==================== mem_arbiter
mem_arbiter/registers.png
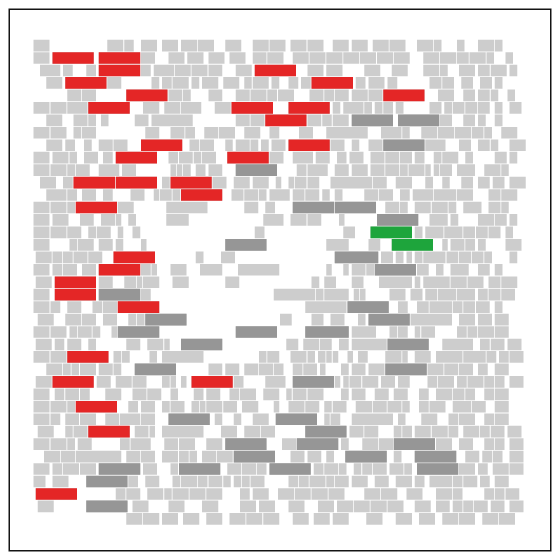

**src/rtl/cpu_types_pkg.sv**
```systemverilog
// Shared CPU-side memory types: RAM handshake status, arbiter FSM states,
// and the sentinel load value returned when a request is abandoned.
package cpu_types_pkg;

  typedef enum logic [1:0] {
    FREE   = 2'd0,
    BUSY   = 2'd1,
    ACCESS = 2'd2,
    ERROR  = 2'd3
  } ramstate_t;

  typedef enum logic {
    IDLE  = 1'b0,
    SERVE = 1'b1
  } arb_state_t;

  localparam logic [31:0] BAD_LOAD = 32'hBAD1BAD1;

endpackage

```
**src/rtl/mem_arbiter_rr_pick.sv**
```systemverilog
// Two-way round-robin selector: a lone requester wins, and on a tie the
// core that was not served last wins.
module rr_pick (
  input  logic [1:0] req,
  input  logic       last,
  output logic       valid,
  output logic       idx
);

  always_comb begin
    valid = |req;
    idx   = 1'b0;
    if (&req) idx = ~last;
    else      idx = req[1];
  end

endmodule

```
**src/rtl/mem_arbiter.sv**
```systemverilog
// Two-core to single-RAM arbiter: grants one request at a time, replays it on
// RAM errors and forces completion with a sentinel once retries run out.
module mem_arbiter
  import cpu_types_pkg::*;
#(
  parameter int WORD_W    = 32,
  parameter int MAX_RETRY = 3
) (
  input  logic                   CLK,
  input  logic                   nRST,
  input  logic [1:0]             cREN,
  input  logic [1:0]             cWEN,
  input  logic [1:0][WORD_W-1:0] caddr,
  input  logic [1:0][WORD_W-1:0] cstore,
  output logic [1:0]             cwait,
  output logic [1:0][WORD_W-1:0] cload,
  output logic [1:0]             cerr,
  output logic                   memREN,
  output logic                   memWEN,
  output logic [WORD_W-1:0]      memaddr,
  output logic [WORD_W-1:0]      memstore,
  input  ramstate_t              ramstate,
  input  logic [WORD_W-1:0]      ramload
);

  localparam int CW = (MAX_RETRY < 1) ? 1 : $clog2(MAX_RETRY + 1);

  arb_state_t        state;
  logic              last;
  logic              gidx;
  logic              wr_q;
  logic              drop;
  logic [CW-1:0]     retry_cnt;
  logic [WORD_W-1:0] addr_q;
  logic [WORD_W-1:0] store_q;

  logic [1:0] req;
  logic       pick_valid;
  logic       pick_idx;
  logic       serving;
  logic       at_limit;
  logic       complete;
  logic       fail;
  logic       reissue;

  assign req = cREN | cWEN;

  rr_pick u_pick (
    .req   (req),
    .last  (last),
    .valid (pick_valid),
    .idx   (pick_idx)
  );

  // drop marks the one quiet cycle after an ERROR; the RAM status is ignored then
  always_comb begin
    serving  = (state == SERVE) && !drop;
    at_limit = (retry_cnt == CW'(MAX_RETRY));
    complete = serving && ((ramstate == ACCESS) || ((ramstate == ERROR) && at_limit));
    fail     = serving && (ramstate == ERROR) && at_limit;
    reissue  = serving && (ramstate == ERROR) && !at_limit;
  end

  always_ff @(posedge CLK or negedge nRST) begin
    if (!nRST) begin
      state     <= IDLE;
      last      <= 1'b1;
      gidx      <= 1'b0;
      wr_q      <= 1'b0;
      drop      <= 1'b0;
      retry_cnt <= '0;
      addr_q    <= '0;
      store_q   <= '0;
    end else begin
      case (state)
        IDLE: begin
          if (pick_valid) begin
            gidx    <= pick_idx;
            addr_q  <= caddr[pick_idx];
            store_q <= cstore[pick_idx];
            wr_q    <= cWEN[pick_idx];
            state   <= SERVE;
          end
        end
        SERVE: begin
          if (drop) begin
            drop <= 1'b0;
          end else if (complete) begin
            last      <= gidx;
            retry_cnt <= '0;
            state     <= IDLE;
          end else if (reissue) begin
            retry_cnt <= retry_cnt + 1'b1;
            drop      <= 1'b1;
          end
        end
        default: state <= IDLE;
      endcase
    end
  end

  // cwait is gated by nRST so a core still holding its request reads 0 in reset
  always_comb begin
    memREN   = serving && !wr_q;
    memWEN   = serving && wr_q;
    memaddr  = (state == SERVE) ? addr_q  : '0;
    memstore = (state == SERVE) ? store_q : '0;
    for (int i = 0; i < 2; i++) begin
      cwait[i] = nRST && req[i] && !(complete && (gidx == 1'(i)));
      cload[i] = '0;
      cerr[i]  = fail && (gidx == 1'(i));
      if (complete && (gidx == 1'(i)))
        cload[i] = fail ? WORD_W'(BAD_LOAD) : ramload;
    end
  end

endmodule

```
**config.mk**
```make
export PLATFORM = sky130hd
export DESIGN_NAME = mem_arbiter
export DESIGN_NICKNAME = d
export VERILOG_FILES = /design/src/rtl/cpu_types_pkg.sv /design/src/rtl/mem_arbiter_rr_pick.sv /design/src/rtl/mem_arbiter.sv
export SDC_FILE = /design/constraint.sdc
export NUM_CORES = 1
export LEC_CHECK = 0
export ABC_CLOCK_PERIOD_IN_PS = 2100
export CORE_MARGIN = 5
export CORE_UTILIZATION = 40
export CTS_CLUSTER_DIAMETER = 30
export CTS_CLUSTER_SIZE = 30
export DETAILED_ROUTE_END_ITERATION = 16
export GPL_TIMING_DRIVEN = 0
export HOLD_SLACK_MARGIN = 0.02
export PLACE_DENSITY = 0.88
export SYNTH_ARGS = -nofsm -noshare
export SYNTH_HDL_FRONTEND = slang
export SYNTH_SLANG_ARGS = --single-unit
```
**constraint.sdc**
```tcl
create_clock -name CLK -period 2.1 [get_ports CLK]
set_input_delay 0.21 -clock CLK [delete_from_list [all_inputs] [get_ports CLK]]
set_output_delay 0.21 -clock CLK [all_outputs]
set_load 0.01 [all_outputs]
```
==================== rs_cmd_sequencer
## src/rtl/rs_cmd_sequencer.sv

```systemverilog
// rs_cmd_sequencer: upstream command stage for an RS flip-flop.
// Debounces raw set/clear request lines, turns each debounced rising edge
// into one registered S or R pulse (never both), then checks the flip-flop's
// q/qbar feedback against the expected state and raises a sticky error.

// rs_cmd_debounce: one request channel (synchroniser + debounce counter).
// Emits a one-cycle 'rise' on the edge where the stable value flips 0->1.
module rs_cmd_debounce #(
    parameter int DEBOUNCE_CYCLES = 4,
    parameter int CNT_W           = 4
) (
    input  logic clk,
    input  logic reset,
    input  logic din,
    output logic rise
);

    localparam logic [CNT_W-1:0] CNT_MAX = CNT_W'(DEBOUNCE_CYCLES - 1);

    logic             s1;
    logic             s2;
    logic             stable;
    logic [CNT_W-1:0] cnt;
    logic             flip;

    // Stable value flips on the DEBOUNCE_CYCLES-th consecutive disagreeing sample
    assign flip = (s2 != stable) && (cnt == CNT_MAX);
    assign rise = flip && s2;

    // Two-flop synchroniser for the raw asynchronous request line
    always_ff @(posedge clk or negedge reset) begin
        if (!reset) begin
            s1 <= 1'b0;
            s2 <= 1'b0;
        end else begin
            s1 <= din;
            s2 <= s1;
        end
    end

    // Debounce counter: any agreement with the stable value restarts the count
    always_ff @(posedge clk or negedge reset) begin
        if (!reset) begin
            stable <= 1'b0;
            cnt    <= '0;
        end else if (s2 == stable) begin
            cnt <= '0;
        end else if (flip) begin
            stable <= s2;
            cnt    <= '0;
        end else begin
            cnt <= cnt + CNT_W'(1);
        end
    end

endmodule

module rs_cmd_sequencer #(
    parameter int DEBOUNCE_CYCLES = 4,
    parameter int CNT_W           = 4,
    parameter int SET_PRIORITY    = 0
) (
    input  logic clk,
    input  logic reset,
    input  logic set_req,
    input  logic clr_req,
    input  logic err_clr,
    input  logic q_fb,
    input  logic qbar_fb,
    output logic S,
    output logic R,
    output logic busy,
    output logic exp_q,
    output logic err
);

    localparam logic [1:0] ST_IDLE  = 2'd0;
    localparam logic [1:0] ST_DRIVE = 2'd1;
    localparam logic [1:0] ST_CHECK = 2'd2;

    logic [1:0] state;
    logic       set_rise;
    logic       clr_rise;
    logic       set_pend;
    logic       clr_pend;
    logic       serve_set;
    logic       serve_clr;
    logic       mismatch;

    rs_cmd_debounce #(
        .DEBOUNCE_CYCLES(DEBOUNCE_CYCLES),
        .CNT_W          (CNT_W)
    ) u_set_deb (
        .clk  (clk),
        .reset(reset),
        .din  (set_req),
        .rise (set_rise)
    );

    rs_cmd_debounce #(
        .DEBOUNCE_CYCLES(DEBOUNCE_CYCLES),
        .CNT_W          (CNT_W)
    ) u_clr_deb (
        .clk  (clk),
        .reset(reset),
        .din  (clr_req),
        .rise (clr_rise)
    );

    assign busy     = (state != ST_IDLE);
    assign mismatch = (q_fb != exp_q) | (q_fb == qbar_fb);

    // Pick which pending request (if any) is launched from IDLE this cycle
    always_comb begin
        serve_set = 1'b0;
        serve_clr = 1'b0;
        if (state == ST_IDLE) begin
            if (set_pend && clr_pend) begin
                if (SET_PRIORITY != 0) begin
                    serve_set = 1'b1;
                end else begin
                    serve_clr = 1'b1;
                end
            end else if (set_pend) begin
                serve_set = 1'b1;
            end else if (clr_pend) begin
                serve_clr = 1'b1;
            end
        end
    end

    // Single-depth request flags; a fresh rising edge outranks a same-cycle launch
    always_ff @(posedge clk or negedge reset) begin
        if (!reset) begin
            set_pend <= 1'b0;
            clr_pend <= 1'b0;
        end else begin
            if (set_rise) begin
                set_pend <= 1'b1;
            end else if (serve_set) begin
                set_pend <= 1'b0;
            end
            if (clr_rise) begin
                clr_pend <= 1'b1;
            end else if (serve_clr) begin
                clr_pend <= 1'b0;
            end
        end
    end

    // IDLE -> DRIVE (one-cycle pulse) -> CHECK (feedback sample) -> IDLE
    always_ff @(posedge clk or negedge reset) begin
        if (!reset) begin
            state <= ST_IDLE;
            S     <= 1'b0;
            R     <= 1'b0;
            exp_q <= 1'b0;
        end else begin
            case (state)
                ST_IDLE: begin
                    if (serve_set) begin
                        S     <= 1'b1;
                        exp_q <= 1'b1;
                        state <= ST_DRIVE;
                    end else if (serve_clr) begin
                        R     <= 1'b1;
                        exp_q <= 1'b0;
                        state <= ST_DRIVE;
                    end
                end
                ST_DRIVE: begin
                    S     <= 1'b0;
                    R     <= 1'b0;
                    state <= ST_CHECK;
                end
                ST_CHECK: begin
                    state <= ST_IDLE;
                end
                default: begin
                    S     <= 1'b0;
                    R     <= 1'b0;
                    state <= ST_IDLE;
                end
            endcase
        end
    end

    // Sticky feedback error; a mismatch in CHECK beats a coincident err_clr
    always_ff @(posedge clk or negedge reset) begin
        if (!reset) begin
            err <= 1'b0;
        end else if ((state == ST_CHECK) && mismatch) begin
            err <= 1'b1;
        end else if (err_clr) begin
            err <= 1'b0;
        end
    end

endmodule

```

## config.mk

```make
export PLATFORM = sky130hd
export DESIGN_NAME = rs_cmd_sequencer
export DESIGN_NICKNAME = d
export VERILOG_FILES = /design/src/rtl/rs_cmd_sequencer.sv
export SDC_FILE = /design/constraint.sdc
export NUM_CORES = 1
export LEC_CHECK = 0
export CORE_ASPECT_RATIO = 0.75
export CORE_MARGIN = 2
export CORE_UTILIZATION = 47
export CTS_CLUSTER_SIZE = 30
export DETAILED_ROUTE_END_ITERATION = 12
export HOLD_SLACK_MARGIN = 0.15
export PLACE_DENSITY = 0.69
export SLEW_MARGIN = 40
export SYNTH_ARGS = -nofsm -noshare
export SYNTH_HDL_FRONTEND = slang
export SYNTH_HIERARCHICAL = 1
export SYNTH_SLANG_ARGS = --single-unit
```

## constraint.sdc

```tcl
create_clock -name clk -period 1.4 [get_ports clk]
set_input_delay 0.35 -clock clk [delete_from_list [all_inputs] [get_ports clk]]
set_output_delay 0.35 -clock clk [all_outputs]
set_load 0.01 [all_outputs]
```

==================== signed_alu_sched
===== src/rtl/signed_alu_sched.sv =====
// Round-robin scheduler sharing one signed add/sub/mul/compare unit among NUM_REQ requesters.
// One operation in flight at a time; tagged result returned over a valid/ready handshake.
module signed_alu_sched #(
  parameter int NUM_REQ = 4,
  parameter int WIDTH   = 8,
  parameter int ID_W    = $clog2(NUM_REQ)
) (
  input  logic                       clk,
  input  logic                       rst,
  input  logic [NUM_REQ-1:0]         req_valid,
  output logic [NUM_REQ-1:0]         req_ready,
  input  logic [3*NUM_REQ-1:0]       req_op,
  input  logic [WIDTH*NUM_REQ-1:0]   req_a,
  input  logic [WIDTH*NUM_REQ-1:0]   req_b,
  output logic                       rsp_valid,
  input  logic                       rsp_ready,
  output logic [ID_W-1:0]            rsp_id,
  output logic [2*WIDTH-1:0]         rsp_data,
  output logic                       rsp_ovf,
  output logic                       busy
);

  localparam logic [1:0] S_IDLE = 2'd0;
  localparam logic [1:0] S_EXEC = 2'd1;
  localparam logic [1:0] S_MUL2 = 2'd2;
  localparam logic [1:0] S_RESP = 2'd3;

  localparam logic [2:0] OP_ADD = 3'd0;
  localparam logic [2:0] OP_SUB = 3'd1;
  localparam logic [2:0] OP_MUL = 3'd2;
  localparam logic [2:0] OP_LT  = 3'd3;
  localparam logic [2:0] OP_GT  = 3'd4;
  localparam logic [2:0] OP_LE  = 3'd5;
  localparam logic [2:0] OP_GE  = 3'd6;
  localparam logic [2:0] OP_EQ  = 3'd7;

  localparam int LO_W = WIDTH / 2;

  logic [1:0]                state_reg;
  logic [ID_W-1:0]           last_reg;
  logic [ID_W-1:0]           id_reg;
  logic [2:0]                op_reg;
  logic signed [WIDTH-1:0]   a_reg;
  logic signed [WIDTH-1:0]   b_reg;
  logic signed [2*WIDTH-1:0] mul_lo_reg;
  logic signed [2*WIDTH-1:0] mul_hi_reg;
  logic [2*WIDTH-1:0]        data_reg;
  logic                      ovf_reg;

  logic [2:0]       op_arr   [NUM_REQ];
  logic [WIDTH-1:0] a_arr    [NUM_REQ];
  logic [WIDTH-1:0] b_arr    [NUM_REQ];
  logic [ID_W-1:0]  scan_idx [NUM_REQ];
  logic             hit      [NUM_REQ];
  logic             found_chain [NUM_REQ+1];
  logic [ID_W-1:0]  id_chain    [NUM_REQ+1];

  logic            grant_found;
  logic [ID_W-1:0] grant_id;

  assign found_chain[0] = 1'b0;
  assign id_chain[0]    = '0;

  // scan_idx[k] is the k-th candidate after the last grant, wrapping around
  generate
    for (genvar gi = 0; gi < NUM_REQ; gi++) begin : g_req
      assign op_arr[gi]   = req_op[3*gi +: 3];
      assign a_arr[gi]    = req_a[WIDTH*gi +: WIDTH];
      assign b_arr[gi]    = req_b[WIDTH*gi +: WIDTH];
      assign scan_idx[gi] = ID_W'((int'(last_reg) + gi + 1) % NUM_REQ);
      assign hit[gi]      = req_valid[scan_idx[gi]] && !found_chain[gi];
      assign found_chain[gi+1] = found_chain[gi] | req_valid[scan_idx[gi]];
      assign id_chain[gi+1]    = id_chain[gi] | (hit[gi] ? scan_idx[gi] : '0);
      assign req_ready[gi] = (state_reg == S_IDLE) && grant_found && (grant_id == ID_W'(gi));
    end
  endgenerate

  assign grant_found = found_chain[NUM_REQ];
  assign grant_id    = id_chain[NUM_REQ];

  logic [WIDTH-1:0] sum;
  logic [WIDTH-1:0] diff;
  logic             add_ovf;
  logic             sub_ovf;

  assign sum     = a_reg + b_reg;
  assign diff    = a_reg - b_reg;
  assign add_ovf = (a_reg[WIDTH-1] == b_reg[WIDTH-1]) && (sum[WIDTH-1] != a_reg[WIDTH-1]);
  assign sub_ovf = (a_reg[WIDTH-1] != b_reg[WIDTH-1]) && (diff[WIDTH-1] != a_reg[WIDTH-1]);

  // Product split on b: a*b = (a*b_hi << LO_W) + a*b_lo, halves summed in MUL2
  logic signed [2*WIDTH-1:0] a_ext;
  logic signed [2*WIDTH-1:0] b_lo_ext;
  logic signed [2*WIDTH-1:0] b_hi_ext;
  logic signed [2*WIDTH-1:0] p_lo;
  logic signed [2*WIDTH-1:0] p_hi;

  assign a_ext    = {{WIDTH{a_reg[WIDTH-1]}}, a_reg};
  assign b_lo_ext = {{(2*WIDTH-LO_W){1'b0}}, b_reg[LO_W-1:0]};
  assign b_hi_ext = {{(WIDTH+LO_W){b_reg[WIDTH-1]}}, b_reg[WIDTH-1:LO_W]};
  assign p_lo     = a_ext * b_lo_ext;
  assign p_hi     = a_ext * b_hi_ext;

  logic [2*WIDTH-1:0] alu_data;
  logic               alu_ovf;

  always_comb begin
    alu_data = '0;
    alu_ovf  = 1'b0;
    case (op_reg)
      OP_ADD: begin
        alu_data = {{WIDTH{sum[WIDTH-1]}}, sum};
        alu_ovf  = add_ovf;
      end
      OP_SUB: begin
        alu_data = {{WIDTH{diff[WIDTH-1]}}, diff};
        alu_ovf  = sub_ovf;
      end
      OP_LT:   alu_data[0] = (a_reg <  b_reg);
      OP_GT:   alu_data[0] = (a_reg >  b_reg);
      OP_LE:   alu_data[0] = (a_reg <= b_reg);
      OP_GE:   alu_data[0] = (a_reg >= b_reg);
      OP_EQ:   alu_data[0] = (a_reg == b_reg);
      default: alu_data = '0;
    endcase
  end

  always_ff @(posedge clk) begin
    if (rst) begin
      state_reg  <= S_IDLE;
      last_reg   <= ID_W'(NUM_REQ - 1);
      id_reg     <= '0;
      op_reg     <= '0;
      a_reg      <= '0;
      b_reg      <= '0;
      mul_lo_reg <= '0;
      mul_hi_reg <= '0;
      data_reg   <= '0;
      ovf_reg    <= 1'b0;
    end else begin
      case (state_reg)
        S_IDLE: begin
          if (grant_found) begin
            op_reg    <= op_arr[grant_id];
            a_reg     <= a_arr[grant_id];
            b_reg     <= b_arr[grant_id];
            id_reg    <= grant_id;
            last_reg  <= grant_id;
            state_reg <= S_EXEC;
          end
        end
        S_EXEC: begin
          if (op_reg == OP_MUL) begin
            mul_lo_reg <= p_lo;
            mul_hi_reg <= p_hi;
            state_reg  <= S_MUL2;
          end else begin
            data_reg  <= alu_data;
            ovf_reg   <= alu_ovf;
            state_reg <= S_RESP;
          end
        end
        S_MUL2: begin
          data_reg  <= (mul_hi_reg << LO_W) + mul_lo_reg;
          ovf_reg   <= 1'b0;
          state_reg <= S_RESP;
        end
        S_RESP: begin
          if (rsp_ready) begin
            state_reg <= S_IDLE;
          end
        end
        default: state_reg <= S_IDLE;
      endcase
    end
  end

  assign rsp_valid = (state_reg == S_RESP);
  assign busy      = (state_reg != S_IDLE);
  assign rsp_id    = id_reg;
  assign rsp_data  = data_reg;
  assign rsp_ovf   = ovf_reg;

endmodule


===== config.mk =====
export PLATFORM = sky130hd
export DESIGN_NAME = signed_alu_sched
export DESIGN_NICKNAME = d
export VERILOG_FILES = /design/src/rtl/signed_alu_sched.sv
export SDC_FILE = /design/constraint.sdc
export NUM_CORES = 1
export LEC_CHECK = 0
export CAP_MARGIN = 0
export CORE_MARGIN = 2
export CORE_UTILIZATION = 55
export CTS_CLUSTER_DIAMETER = 100
export DETAILED_ROUTE_END_ITERATION = 7
export PLACE_DENSITY = 0.82
export SLEW_MARGIN = 15
export SYNTH_ARGS = -nofsm -noshare
export SYNTH_HDL_FRONTEND = slang
export SYNTH_SLANG_ARGS = --single-unit

===== constraint.sdc =====
create_clock -name clk -period 8.2 [get_ports clk]
set_input_delay 1.64 -clock clk [delete_from_list [all_inputs] [get_ports clk]]
set_output_delay 1.64 -clock clk [all_outputs]
set_load 0.02 [all_outputs]

signed_alu_sched/zoom.png
Scale bar: 20 um. Window x 3 to 53, y 3 to 53 um. Cells in grey, sequential cells in the stronger grey; small squares are vias.
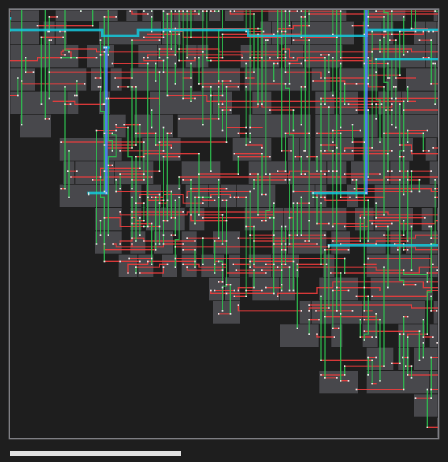
legend:
  green:
    layer: met2
  red:
    layer: met1
  cyan:
    layer: met3
  blue:
    layer: met4
most frequent: inv_1 (26), ha_1 (23), fa_1 (22)
sequential cells in the window: 0
cells with their middle in the window: 137

==> metrics.cfg, signed_alu_sched <==
[status]
status=completed

[final_layout]
nets=1085
n_antenna_cell=0
comb_share_pct=60.57
clock_area_share_pct=3.247
largest_reg_flops=16
bufAreaShareNonClock_pct=13.70
numSequentialCells=67
combGateArea_um2=4878
area_growth_pct=21.89

[logic_synthesis]
synth_cell_type_count=61
synth_top_flop_cell=dfxtp_1
xor_area_share_pct=3.522
async_reset_ff_share_pct=0

[route]
drt_first_pass_iters=5
drc=0
drtAntennaViolNets=0

[global_route]
antenna_found_initial=0
grt_start_max_net_pins=60
grt_remaining_overflow=0
global_route.usage.met1_pct=33.87

[final_timing]
setup_slack_ns=2.641
hold_viol=0
hold_ws_ns=0.4519
rsz0062_at_grt=false

[pwr]
ir_drop_mv=0.1564
combPwrFrac_pct=62.5
p_int_uw=1278
p_seq_uw=565
pg_clk_uw=349

[die]
die_h_um=113.6
core_util_floorplan_pct=55.71
taps=147

[clock_network]
cts_max_level=3
numCtsBuffers=9

[critical_path]
ff2ff_setup_slack_ns=4.00

[placement]
gp_congestion=0.8975

==> signed_alu_sched: metal layers <==
layer	wire length, um	part of all wire, %	vias up
li1	-	-	2972
met2	7634	47	188
met3	803	4.9	45
met4	362	2.2	0
met5	0	0	-
met1	7445	46	2827
==> signed_alu_sched: cells by family (layout without fill, tap and decap cells) <==
group	after synthesis	after routing
muxes	42	42
adders and majority gates	112	112
DFF	67	67
xor gates and xnor gates	25	25
AOI/OAI and AO/OA	194	194
and+or+nand+nor	251	251
buffers and inverters	108	203
==> signed_alu_sched: placed cells by master, fill, tap and decap left out, drive strengths merged, types with 5 or more instances in the layout <==
cell,instances
nor3,19
clkdlybuf4s50,106
o211ai,5
xor2,6
nor2b,6
o21bai,6
a21oi,49
a211oi,20
buf,6
nand2,71
nand3,14
or4,6
o21ai,36
and2,26
o22ai,14
nand2b,13
ha,75
fa,37
or3,6
a21o,21
a2bb2oi,7
inv,76
xnor2,18
clkbuf,12
mux2i,42
nand3b,7
dfxtp,67
nor2,64
==> signed_alu_sched: worst min-delay path: stages, from the launching register on <==
cell and delay (ns):
dfxtp_1 0.30, nand2_1 0.05, a21oi_1 0.05
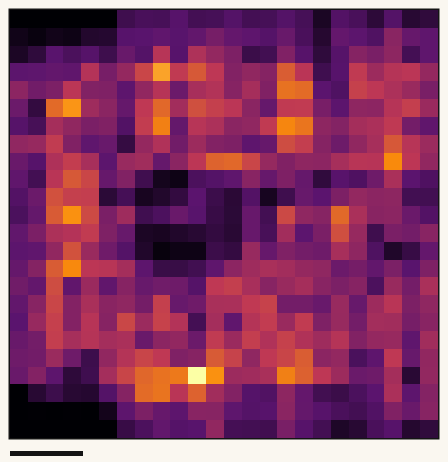
mem_arbiter/wire_density.png
Scale bar: 20 um. 24 x 24 tiles, from black (low) to pale yellow (high), scaled to the fullest tile. Values are wire area over tile area, all layers added.
mean over tiles: 0.24
tiles over half the peak: 15%
nearly empty tiles: 3.1%
fullest tile: 0.72
WL per Instance: 21.55 um
via count: 5589
GR Util All Layers: 27.78%

About mem_arbiter/registers.png:
legend:
  green:
    name_in_the_netlist: retry_cnt
    sequential_cells: 2
  red:
    name_in_the_netlist: addr_q
    sequential_cells: 32
not coloured: 37
seq pwr: 2500 uW
sequential cell area: 1779 um^2
Core Util, Final: 72.24%

==> metrics.cfg, mem_arbiter <==
[route]
drtAntennaViolNets=0

[clock_network]
clk_latency_ns=0.33
clk_pin_slew_ns=0.05
cts_resized=151
cts_tree=built

[logic_synthesis]
xor_area_share_pct=0
synthCells=499
yosysSeqAreaShare_pct=38.16
edf_count=0
yosysTopAreaCellShare_pct=37.59
synthesis.nets=668
synthAdderAreaFrac_pct=0.2685

[pwr]
pwr-share-seq_pct=25.2
power.switching_uw=3672
pg_clk_uw=1410
ir_drop_mv=0.7661

[placement]
numPortBuffers=301
gp_congestion=0.9104

[final_timing]
tightest_slew_ns=0.5051
finalCritPeriodShare_pct=98.02
period_needed_ns=2.058
fmax_ghz=0.4858

[critical_path]
critPathRequiredTime_ns=1.89
cp_data_arrival_time_ns=1.85

[final_layout]
lay_top_cells=clkdlybuf4s50_1, and2_1, dfrtp_1, a311oi_1, a2bb2oi_1
drive_gt1_share_pct=13.12

[die]
core_util_floorplan_pct=40.81
io_pins=302
die_h_um=117.9

[global_route]
grt_remaining_overflow=0
use_met3_pct=5.863

[status]
status=completed

[run]
tool_warnings=27

==> mem_arbiter: routing by layer <==
| layer | share of wire (%) | vias up |
|---|---|---|
| li1 | - | 2542 |
| met1 | 38 | 2729 |
| met2 | 53 | 275 |
| met3 | 6.7 | 43 |
| met4 | 2.9 | 0 |
| met5 | 0 | - |
==> mem_arbiter: area by class of cell <==
class                           count  area (um^2)
Clock inverter                      1        5.005
Buffer                             65        420.4
Multi-Input combinational cell    362         2638
Sequential cell                    71         1779
Timing Repair Buffer              310         2964
Tap cell                          143        178.9
Fill cell                         860         3169
Inverter                            1        3.754
Clock buffer                       13        260.3
==> mem_arbiter: stage by stage <==
step	worst slack [ns]	setup TNS, ns	cell area, um^2	instances	total power [uW]
final	0.04160	0	8249	966	9908
after global routing	-0.009497	-0.02474	8249	966	10450
after CTS	0.004049	0	8309	965	9952
after detailed placement	-0.3699	-25.29	7876	944	8372
after global placement	-2.381	-143.85	7851	943	8212
after floorplan	0.5263	0	4659	499	5412
==> mem_arbiter: sequential cells by signal, summed over array words and instances (netlist names) <==
| name | flops |
|---|---|
| retry_cnt | 2 |
| last | 1 |
| state | 1 |
| drop | 1 |
| addr_q | 32 |
| gidx | 1 |
| store_q | 32 |
| wr_q | 1 |
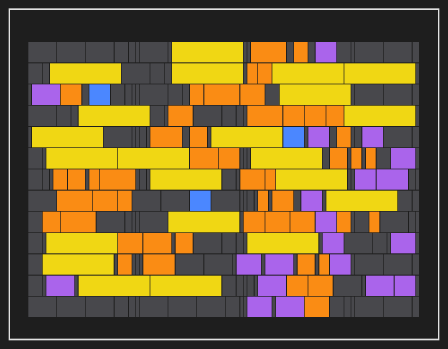
rs_cmd_sequencer/cell_classes.png
Fill, decap, tap and diode cells in grey.
legend:
  purple:
    class: other buffers and delay cells
    cells: 20
  blue:
    class: cells driving clock nets
    cells: 3
  orange:
    class: all other logic
    cells: 49
  yellow:
    class: flip-flops
    cells: 22
Core Box Area: 1773 um^2
sequential share of cell area: 48.40%
Core Util, Final: 64.15%

==> metrics.cfg, rs_cmd_sequencer <==
[final_timing]
max_slew_margin_pct=73.74
clock_skew_ns=0.004890
fmax_ghz=0.7316
period_needed_ns=1.367

[logic_synthesis]
async_reset_ff_share_pct=100.0
muxShareOfSynthArea_pct=2.473
syn-mean-instance-area_um2=12.83
synthTopCellsByArea=dfrtp_1, a21oi_1, ha_1, nand2b_1, nor3b_2
synth_area_um2=910.9
yosysTopAreaCellShare_pct=60.44
yosysSeqAreaShare_pct=60.44
simple_gate_share_pct=23.90
synth_warnings=6
synth_top_flop_cell=dfrtp_1
top_logic_kind=simple AND/OR/NAND/NOR gates

[clock_network]
cts_max_level=1
clk_latency_ns=0.30
cts_root_buf=clkbuf_4
ctsHoldBuffers=0

[final_layout]
n_antenna_cell=0
area_growth_pct=24.86
n_fill_cell=145

[critical_path]
startpoint_type=flop
setup.worst_path.end=busy
rr_startpoint=u_set_deb/cnt[0]
regToRegEndpoint=u_set_deb/stable

[status]
status=completed

[hold_path]
hold_path_class=in -> async

[global_route]
global_route.usage.met1_pct=18.54
grt_start_max_net_pins=23
grt_pass1_vias=556
grt.total_usage_pct=15.71
antenna_found_initial=0

[route]
drtAntennaViolNets=0
vias=602

[placement]
dp_cells=109

rs_cmd_sequencer: cell usage in the layout (no fill, tap or decap), drive strengths merged:
master / n
a2bb2oi: 1
clkdlybuf4s50: 6
nor3: 2
buf: 10
mux2: 2
ha: 2
nor2: 5
or2b: 1
nor4: 2
or3b: 1
o31ai: 1
and3b: 3
nand3b: 2
clkbuf: 3
dlygate4sd2: 4
nor2b: 2
and4: 2
o41ai: 1
and2b: 1
nor3b: 4
nand2b: 4
dfrtp: 22
inv: 4
xnor2: 2
a21oi: 6
a21o: 1
rs_cmd_sequencer: repair_timing:
action,in CTS,in global routing
pin swaps,0,1
endpoints found under the setup margin,5,1
setup buffers,2,2
resized,6,5
hold endpoints to repair,0,0
rs_cmd_sequencer: area by class of cell:
type	instances	share of cell area, %
flip-flops and latches	22	48.40
multi-input cells	45	30.58
repair buffers	20	15.29
well taps	22	2.420
clock buffers	3	1.980
inverters	4	1.320
rs_cmd_sequencer: power by group through the flow:
stage                     registers, uW  logic [uW]  clock network (uW)
after global routing                907         632                 320
after global placement              897         524                   0
after detailed placement            905         537                   0
final                               884         567                 279
after floorplan                     911         265                   0
after CTS                           885         537                 292

==================== vga_frame_capture
vga_frame_capture/zoom.png
Scale bar: 20 um. Window x 1 to 51, y 1 to 51 um. Cells in grey, sequential cells in the stronger grey; small squares are vias.
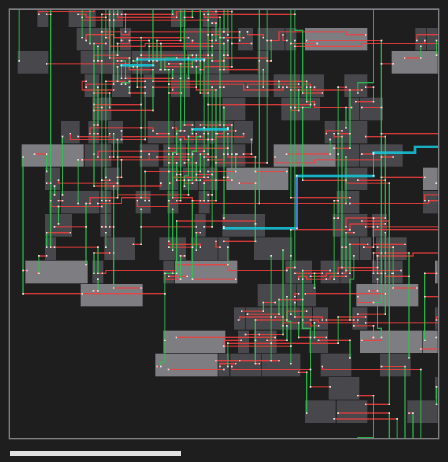

[src/rtl/vga_frame_capture.sv]
// vga_frame_capture: one-shot capture of a VGA frame into a frame-buffer write port.
// Ports: CLK, i_rst, i_pix_stb, i_hs/i_vs, i_r/g/b, i_arm -> o_busy, o_we/o_addr/o_data, o_done, o_frame_err.
module vga_frame_capture #(
    parameter int H_ACTIVE   = 640,
    parameter int V_ACTIVE   = 360,
    parameter int H_OFFSET   = 144,
    parameter int V_OFFSET   = 155,
    parameter int ADDR_WIDTH = 18
) (
    input  logic                  CLK,
    input  logic                  i_rst,
    input  logic                  i_pix_stb,
    input  logic                  i_hs,
    input  logic                  i_vs,
    input  logic [3:0]            i_r,
    input  logic [3:0]            i_g,
    input  logic [3:0]            i_b,
    input  logic                  i_arm,
    output logic                  o_busy,
    output logic                  o_we,
    output logic [ADDR_WIDTH-1:0] o_addr,
    output logic [5:0]            o_data,
    output logic                  o_done,
    output logic                  o_frame_err
);

    localparam int DEPTH  = H_ACTIVE * V_ACTIVE;
    localparam int PIX_W  = $clog2(H_OFFSET + H_ACTIVE + 1);
    localparam int LINE_W = $clog2(V_OFFSET + V_ACTIVE + 1);

    localparam logic [PIX_W-1:0]      PIX_LO   = PIX_W'(H_OFFSET);
    localparam logic [PIX_W-1:0]      PIX_MAX  = PIX_W'(H_OFFSET + H_ACTIVE);
    localparam logic [LINE_W-1:0]     LINE_LO  = LINE_W'(V_OFFSET);
    localparam logic [LINE_W-1:0]     LINE_MAX = LINE_W'(V_OFFSET + V_ACTIVE);
    localparam logic [ADDR_WIDTH-1:0] PTR_END  = ADDR_WIDTH'(DEPTH);

    typedef enum logic [1:0] {
        IDLE,
        WAIT_VS,
        CAPTURE,
        DONE
    } state_t;

    state_t state_q;
    state_t state_d;

    logic                  hs_q;
    logic                  vs_q;
    logic                  hs_edge;
    logic                  vs_edge;
    logic [PIX_W-1:0]      pix_cnt;
    logic [PIX_W-1:0]      pix_nxt;
    logic [LINE_W-1:0]     line_cnt;
    logic [LINE_W-1:0]     line_nxt;
    logic [ADDR_WIDTH-1:0] wr_ptr;
    logic                  in_win;
    logic                  cnt_clr;
    logic                  cap_en;
    logic                  frame_err_d;
    logic                  unused_lsbs;

    assign unused_lsbs = ^{i_r[1:0], i_g[1:0], i_b[1:0]};

    // Edges compare the previous strobe's sync level with the current one.
    assign hs_edge = i_pix_stb & hs_q & ~i_hs;
    assign vs_edge = i_pix_stb & vs_q & ~i_vs;

    // Counter values that belong to the strobe being sampled now.
    always_comb begin
        pix_nxt  = pix_cnt;
        line_nxt = line_cnt;
        if (hs_edge) begin
            pix_nxt = '0;
            if (line_cnt != LINE_MAX) begin
                line_nxt = line_cnt + LINE_W'(1);
            end
        end else if (pix_cnt != PIX_MAX) begin
            pix_nxt = pix_cnt + PIX_W'(1);
        end
    end

    assign in_win = (line_nxt >= LINE_LO) && (line_nxt < LINE_MAX) &&
                    (pix_nxt >= PIX_LO) && (pix_nxt < PIX_MAX);

    always_ff @(posedge CLK) begin
        if (i_rst) begin
            state_q <= IDLE;
        end else begin
            state_q <= state_d;
        end
    end

    always_comb begin
        state_d     = state_q;
        cnt_clr     = 1'b0;
        cap_en      = 1'b0;
        frame_err_d = 1'b0;
        o_busy      = 1'b0;
        o_done      = 1'b0;
        unique case (state_q)
            IDLE: begin
                if (i_arm) begin
                    state_d = WAIT_VS;
                end
            end
            WAIT_VS: begin
                o_busy = 1'b1;
                if (vs_edge) begin
                    state_d = CAPTURE;
                    cnt_clr = 1'b1;
                end
            end
            CAPTURE: begin
                o_busy = 1'b1;
                if (wr_ptr == PTR_END) begin
                    state_d = DONE;
                end else if (vs_edge) begin
                    // Frame restarted before all pixels arrived.
                    cnt_clr     = 1'b1;
                    frame_err_d = 1'b1;
                end else begin
                    cap_en = 1'b1;
                end
            end
            DONE: begin
                o_done  = 1'b1;
                state_d = IDLE;
            end
            default: begin
                state_d = IDLE;
            end
        endcase
    end

    always_ff @(posedge CLK) begin
        if (i_rst) begin
            hs_q        <= 1'b0;
            vs_q        <= 1'b0;
            pix_cnt     <= '0;
            line_cnt    <= '0;
            wr_ptr      <= '0;
            o_we        <= 1'b0;
            o_addr      <= '0;
            o_data      <= '0;
            o_frame_err <= 1'b0;
        end else begin
            o_we        <= 1'b0;
            o_frame_err <= frame_err_d;
            if (i_pix_stb) begin
                hs_q <= i_hs;
                vs_q <= i_vs;
            end
            if (cnt_clr) begin
                pix_cnt  <= '0;
                line_cnt <= '0;
                wr_ptr   <= '0;
            end else if (cap_en && i_pix_stb) begin
                pix_cnt  <= pix_nxt;
                line_cnt <= line_nxt;
                if (in_win) begin
                    o_we   <= 1'b1;
                    o_addr <= wr_ptr;
                    o_data <= {i_r[3:2], i_g[3:2], i_b[3:2]};
                    wr_ptr <= wr_ptr + ADDR_WIDTH'(1);
                end
            end
        end
    end

endmodule
[config.mk]
export PLATFORM = sky130hd
export DESIGN_NAME = vga_frame_capture
export DESIGN_NICKNAME = d
export VERILOG_FILES = /design/src/rtl/vga_frame_capture.sv
export SDC_FILE = /design/constraint.sdc
export NUM_CORES = 1
export LEC_CHECK = 0
export CORE_UTILIZATION = 35
export DETAILED_ROUTE_END_ITERATION = 6
export PLACE_DENSITY_LB_ADDON = 0.08
export SYNTH_ARGS = -nofsm -noshare
export SYNTH_HDL_FRONTEND = slang
export SYNTH_SLANG_ARGS = --single-unit
[constraint.sdc]
create_clock -name CLK -period 3.4 [get_ports CLK]
set_input_delay 0.34 -clock CLK [delete_from_list [all_inputs] [get_ports CLK]]
set_output_delay 0.34 -clock CLK [all_outputs]
set_load 0.005 [all_outputs]
==================== ucode_sequencer
File: src/rtl/ucode_sequencer.sv
// Micro-op sequencer for the SM83 core: instruction register, step counter, CB-prefix tracking,
// HALT and interrupt dispatch. All outputs are registered.
module ucode_sequencer #(
  parameter int unsigned  STEP_W     = 3,
  parameter int unsigned  MAX_STEP   = 5,
  parameter int unsigned  IRQ_N      = 5,
  parameter logic [7:0]   IRQ_OPCODE = 8'hD3
) (
  input  logic              clk,
  input  logic              rst_n,
  input  logic              stall,
  input  logic [7:0]        db_in,
  input  logic              done,
  input  logic              is_cond,
  input  logic [STEP_W-1:0] next_cond,
  input  logic [3:0]        flags,
  input  logic              ime,
  input  logic [IRQ_N-1:0]  irq_pending,
  output logic [7:0]        opcode,
  output logic              cb_mode,
  output logic [STEP_W-1:0] step,
  output logic              irq_dispatch,
  output logic [7:0]        irq_vec,
  output logic [IRQ_N-1:0]  irq_ack,
  output logic              halted,
  output logic              illegal
);

  localparam int unsigned IdxW = (IRQ_N > 1) ? $clog2(IRQ_N) : 1;

  typedef enum logic [0:0] {StRun, StHalt} state_e;

  state_e              state_q;
  logic [7:0]          opcode_q;
  logic                cb_mode_q;
  logic [STEP_W-1:0]   step_q;
  logic                irq_dispatch_q;
  logic [7:0]          irq_vec_q;
  logic [IRQ_N-1:0]    irq_ack_q;
  logic                halted_q;
  logic                illegal_q;

  logic                cc_true;
  logic [IdxW-1:0]     irq_idx;
  logic                irq_any;
  logic                seq_end;
  logic                cb_prefix;

  // Only Z (bit 3) and C (bit 0) select conditional branches.
  logic unused_flags;
  assign unused_flags = ^flags[2:1];

  always_comb begin
    cc_true = 1'b0;
    unique case (opcode_q[4:3])
      2'd0: cc_true = !flags[3];
      2'd1: cc_true = flags[3];
      2'd2: cc_true = !flags[0];
      2'd3: cc_true = flags[0];
      default: cc_true = 1'b0;
    endcase
  end

  // Lowest set bit wins: scan downward so the last hit is the smallest index.
  always_comb begin
    irq_idx = '0;
    for (int i = IRQ_N - 1; i >= 0; i--) begin
      if (irq_pending[i]) irq_idx = IdxW'(i);
    end
  end

  assign irq_any   = |irq_pending;
  assign seq_end   = done || (step_q == STEP_W'(MAX_STEP));
  assign cb_prefix = (opcode_q == 8'hCB) && !cb_mode_q && !irq_dispatch_q;

  always_ff @(posedge clk) begin
    if (!rst_n) begin
      state_q        <= StRun;
      opcode_q       <= 8'h00;
      cb_mode_q      <= 1'b0;
      step_q         <= '0;
      irq_dispatch_q <= 1'b0;
      irq_vec_q      <= 8'h40;
      irq_ack_q      <= '0;
      halted_q       <= 1'b0;
      illegal_q      <= 1'b0;
    end else begin
      irq_ack_q <= '0;
      if (!stall) begin
        unique case (state_q)
          StRun: begin
            if (seq_end) begin
              if (!done) illegal_q <= 1'b1;
              step_q <= '0;
              if ((opcode_q == 8'h76) && !cb_mode_q && !irq_dispatch_q && !irq_any) begin
                state_q  <= StHalt;
                halted_q <= 1'b1;
              end else if (ime && irq_any && !((opcode_q == 8'hCB) && !cb_mode_q)) begin
                opcode_q       <= IRQ_OPCODE;
                irq_dispatch_q <= 1'b1;
                cb_mode_q      <= 1'b0;
                irq_vec_q      <= 8'h40 + (8'(irq_idx) << 3);
                irq_ack_q      <= IRQ_N'(1) << irq_idx;
              end else begin
                opcode_q       <= db_in;
                irq_dispatch_q <= 1'b0;
                cb_mode_q      <= cb_prefix;
              end
            end else if (is_cond && !cc_true) begin
              step_q <= next_cond;
            end else begin
              step_q <= step_q + STEP_W'(1);
            end
          end
          StHalt: begin
            if (irq_any) begin
              state_q  <= StRun;
              halted_q <= 1'b0;
              step_q   <= '0;
              if (ime) begin
                opcode_q       <= IRQ_OPCODE;
                irq_dispatch_q <= 1'b1;
                cb_mode_q      <= 1'b0;
                irq_vec_q      <= 8'h40 + (8'(irq_idx) << 3);
                irq_ack_q      <= IRQ_N'(1) << irq_idx;
              end else begin
                // Resume on a NOP: its done cycle refetches from the bus.
                opcode_q <= 8'h00;
              end
            end
          end
          default: state_q <= StRun;
        endcase
      end
    end
  end

  assign opcode       = opcode_q;
  assign cb_mode      = cb_mode_q;
  assign step         = step_q;
  assign irq_dispatch = irq_dispatch_q;
  assign irq_vec      = irq_vec_q;
  assign irq_ack      = irq_ack_q;
  assign halted       = halted_q;
  assign illegal      = illegal_q;

endmodule

File: config.mk
export PLATFORM = sky130hd
export DESIGN_NAME = ucode_sequencer
export DESIGN_NICKNAME = d
export VERILOG_FILES = /design/src/rtl/ucode_sequencer.sv
export SDC_FILE = /design/constraint.sdc
export NUM_CORES = 1
export LEC_CHECK = 0
export CAP_MARGIN = 20
export CORE_MARGIN = 2
export CORE_UTILIZATION = 29
export DETAILED_ROUTE_END_ITERATION = 10
export GPL_ROUTABILITY_DRIVEN = 0
export MAX_ROUTING_LAYER = met4
export PLACE_DENSITY = 0.56
export SYNTH_ARGS = -nofsm -noshare
export SYNTH_HDL_FRONTEND = slang
export SYNTH_SLANG_ARGS = --single-unit
File: constraint.sdc
create_clock -name clk -period 1.4 [get_ports clk]
set_input_delay 0.28 -clock clk [delete_from_list [all_inputs] [get_ports clk]]
set_output_delay 0.28 -clock clk [all_outputs]
set_load 0.03 [all_outputs]
==================== writeback_stage_flat
`config.mk`:
```
export PLATFORM = sky130hd
export DESIGN_NAME = writeback_stage_flat
export DESIGN_NICKNAME = d
export VERILOG_FILES = /design/src/rtl/writeback_stage_if.sv /design/src/rtl/writeback_stage.sv /design/src/flat_wrapper.sv
export SDC_FILE = /design/constraint.sdc
export NUM_CORES = 1
export LEC_CHECK = 0
export CAP_MARGIN = 10
export CORE_MARGIN = 3
export CORE_UTILIZATION = 41
export CTS_BUF_LIST = sky130_fd_sc_hd__clkbuf_8
export DETAILED_ROUTE_END_ITERATION = 10
export GPL_TIMING_DRIVEN = 0
export PLACE_DENSITY = 0.9
export SLEW_MARGIN = 25
export SYNTH_ARGS = -nofsm -noshare
export SYNTH_HDL_FRONTEND = slang
export SYNTH_SLANG_ARGS = --single-unit
```
`constraint.sdc`:
```
create_clock -name clk -period 2.59 [get_ports clk]
set_input_delay 0.259 -clock clk [delete_from_list [all_inputs] [get_ports clk]]
set_output_delay 0.259 -clock clk [all_outputs]
set_load 0.01 [all_outputs]
```
`src/rtl/writeback_stage_if.sv`:
```
// writeback_stage_if
//   Bundles the MEM/WB boundary of the MiniMIPS pipeline. It carries the
//   memory-stage results and the hazard controls into the writeback stage.
//   It carries the register-file write port, the forwarding port and the
//   retire counter back out.
// Modports
//   master : memory stage / hazard unit side (drives in_*, stall_i, flush_i)
//   slave  : writeback stage side (drives WE3/A3/WD3, wb_valid, fwd_*, retire_count)
interface writeback_stage_if #(
    parameter int DATA_WIDTH = 32,
    parameter int ADDR_WIDTH = 5,
    parameter int CNT_WIDTH  = 32
);
    logic                  stall_i;
    logic                  flush_i;
    logic                  in_valid;
    logic                  in_reg_write;
    logic                  in_mem_to_reg;
    logic [1:0]            in_load_size;
    logic                  in_load_unsigned;
    logic [1:0]            in_byte_off;
    logic [DATA_WIDTH-1:0] in_alu_result;
    logic [DATA_WIDTH-1:0] in_mem_rdata;
    logic [ADDR_WIDTH-1:0] in_dest;

    logic                  WE3;
    logic [ADDR_WIDTH-1:0] A3;
    logic [DATA_WIDTH-1:0] WD3;
    logic                  wb_valid;
    logic                  fwd_en;
    logic [ADDR_WIDTH-1:0] fwd_reg;
    logic [DATA_WIDTH-1:0] fwd_data;
    logic [CNT_WIDTH-1:0]  retire_count;

    modport master (
        output stall_i, flush_i, in_valid, in_reg_write, in_mem_to_reg,
               in_load_size, in_load_unsigned, in_byte_off, in_alu_result,
               in_mem_rdata, in_dest,
        input  WE3, A3, WD3, wb_valid, fwd_en, fwd_reg, fwd_data, retire_count
    );

    modport slave (
        input  stall_i, flush_i, in_valid, in_reg_write, in_mem_to_reg,
               in_load_size, in_load_unsigned, in_byte_off, in_alu_result,
               in_mem_rdata, in_dest,
        output WE3, A3, WD3, wb_valid, fwd_en, fwd_reg, fwd_data, retire_count
    );
endinterface

```
`src/rtl/writeback_stage.sv`:
```
// writeback_stage
//   MEM/WB pipeline register plus writeback logic for the MiniMIPS pipeline.
//   Load extraction (byte/half/word with sign or zero extension) and the
//   ALU/load select happen before the register. As a result, WD3 comes straight
//   from a flop and is stable half a cycle before the negedge regfile commit.
// Ports
//   clk  : pipeline clock, posedge captures
//   rst  : asynchronous, active-high reset; clears every stage register
//   wb   : writeback_stage_if.slave
//          inputs  - stall_i, flush_i, in_* memory-stage results
//          outputs - WE3/A3/WD3 regfile write port, wb_valid,
//                    fwd_en/fwd_reg/fwd_data (mirror of the write port),
//                    retire_count
// Configuration
//   WB_RETIRE_COUNT_EN : when defined, retire_count counts instructions that
//                        leave the stage. It wraps modulo 2^CNT_WIDTH.
//                        When undefined, retire_count is tied to 0.
module writeback_stage #(
    parameter int DATA_WIDTH = 32,
    parameter int ADDR_WIDTH = 5,
    parameter int CNT_WIDTH  = 32
) (
    input  logic              clk,
    input  logic              rst,
    writeback_stage_if.slave  wb
);

    // Byte/half lane select followed by sign or zero extension. Sizes 10 and
    // 11 both pass the word through, and the unsigned flag is ignored for them.
    function automatic logic [DATA_WIDTH-1:0] load_extract(
        input logic [DATA_WIDTH-1:0] rdata,
        input logic [1:0]            size,
        input logic                  uns,
        input logic [1:0]            off
    );
        logic signed [7:0]      lane_b;
        logic signed [15:0]     lane_h;
        logic [DATA_WIDTH-1:0]  res;
        case (off)
            2'd0:    lane_b = rdata[7:0];
            2'd1:    lane_b = rdata[15:8];
            2'd2:    lane_b = rdata[23:16];
            default: lane_b = rdata[31:24];
        endcase
        // Misaligned halfwords are not trapped; off[0] simply drops out.
        lane_h = off[1] ? rdata[31:16] : rdata[15:0];
        case (size)
            2'b00:   res = uns ? {{(DATA_WIDTH-8){1'b0}}, lane_b}
                           : {{(DATA_WIDTH-8){lane_b[7]}}, lane_b};
            2'b01:   res = uns ? {{(DATA_WIDTH-16){1'b0}}, lane_h}
                           : {{(DATA_WIDTH-16){lane_h[15]}}, lane_h};
            default: res = rdata;
        endcase
        return res;
    endfunction

    logic                  valid_q,     valid_d;
    logic                  reg_write_q, reg_write_d;
    logic [ADDR_WIDTH-1:0] dest_q,      dest_d;
    logic [DATA_WIDTH-1:0] data_q,      data_d;
    logic [DATA_WIDTH-1:0] wb_value;

    always_comb begin
        wb_value = wb.in_mem_to_reg
                 ? load_extract(wb.in_mem_rdata, wb.in_load_size,
                                wb.in_load_unsigned, wb.in_byte_off)
                 : wb.in_alu_result;
    end

    // Flush beats stall, and stall beats capture.
    always_comb begin
        valid_d     = valid_q;
        reg_write_d = reg_write_q;
        dest_d      = dest_q;
        data_d      = data_q;
        if (wb.flush_i) begin
            valid_d     = 1'b0;
            reg_write_d = 1'b0;
            dest_d      = '0;
            data_d      = '0;
        end else if (!wb.stall_i) begin
            valid_d     = wb.in_valid;
            reg_write_d = wb.in_reg_write;
            dest_d      = wb.in_dest;
            data_d      = wb_value;
        end
    end

    // MEM/WB register boundary
    always_ff @(posedge clk or posedge rst) begin
        if (rst) begin
            valid_q     <= 1'b0;
            reg_write_q <= 1'b0;
            dest_q      <= '0;
            data_q      <= '0;
        end else begin
            valid_q     <= valid_d;
            reg_write_q <= reg_write_d;
            dest_q      <= dest_d;
            data_q      <= data_d;
        end
    end

    // The regfile does not protect $zero, so writes to r0 are dropped here.
    // A3/WD3 still show the captured values.
    logic we;
    always_comb begin
        we = valid_q & reg_write_q & (dest_q != '0);
    end

    assign wb.WE3      = we;
    assign wb.A3       = dest_q;
    assign wb.WD3      = data_q;
    assign wb.wb_valid = valid_q;
    assign wb.fwd_en   = we;
    assign wb.fwd_reg  = dest_q;
    assign wb.fwd_data = data_q;

`ifdef WB_RETIRE_COUNT_EN
    logic [CNT_WIDTH-1:0] cnt_q, cnt_d;

    // An instruction retires on the edge where it leaves the stage. This is
    // the case when the stage is valid and is not being held.
    always_comb begin
        cnt_d = cnt_q;
        if (valid_q && !wb.stall_i) begin
            cnt_d = cnt_q + 1'b1;
        end
    end

    always_ff @(posedge clk or posedge rst) begin
        if (rst) begin
            cnt_q <= '0;
        end else begin
            cnt_q <= cnt_d;
        end
    end

    assign wb.retire_count = cnt_q;
`else
    assign wb.retire_count = {CNT_WIDTH{1'b0}};
`endif

endmodule

```
`src/flat_wrapper.sv`:
```
// flat-port wrapper written by rule: the top's interface ports become plain ports
module writeback_stage_flat 
#(
    parameter int DATA_WIDTH = 32,
    parameter int ADDR_WIDTH = 5,
    parameter int CNT_WIDTH  = 32
)
  (clk, rst, wb_stall_i, wb_flush_i, wb_in_valid, wb_in_reg_write, wb_in_mem_to_reg, wb_in_load_size, wb_in_load_unsigned, wb_in_byte_off, wb_in_alu_result, wb_in_mem_rdata, wb_in_dest, wb_WE3, wb_A3, wb_WD3, wb_wb_valid, wb_fwd_en, wb_fwd_reg, wb_fwd_data, wb_retire_count);
  writeback_stage_if #(.DATA_WIDTH(DATA_WIDTH), .ADDR_WIDTH(ADDR_WIDTH), .CNT_WIDTH(CNT_WIDTH)) wb_i ();
  input  logic clk;
  input  logic rst;
  input wire logic [$bits(wb_i.stall_i)-1:0] wb_stall_i;
  input wire logic [$bits(wb_i.flush_i)-1:0] wb_flush_i;
  input wire logic [$bits(wb_i.in_valid)-1:0] wb_in_valid;
  input wire logic [$bits(wb_i.in_reg_write)-1:0] wb_in_reg_write;
  input wire logic [$bits(wb_i.in_mem_to_reg)-1:0] wb_in_mem_to_reg;
  input wire logic [$bits(wb_i.in_load_size)-1:0] wb_in_load_size;
  input wire logic [$bits(wb_i.in_load_unsigned)-1:0] wb_in_load_unsigned;
  input wire logic [$bits(wb_i.in_byte_off)-1:0] wb_in_byte_off;
  input wire logic [$bits(wb_i.in_alu_result)-1:0] wb_in_alu_result;
  input wire logic [$bits(wb_i.in_mem_rdata)-1:0] wb_in_mem_rdata;
  input wire logic [$bits(wb_i.in_dest)-1:0] wb_in_dest;
  output wire logic [$bits(wb_i.WE3)-1:0] wb_WE3;
  output wire logic [$bits(wb_i.A3)-1:0] wb_A3;
  output wire logic [$bits(wb_i.WD3)-1:0] wb_WD3;
  output wire logic [$bits(wb_i.wb_valid)-1:0] wb_wb_valid;
  output wire logic [$bits(wb_i.fwd_en)-1:0] wb_fwd_en;
  output wire logic [$bits(wb_i.fwd_reg)-1:0] wb_fwd_reg;
  output wire logic [$bits(wb_i.fwd_data)-1:0] wb_fwd_data;
  output wire logic [$bits(wb_i.retire_count)-1:0] wb_retire_count;
  assign wb_i.stall_i = wb_stall_i;
  assign wb_i.flush_i = wb_flush_i;
  assign wb_i.in_valid = wb_in_valid;
  assign wb_i.in_reg_write = wb_in_reg_write;
  assign wb_i.in_mem_to_reg = wb_in_mem_to_reg;
  assign wb_i.in_load_size = wb_in_load_size;
  assign wb_i.in_load_unsigned = wb_in_load_unsigned;
  assign wb_i.in_byte_off = wb_in_byte_off;
  assign wb_i.in_alu_result = wb_in_alu_result;
  assign wb_i.in_mem_rdata = wb_in_mem_rdata;
  assign wb_i.in_dest = wb_in_dest;
  assign wb_WE3 = wb_i.WE3;
  assign wb_A3 = wb_i.A3;
  assign wb_WD3 = wb_i.WD3;
  assign wb_wb_valid = wb_i.wb_valid;
  assign wb_fwd_en = wb_i.fwd_en;
  assign wb_fwd_reg = wb_i.fwd_reg;
  assign wb_fwd_data = wb_i.fwd_data;
  assign wb_retire_count = wb_i.retire_count;
  writeback_stage #(.DATA_WIDTH(DATA_WIDTH), .ADDR_WIDTH(ADDR_WIDTH), .CNT_WIDTH(CNT_WIDTH)) u_core (.clk(clk), .rst(rst), .wb(wb_i));
endmodule
```
==================== score_keeper
[config.mk]
export PLATFORM = sky130hd
export DESIGN_NAME = score_keeper
export DESIGN_NICKNAME = d
export VERILOG_FILES = /design/src/rtl/score_keeper.sv
export SDC_FILE = /design/constraint.sdc
export NUM_CORES = 1
export LEC_CHECK = 0
export CAP_MARGIN = 20
export CELL_PAD_IN_SITES_DETAIL_PLACEMENT = 0
export CELL_PAD_IN_SITES_GLOBAL_PLACEMENT = 1
export CORE_MARGIN = 2
export CORE_UTILIZATION = 48
export DETAILED_ROUTE_END_ITERATION = 8
export GPL_ROUTABILITY_DRIVEN = 1
export HOLD_SLACK_MARGIN = 0.12
export PLACE_DENSITY_LB_ADDON = 0.1
export SETUP_SLACK_MARGIN = 0.15
export SYNTH_ARGS = -nofsm -noshare
export SYNTH_HDL_FRONTEND = slang
export SYNTH_SLANG_ARGS = --single-unit
[constraint.sdc]
create_clock -name clk -period 3.9 [get_ports clk]
set_clock_uncertainty 0.1 [all_clocks]
set_input_delay 0.585 -clock clk [delete_from_list [all_inputs] [get_ports clk]]
set_output_delay 0.585 -clock clk [all_outputs]
set_load 0.03 [all_outputs]
[src/rtl/score_keeper.sv]
// Score keeper for the VGA pong game: spots goals from the ball position,
// keeps BCD scores, runs the play/holdoff/game-over sequencing and drives
// four active-low seven-segment digits with a blinking winner display.
module score_keeper #(
    parameter logic [9:0]  LEFT_GOAL_X    = 10'd0,
    parameter logic [9:0]  RIGHT_GOAL_X   = 10'd639,
    parameter logic [7:0]  WIN_SCORE      = 8'h11,
    parameter logic [24:0] HOLDOFF_CYCLES = 25'd25000000,
    parameter logic [24:0] BLINK_CYCLES   = 25'd12500000
) (
    input  logic       clk,
    input  logic       rst,
    input  logic       new_game,
    input  logic [9:0] ball_x,
    output logic [6:0] hex_left_tens,
    output logic [6:0] hex_left_ones,
    output logic [6:0] hex_right_tens,
    output logic [6:0] hex_right_ones,
    output logic [7:0] score_left,
    output logic [7:0] score_right,
    output logic       goal_left,
    output logic       goal_right,
    output logic       game_over,
    output logic       winner
);

    typedef enum logic [1:0] {
        PLAY    = 2'd0,
        HOLDOFF = 2'd1,
        OVER    = 2'd2
    } state_t;

    localparam logic [24:0] HOLD_LAST  = HOLDOFF_CYCLES - 25'd1;
    localparam logic [24:0] BLINK_LAST = BLINK_CYCLES - 25'd1;
    localparam logic [6:0]  SEG_OFF    = 7'h7F;
    localparam logic [6:0]  SEG_ZERO   = 7'h40;

    state_t      state_q;
    logic [9:0]  prevX_q;
    logic [7:0]  scoreLeft_q;
    logic [7:0]  scoreRight_q;
    logic        goalLeft_q;
    logic        goalRight_q;
    logic        gameOver_q;
    logic        winner_q;
    logic [24:0] holdCnt_q;
    logic [24:0] blinkCnt_q;
    logic        blinkOff_q;

    logic        leftHit_d;
    logic        rightHit_d;
    logic [7:0]  nextLeft_d;
    logic [7:0]  nextRight_d;

    logic [6:0]  hexLeftTens_q;
    logic [6:0]  hexLeftOnes_q;
    logic [6:0]  hexRightTens_q;
    logic [6:0]  hexRightOnes_q;
    logic [6:0]  hexLeftTens_d;
    logic [6:0]  hexLeftOnes_d;
    logic [6:0]  hexRightTens_d;
    logic [6:0]  hexRightOnes_d;

    // BCD increment of a two-digit score; 99 rolls over to 00.
    function automatic logic [7:0] bcdInc(input logic [7:0] s);
        logic [3:0] tens;
        logic [3:0] ones;
        tens = s[7:4];
        ones = s[3:0];
        if (ones == 4'd9) begin
            ones = 4'd0;
            tens = (tens == 4'd9) ? 4'd0 : tens + 4'd1;
        end else begin
            ones = ones + 4'd1;
        end
        return {tens, ones};
    endfunction

    // Active-low seven-segment pattern, bit0 = a .. bit6 = g.
    function automatic logic [6:0] segDecode(input logic [3:0] d);
        logic [6:0] seg;
        case (d)
            4'd0:    seg = 7'h40;
            4'd1:    seg = 7'h79;
            4'd2:    seg = 7'h24;
            4'd3:    seg = 7'h30;
            4'd4:    seg = 7'h19;
            4'd5:    seg = 7'h12;
            4'd6:    seg = 7'h02;
            4'd7:    seg = 7'h78;
            4'd8:    seg = 7'h00;
            4'd9:    seg = 7'h10;
            default: seg = 7'h7F;
        endcase
        return seg;
    endfunction

    // Goal edges compare this cycle's ball position with last cycle's, plus the incremented scores.
    always_comb begin
        leftHit_d   = (prevX_q < RIGHT_GOAL_X) && (ball_x >= RIGHT_GOAL_X);
        rightHit_d  = (prevX_q > LEFT_GOAL_X) && (ball_x <= LEFT_GOAL_X);
        nextLeft_d  = bcdInc(scoreLeft_q);
        nextRight_d = bcdInc(scoreRight_q);
    end

    // Game sequencing: scoring in PLAY, goal lockout in HOLDOFF, frozen scores and blink timing in OVER.
    always_ff @(posedge clk) begin
        if (rst) begin
            state_q      <= PLAY;
            prevX_q      <= 10'd320;
            scoreLeft_q  <= 8'h00;
            scoreRight_q <= 8'h00;
            goalLeft_q   <= 1'b0;
            goalRight_q  <= 1'b0;
            gameOver_q   <= 1'b0;
            winner_q     <= 1'b0;
            holdCnt_q    <= 25'd0;
            blinkCnt_q   <= 25'd0;
            blinkOff_q   <= 1'b0;
        end else begin
            prevX_q     <= ball_x;
            goalLeft_q  <= 1'b0;
            goalRight_q <= 1'b0;
            if (new_game) begin
                state_q      <= PLAY;
                scoreLeft_q  <= 8'h00;
                scoreRight_q <= 8'h00;
                gameOver_q   <= 1'b0;
                winner_q     <= 1'b0;
                holdCnt_q    <= 25'd0;
                blinkCnt_q   <= 25'd0;
                blinkOff_q   <= 1'b0;
            end else begin
                case (state_q)
                    PLAY: begin
                        if (leftHit_d || rightHit_d) begin
                            goalLeft_q  <= leftHit_d;
                            goalRight_q <= rightHit_d;
                            if (leftHit_d) begin
                                scoreLeft_q <= nextLeft_d;
                            end
                            if (rightHit_d) begin
                                scoreRight_q <= nextRight_d;
                            end
                            blinkCnt_q <= 25'd0;
                            blinkOff_q <= 1'b0;
                            holdCnt_q  <= 25'd0;
                            if (leftHit_d && (nextLeft_d == WIN_SCORE)) begin
                                state_q    <= OVER;
                                gameOver_q <= 1'b1;
                                winner_q   <= 1'b0;
                            end else if (rightHit_d && (nextRight_d == WIN_SCORE)) begin
                                state_q    <= OVER;
                                gameOver_q <= 1'b1;
                                winner_q   <= 1'b1;
                            end else begin
                                state_q <= HOLDOFF;
                            end
                        end
                    end
                    HOLDOFF: begin
                        if (holdCnt_q == HOLD_LAST) begin
                            holdCnt_q <= 25'd0;
                            state_q   <= PLAY;
                        end else begin
                            holdCnt_q <= holdCnt_q + 25'd1;
                        end
                    end
                    OVER: begin
                        if (blinkCnt_q == BLINK_LAST) begin
                            blinkCnt_q <= 25'd0;
                            blinkOff_q <= ~blinkOff_q;
                        end else begin
                            blinkCnt_q <= blinkCnt_q + 25'd1;
                        end
                    end
                    default: begin
                        state_q <= PLAY;
                    end
                endcase
            end
        end
    end

    // Digit patterns: leading zero blanked, winner's pair dark during the off half of the blink.
    always_comb begin
        hexLeftTens_d  = (scoreLeft_q[7:4] == 4'd0) ? SEG_OFF : segDecode(scoreLeft_q[7:4]);
        hexLeftOnes_d  = segDecode(scoreLeft_q[3:0]);
        hexRightTens_d = (scoreRight_q[7:4] == 4'd0) ? SEG_OFF : segDecode(scoreRight_q[7:4]);
        hexRightOnes_d = segDecode(scoreRight_q[3:0]);
        if (gameOver_q && blinkOff_q) begin
            if (winner_q) begin
                hexRightTens_d = SEG_OFF;
                hexRightOnes_d = SEG_OFF;
            end else begin
                hexLeftTens_d = SEG_OFF;
                hexLeftOnes_d = SEG_OFF;
            end
        end
    end

    // Segment outputs are registered, so they trail the score registers by one cycle.
    always_ff @(posedge clk) begin
        if (rst) begin
            hexLeftTens_q  <= SEG_OFF;
            hexLeftOnes_q  <= SEG_ZERO;
            hexRightTens_q <= SEG_OFF;
            hexRightOnes_q <= SEG_ZERO;
        end else begin
            hexLeftTens_q  <= hexLeftTens_d;
            hexLeftOnes_q  <= hexLeftOnes_d;
            hexRightTens_q <= hexRightTens_d;
            hexRightOnes_q <= hexRightOnes_d;
        end
    end

    assign hex_left_tens  = hexLeftTens_q;
    assign hex_left_ones  = hexLeftOnes_q;
    assign hex_right_tens = hexRightTens_q;
    assign hex_right_ones = hexRightOnes_q;
    assign score_left     = scoreLeft_q;
    assign score_right    = scoreRight_q;
    assign goal_left      = goalLeft_q;
    assign goal_right     = goalRight_q;
    assign game_over      = gameOver_q;
    assign winner         = winner_q;

endmodule

ucode_sequencer/registers.png
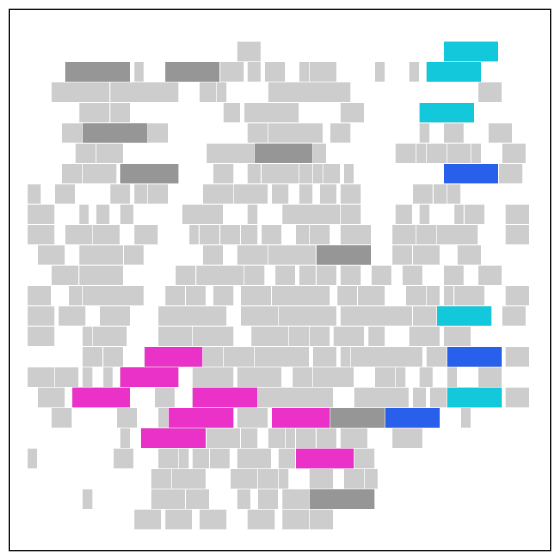
legend:
  magenta:
    name_in_the_netlist: opcode
    sequential_cells: 8
  blue:
    name_in_the_netlist: irq_vec
    sequential_cells: 3
  cyan:
    name_in_the_netlist: irq_ack
    sequential_cells: 5
not coloured: 8

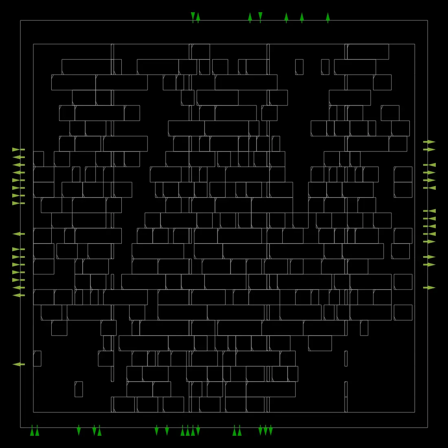
ucode_sequencer/final_placement.png
Rows: 24
fill count: 387
Core Util, Final: 58.76%
flip-flops: 24

==> metrics.cfg, ucode_sequencer <==
[logic_synthesis]
top_cells_by_count=dfxtp_1, nor2_1, nand2_1
simple_gate_share_pct=20.69
top_logic_kind=AND-OR/OR-AND gates
ys_area_um2=1349
synth_cell_type_count=53

[pwr]
leakagePower_uw=0.001064
comb-power_uw=476

[status]
violations=negative setup slack
status=complete, but fails checks

[hold_path]
whs_path_depth=2

[final_layout]
instances_no_fill=298
drive_gt1_share_pct=51.63

[critical_path]
crit_path_max_fanout=4
max_stage_delay_ns=0.38

[die]
die_area_um2=5213

[clock_network]
clk_latency_ns=0.27
cts_max_path_buffers=2

[global_route]
grt_pass1_wl_um=7079

[final_timing]
setup_viol=17
fmax_ghz=0.6482
slew_viol_final=0
setup_slack_ns=-0.1428

[ucode_sequencer: flip-flops by register name, indices dropped and copies added (netlist names)]
name,count
cb_mode,1
irq_vec,3
illegal,1
irq_dispatch,1
step,3
halted,1
irq_ack,5
state_q,1
opcode,8
[ucode_sequencer: worst paths after layout]
path / start / end / slack (ns)
max reg2reg: step[1] / opcode[3] / -0.14
min reg2reg: irq_vec[3] / irq_vec[3] / 0.47
max: step[1] / opcode[3] / -0.14
min: irq_pending[0] / irq_vec[3] / 0.45
[ucode_sequencer: kinds of logic after synthesis]
family,Yosys count
DFF,24
AOI/OAI and AO/OA,53
muxes,1
and+or+nand+nor,49
adders and majority gates,2
buffers and inverters,20
xor gates and xnor gates,3
other,2
[ucode_sequencer: layout make-up]
type	instances	area, um^2
flip-flops and latches	24	511.7
repair buffers	96	828.3
inverters	9	33.78
clock inverters	1	30.03
fillers	387	1821
well taps	52	65.06
multi-input cells	113	1084
clock buffers	3	41.29
[ucode_sequencer: worst register-to-register path: stages (launching register included)]
cell	delay, ns
dfxtp_4	0.35
inv_2	0.04
ha_4	0.17
a211o_4	0.38
buf_6	0.14
o211ai_4	0.12
o2111ai_2	0.18
o31ai_2	0.09
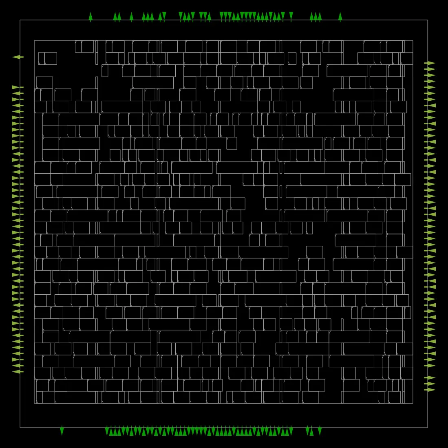
writeback_stage_flat/final_placement.png
Rows: 30
sequential share of cell area: 19.66%

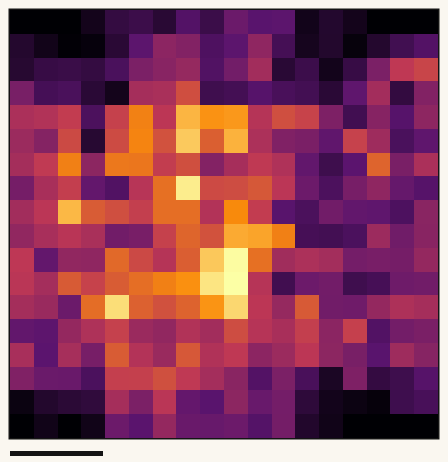
writeback_stage_flat/wire_density.png
Scale bar: 20 um. 18 x 18 tiles, from black (low) to pale yellow (high), scaled to the fullest tile. Values are wire area over tile area, all layers added.
densest ninth of the die: centre
tiles over half the peak: 25%
mean over tiles: 0.21
fullest tile: 0.56
nearly empty tiles: 4.9%

==> metrics.cfg, writeback_stage_flat <==
[status]
status=completed

[critical_path]
cp_slowest_cell=clkdlybuf4s50_1
crit_path_max_fanout=4
cp_data_arrival_time_ns=2.00
cp_num_cells=4

[pwr]
top_power_group=combinational logic
pwr-share-seq_pct=34.5
power_density_nw_per_um2=403.5

[clock_network]
numCtsBuffers=5
post_cts_buffers=0
clk_pin_slew_ns=0.08

[final_layout]
instances_no_fill=611
n_fill_cell=535
logic_gates=202

[die]
io_pins=190
core_util_floorplan_pct=43.30

[route]
drt-met1-wl_um=4000

[placement]
gp_congestion=0.8563

## writeback_stage_flat: worst reg2reg max path: stages (launching register included)
cell and delay (ns):
dfrtp_1 0.42, a222oi_1 0.33, o21ai_0 0.13
## writeback_stage_flat: sequential cells by signal (all words and copies together) (netlist names)
signal	count
u_core.reg_write_q	1
u_core.wb.A3	5
u_core.wb.WD3	32
u_core.wb.wb_valid	1
## writeback_stage_flat: cell usage after synthesis, drive strengths merged (2+ instances only)
cell     instances
or3b             2
nor3             4
nor2             7
o32ai            7
mux2i            7
nor2b            5
and2b            5
a21o             7
a22oi            9
and3             7
nand2b          15
a222oi          17
dfrtp           39
a31oi            2
clkbuf          18
buf             80
a211oi           7
mux2            10
a221oi           2
inv             11
a211o            2
nand2            2
a2111oi         14
o21ai           16
o31ai           14
## writeback_stage_flat: kinds of logic after synthesis
kind of cell	count (synthesis)	synth area share (%)
AOI/OAI and AO/OA	99	27.09
buffers and inverters	109	23.14
DFF	39	32.46
muxes	17	6.201
other	1	0.1247
and+or+nand+nor	54	10.99
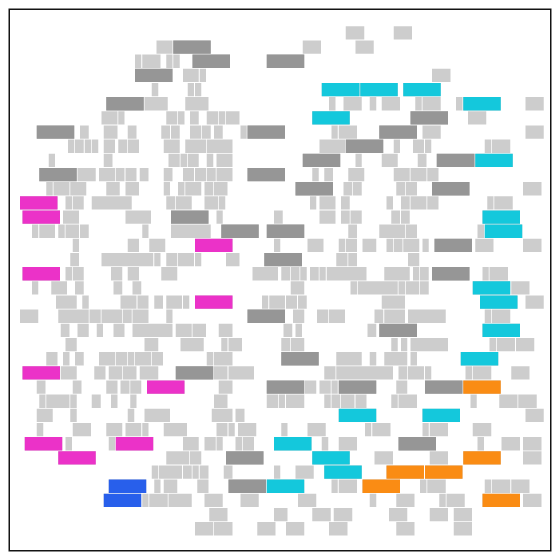
vga_frame_capture/registers.png
legend:
  blue:
    name_in_the_netlist: state_q
    sequential_cells: 2
  orange:
    name_in_the_netlist: o_data
    sequential_cells: 6
    where: lower right
  magenta:
    name_in_the_netlist: line_cnt
    sequential_cells: 10
  cyan:
    name_in_the_netlist: o_addr
    sequential_cells: 18
not coloured: 32

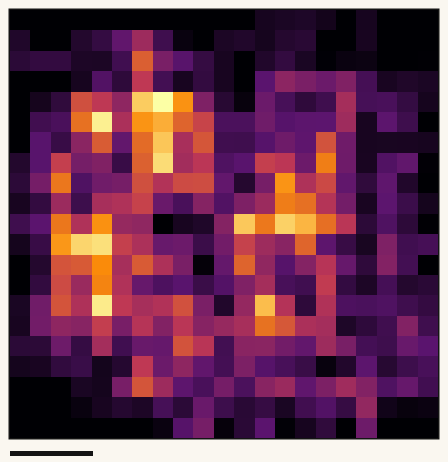
vga_frame_capture/wire_density.png
Scale bar: 20 um. 21 x 21 tiles, from black (low) to pale yellow (high), scaled to the fullest tile. Values are wire area over tile area, all layers added.
nearly empty tiles: 14%
tiles over half the peak: 14%
mean over tiles: 0.11
fullest tile: 0.43
emptiest ninth of the die: upper right

About vga_frame_capture/zoom.png:
legend:
  cyan:
    layer: met3
  red:
    layer: met1
  green:
    layer: met2
  blue:
    layer: met4
netlist names of flops here include: line_cnt (6), state_q (2)
most frequent: nor2_1 (15), dfxtp_1 (12), nand2_1 (8)
sequential cells in the window: 12
cells with their middle in the window: 118

==> metrics.cfg, vga_frame_capture <==
[final_layout]
numSequentialCells=68
nets=476
n_antenna_cell=0
area_growth_pct=19.40
reg.largest.list=o_addr: 18 flops, wr_ptr: 18 flops
n_fill_cell=1005

[status]
status=completed

[hold_path]
whs_path_depth=2
hold_start=o_addr[1]
holdPathEnd=o_addr[1]

[clock_network]
clock-sinks=68
numCtsBuffers=9
post_cts_buffers=0
clk_latency_ns=0.35
ctsHoldBuffers=0
cts_max_path_buffers=2
clk_pin_slew_ns=0.08

[final_timing]
clock_skew_ns=0.01096
hold_viol=0
finalCritPeriodShare_pct=90.38
max_slew_margin_pct=55.27
setup_viol=0

[pwr]
ir_drop_mv=0.1935
comb-power_uw=205
combPwrFrac_pct=12.2
p_int_uw=1244
switching_share_pct=26.17

[global_route]
antenna_found_initial=0
grtUsageMet2_pct=24.74
grt_pass1_vias=2595
use_met3_pct=4.342

[logic_synthesis]
synthesis.nets=441
ys_cells=414
ys_seq_elements=68
synth_area_um2=3618
top_cell=dfxtp_1

[critical_path]
cp_data_arrival_time_ns=3.31
critPathRequiredTime_ns=3.64
crit_start=line_cnt[0]
cp-end-kind=flop
cp_slowest_cell=dfxtp_1

[die]
die_area_um2=10750
core_util_floorplan_pct=36.52

[route]
drt-met1-wl_um=3663

[vga_frame_capture: placed cells by master (no fill, tap or decap), drive strengths merged, types with 11 or more instances in the layout]
master / count
dfxtp: 68
nor2: 66
clkdlybuf4s50: 39
mux2i: 33
nand2: 25
nand3: 19
xnor2: 17
nor3: 17
inv: 15
o21ai: 12
and3: 11
a21oi: 11
[vga_frame_capture: cells by family after synthesis]
kind of cell	count (synthesis)	share of synthesized area (%)
simple gates	183	26.73
flops	68	37.62
compound gates	54	11.13
buf+inv	39	5.428
mux	34	9.440
xor+xnor	27	6.535
fa+ha+maj	9	3.112
[vga_frame_capture: metrics by stage]
stage | hold WS, ns | instances | cell area (um^2) | total power [uW] | setup WS [ns]
after CTS | 0.4999 | 587 | 4320 | 1718 | 0.3544
after global placement | 0.4715 | 571 | 4128 | 1050 | 0.2149
after detailed placement | 0.4796 | 571 | 4128 | 1053 | 0.2121
final | 0.4932 | 587 | 4320 | 1685 | 0.3272
after floorplan | 0.4592 | 414 | 3618 | 973.0 | 0.8474
after global routing | 0.5194 | 587 | 4320 | 1778 | 0.1011
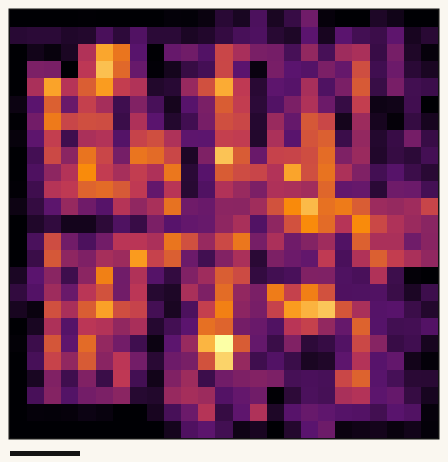
score_keeper/wire_density.png
Scale bar: 20 um. 25 x 25 tiles, from black (low) to pale yellow (high), scaled to the fullest tile. Values are wire area over tile area, all layers added.
nearly empty tiles: 9.6%
fullest tile: 0.51
mean over tiles: 0.16

==> metrics.cfg, score_keeper <==
[final_layout]
numSequentialCells=139
combGateArea_um2=3707
final_util_pct=58.65

[pwr]
power_density_nw_per_um2=390.7
pg_clk_uw=1580
combPwrFrac_pct=4.5
p_int_uw=2484

[logic_synthesis]
synthesis.nets=806
top_cells_by_count=dfxtp_1, nor2_1, xnor2_1
synthTopCellsByArea=dfxtp_1, xnor2_1, nor2_1, ha_1, a21oi_1

[die]
taps=180

[status]
status=completed

[global_route]
antenna_found_initial=0
grt_pass1_vias=5385

[final_timing]
finalCritPeriodShare_pct=81.32

[placement]
preCtsSetupSlack_ns=0.2912

[critical_path]
reg2reg_depth=10

-- score_keeper: cell usage in the layout (no fill, tap or decap), types with 7 or more instances in the layout --
cell type and instances:
a21oi_1 39, and3_1 10, and4_1 7, buf_4 11
clkbuf_16 17, clkdlybuf4s50_1 60, dfxtp_1 139, ha_1 28
inv_1 36, mux2i_1 13, nand2_1 44, nand2b_1 17
nand3_1 26, nand4_1 23, nor2_1 96, nor2b_1 12
nor3_1 24, nor4_1 20, nor4_2 9, nor4b_1 7
o21ai_0 19, xnor2_1 48
-- score_keeper: per-layer routing --
layer  up-vias  GRT usage, %
li1       2815             -
met1      2654         27.18
met2        92         35.84
met3        17         4.600
met4         0         8.621
met5         -             0
-- score_keeper: how the worst max path moves through the flow --
stage / end / cells after the start
after floorplan: flop / 11
after global placement: blinkCnt_q[9] / 7
after detailed placement: flop / 11
after CTS: flop / 10
after global routing: flop / 10
final: flop / 10
-- score_keeper: critical path, stage by stage (launching register included) --
cell      delay [ns]
dfxtp_1         0.50
nor2_2          0.44
o211ai_2        0.29
nor3_2          0.43
o211ai_1        0.18
a21oi_1         0.26
ha_1            0.29
nand2b_1        0.14
nor2_1          0.05
a221oi_1        0.22
o31ai_1         0.10

==> notes/layouts.md <==
Pictures saved along the way, in no particular order.

Placement by cell class.
Fill, decap, tap and diode cells in grey.
shot_01.png
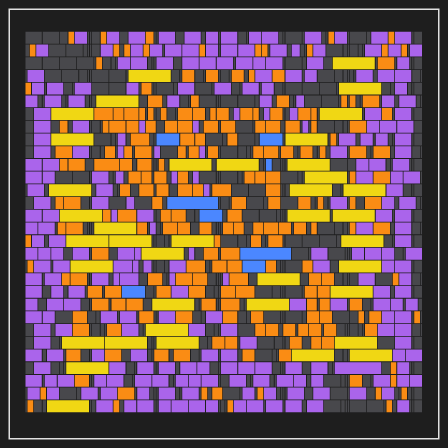
shot_02.png
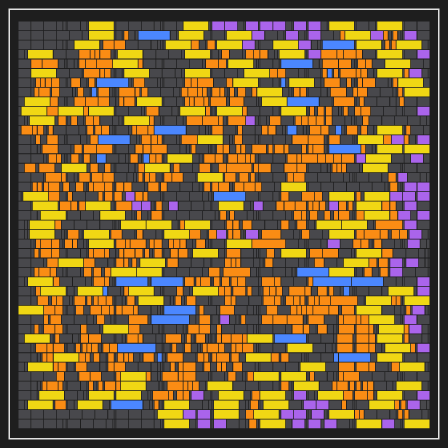
shot_03.png
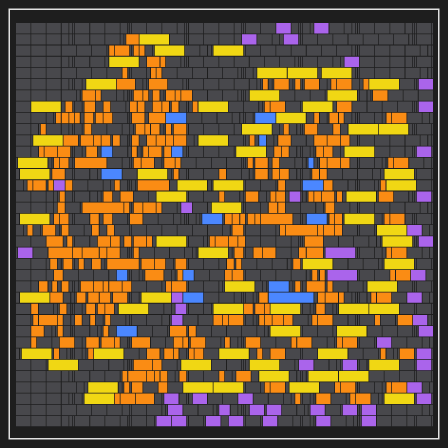
shot_04.png
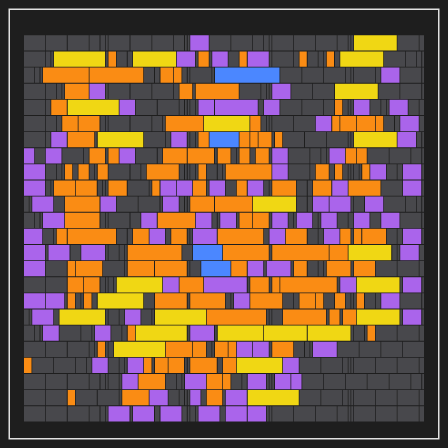
- most sequential cells: shot_02.png
- vga_frame_capture = shot_03.png
- ucode_sequencer = shot_04.png
- score_keeper = shot_02.png
- writeback_stage_flat = shot_01.png

Key to shot_03.png:
legend:
  yellow:
    class: flip-flops
    cells: 68
  purple:
    class: other buffers and delay cells
    cells: 48
  orange:
    class: all other logic
    cells: 322
  blue:
    class: clock drivers and dummy loads
    cells: 16



==> screenshots <==
Sequential cells coloured by netlist name.
Plate I
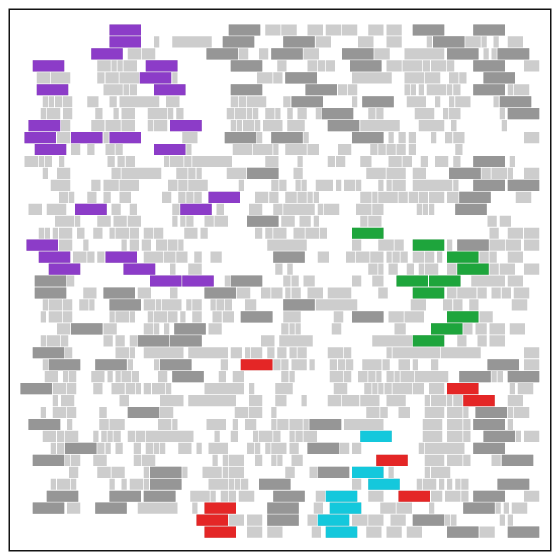
Plate II
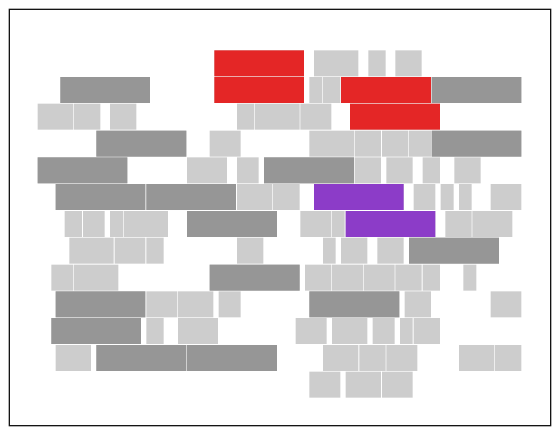
Plate III
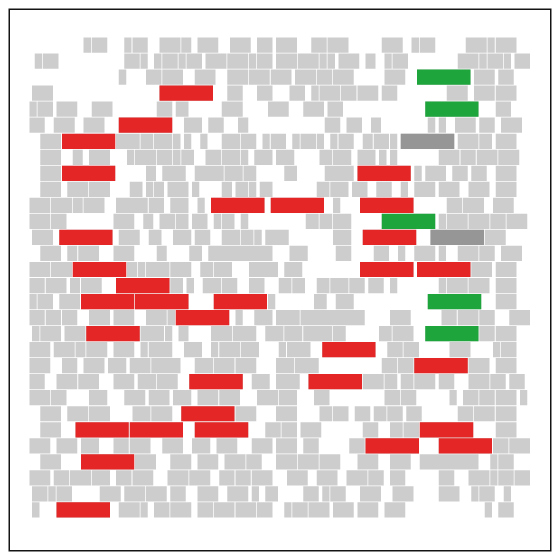
Plate IV
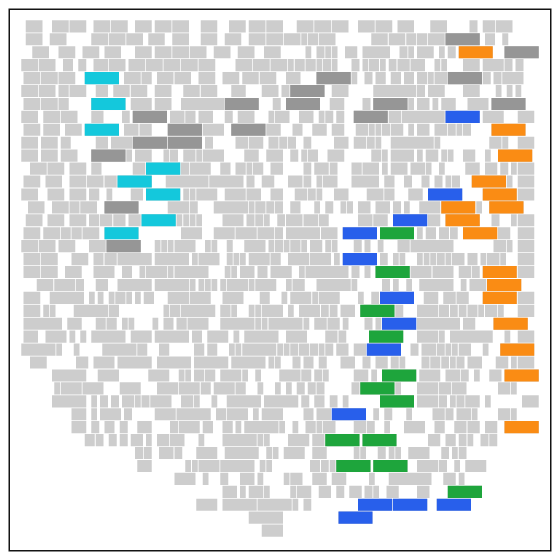
| picture | from |
|---|---|
| Plate III | writeback_stage_flat |
| Plate I | score_keeper |
| Plate IV | signed_alu_sched |
| Plate II | rs_cmd_sequencer |
- fewest sequential cells: Plate II
- fewest cells: Plate II


==> screenshots <==
Close-up of the layout.
(a)
Scale bar: 20 um. Window x 4 to 54, y 4 to 54 um. Cells in grey, sequential cells in the stronger grey; small squares are vias.
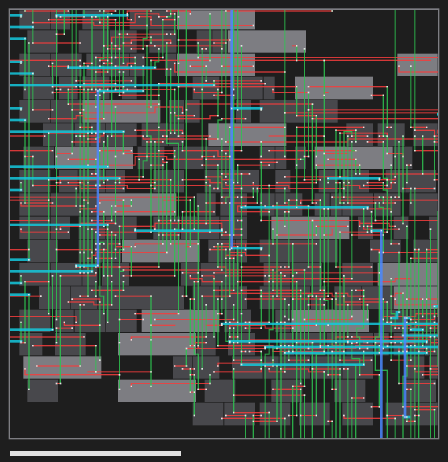
(b)
Scale bar: 20 um. Window x 6 to 56, y 6 to 56 um. Cells in grey, sequential cells in the stronger grey; small squares are vias.
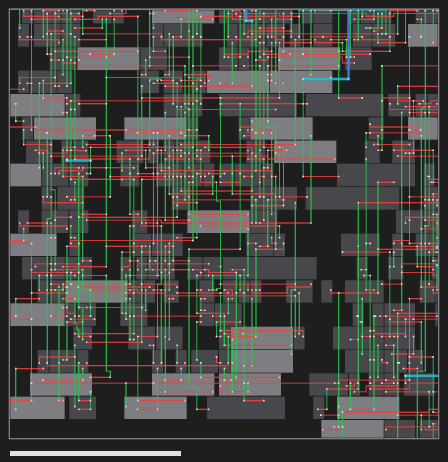
(c)
Scale bar: 20 um. Window x 0 to 50, y 0 to 50 um. Cells in grey, sequential cells in the stronger grey; small squares are vias.
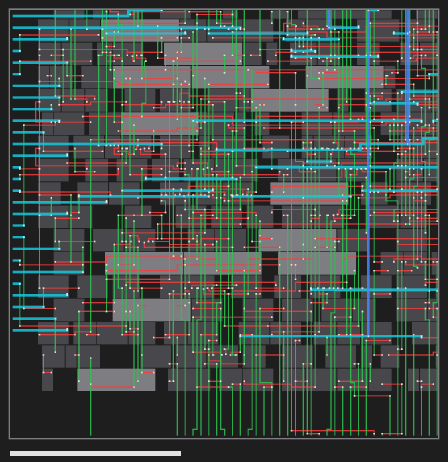
- smallest die: (c)
(b): score_keeper
(a): mem_arbiter
(c): writeback_stage_flat

Power and IR drop assume default switching activity.
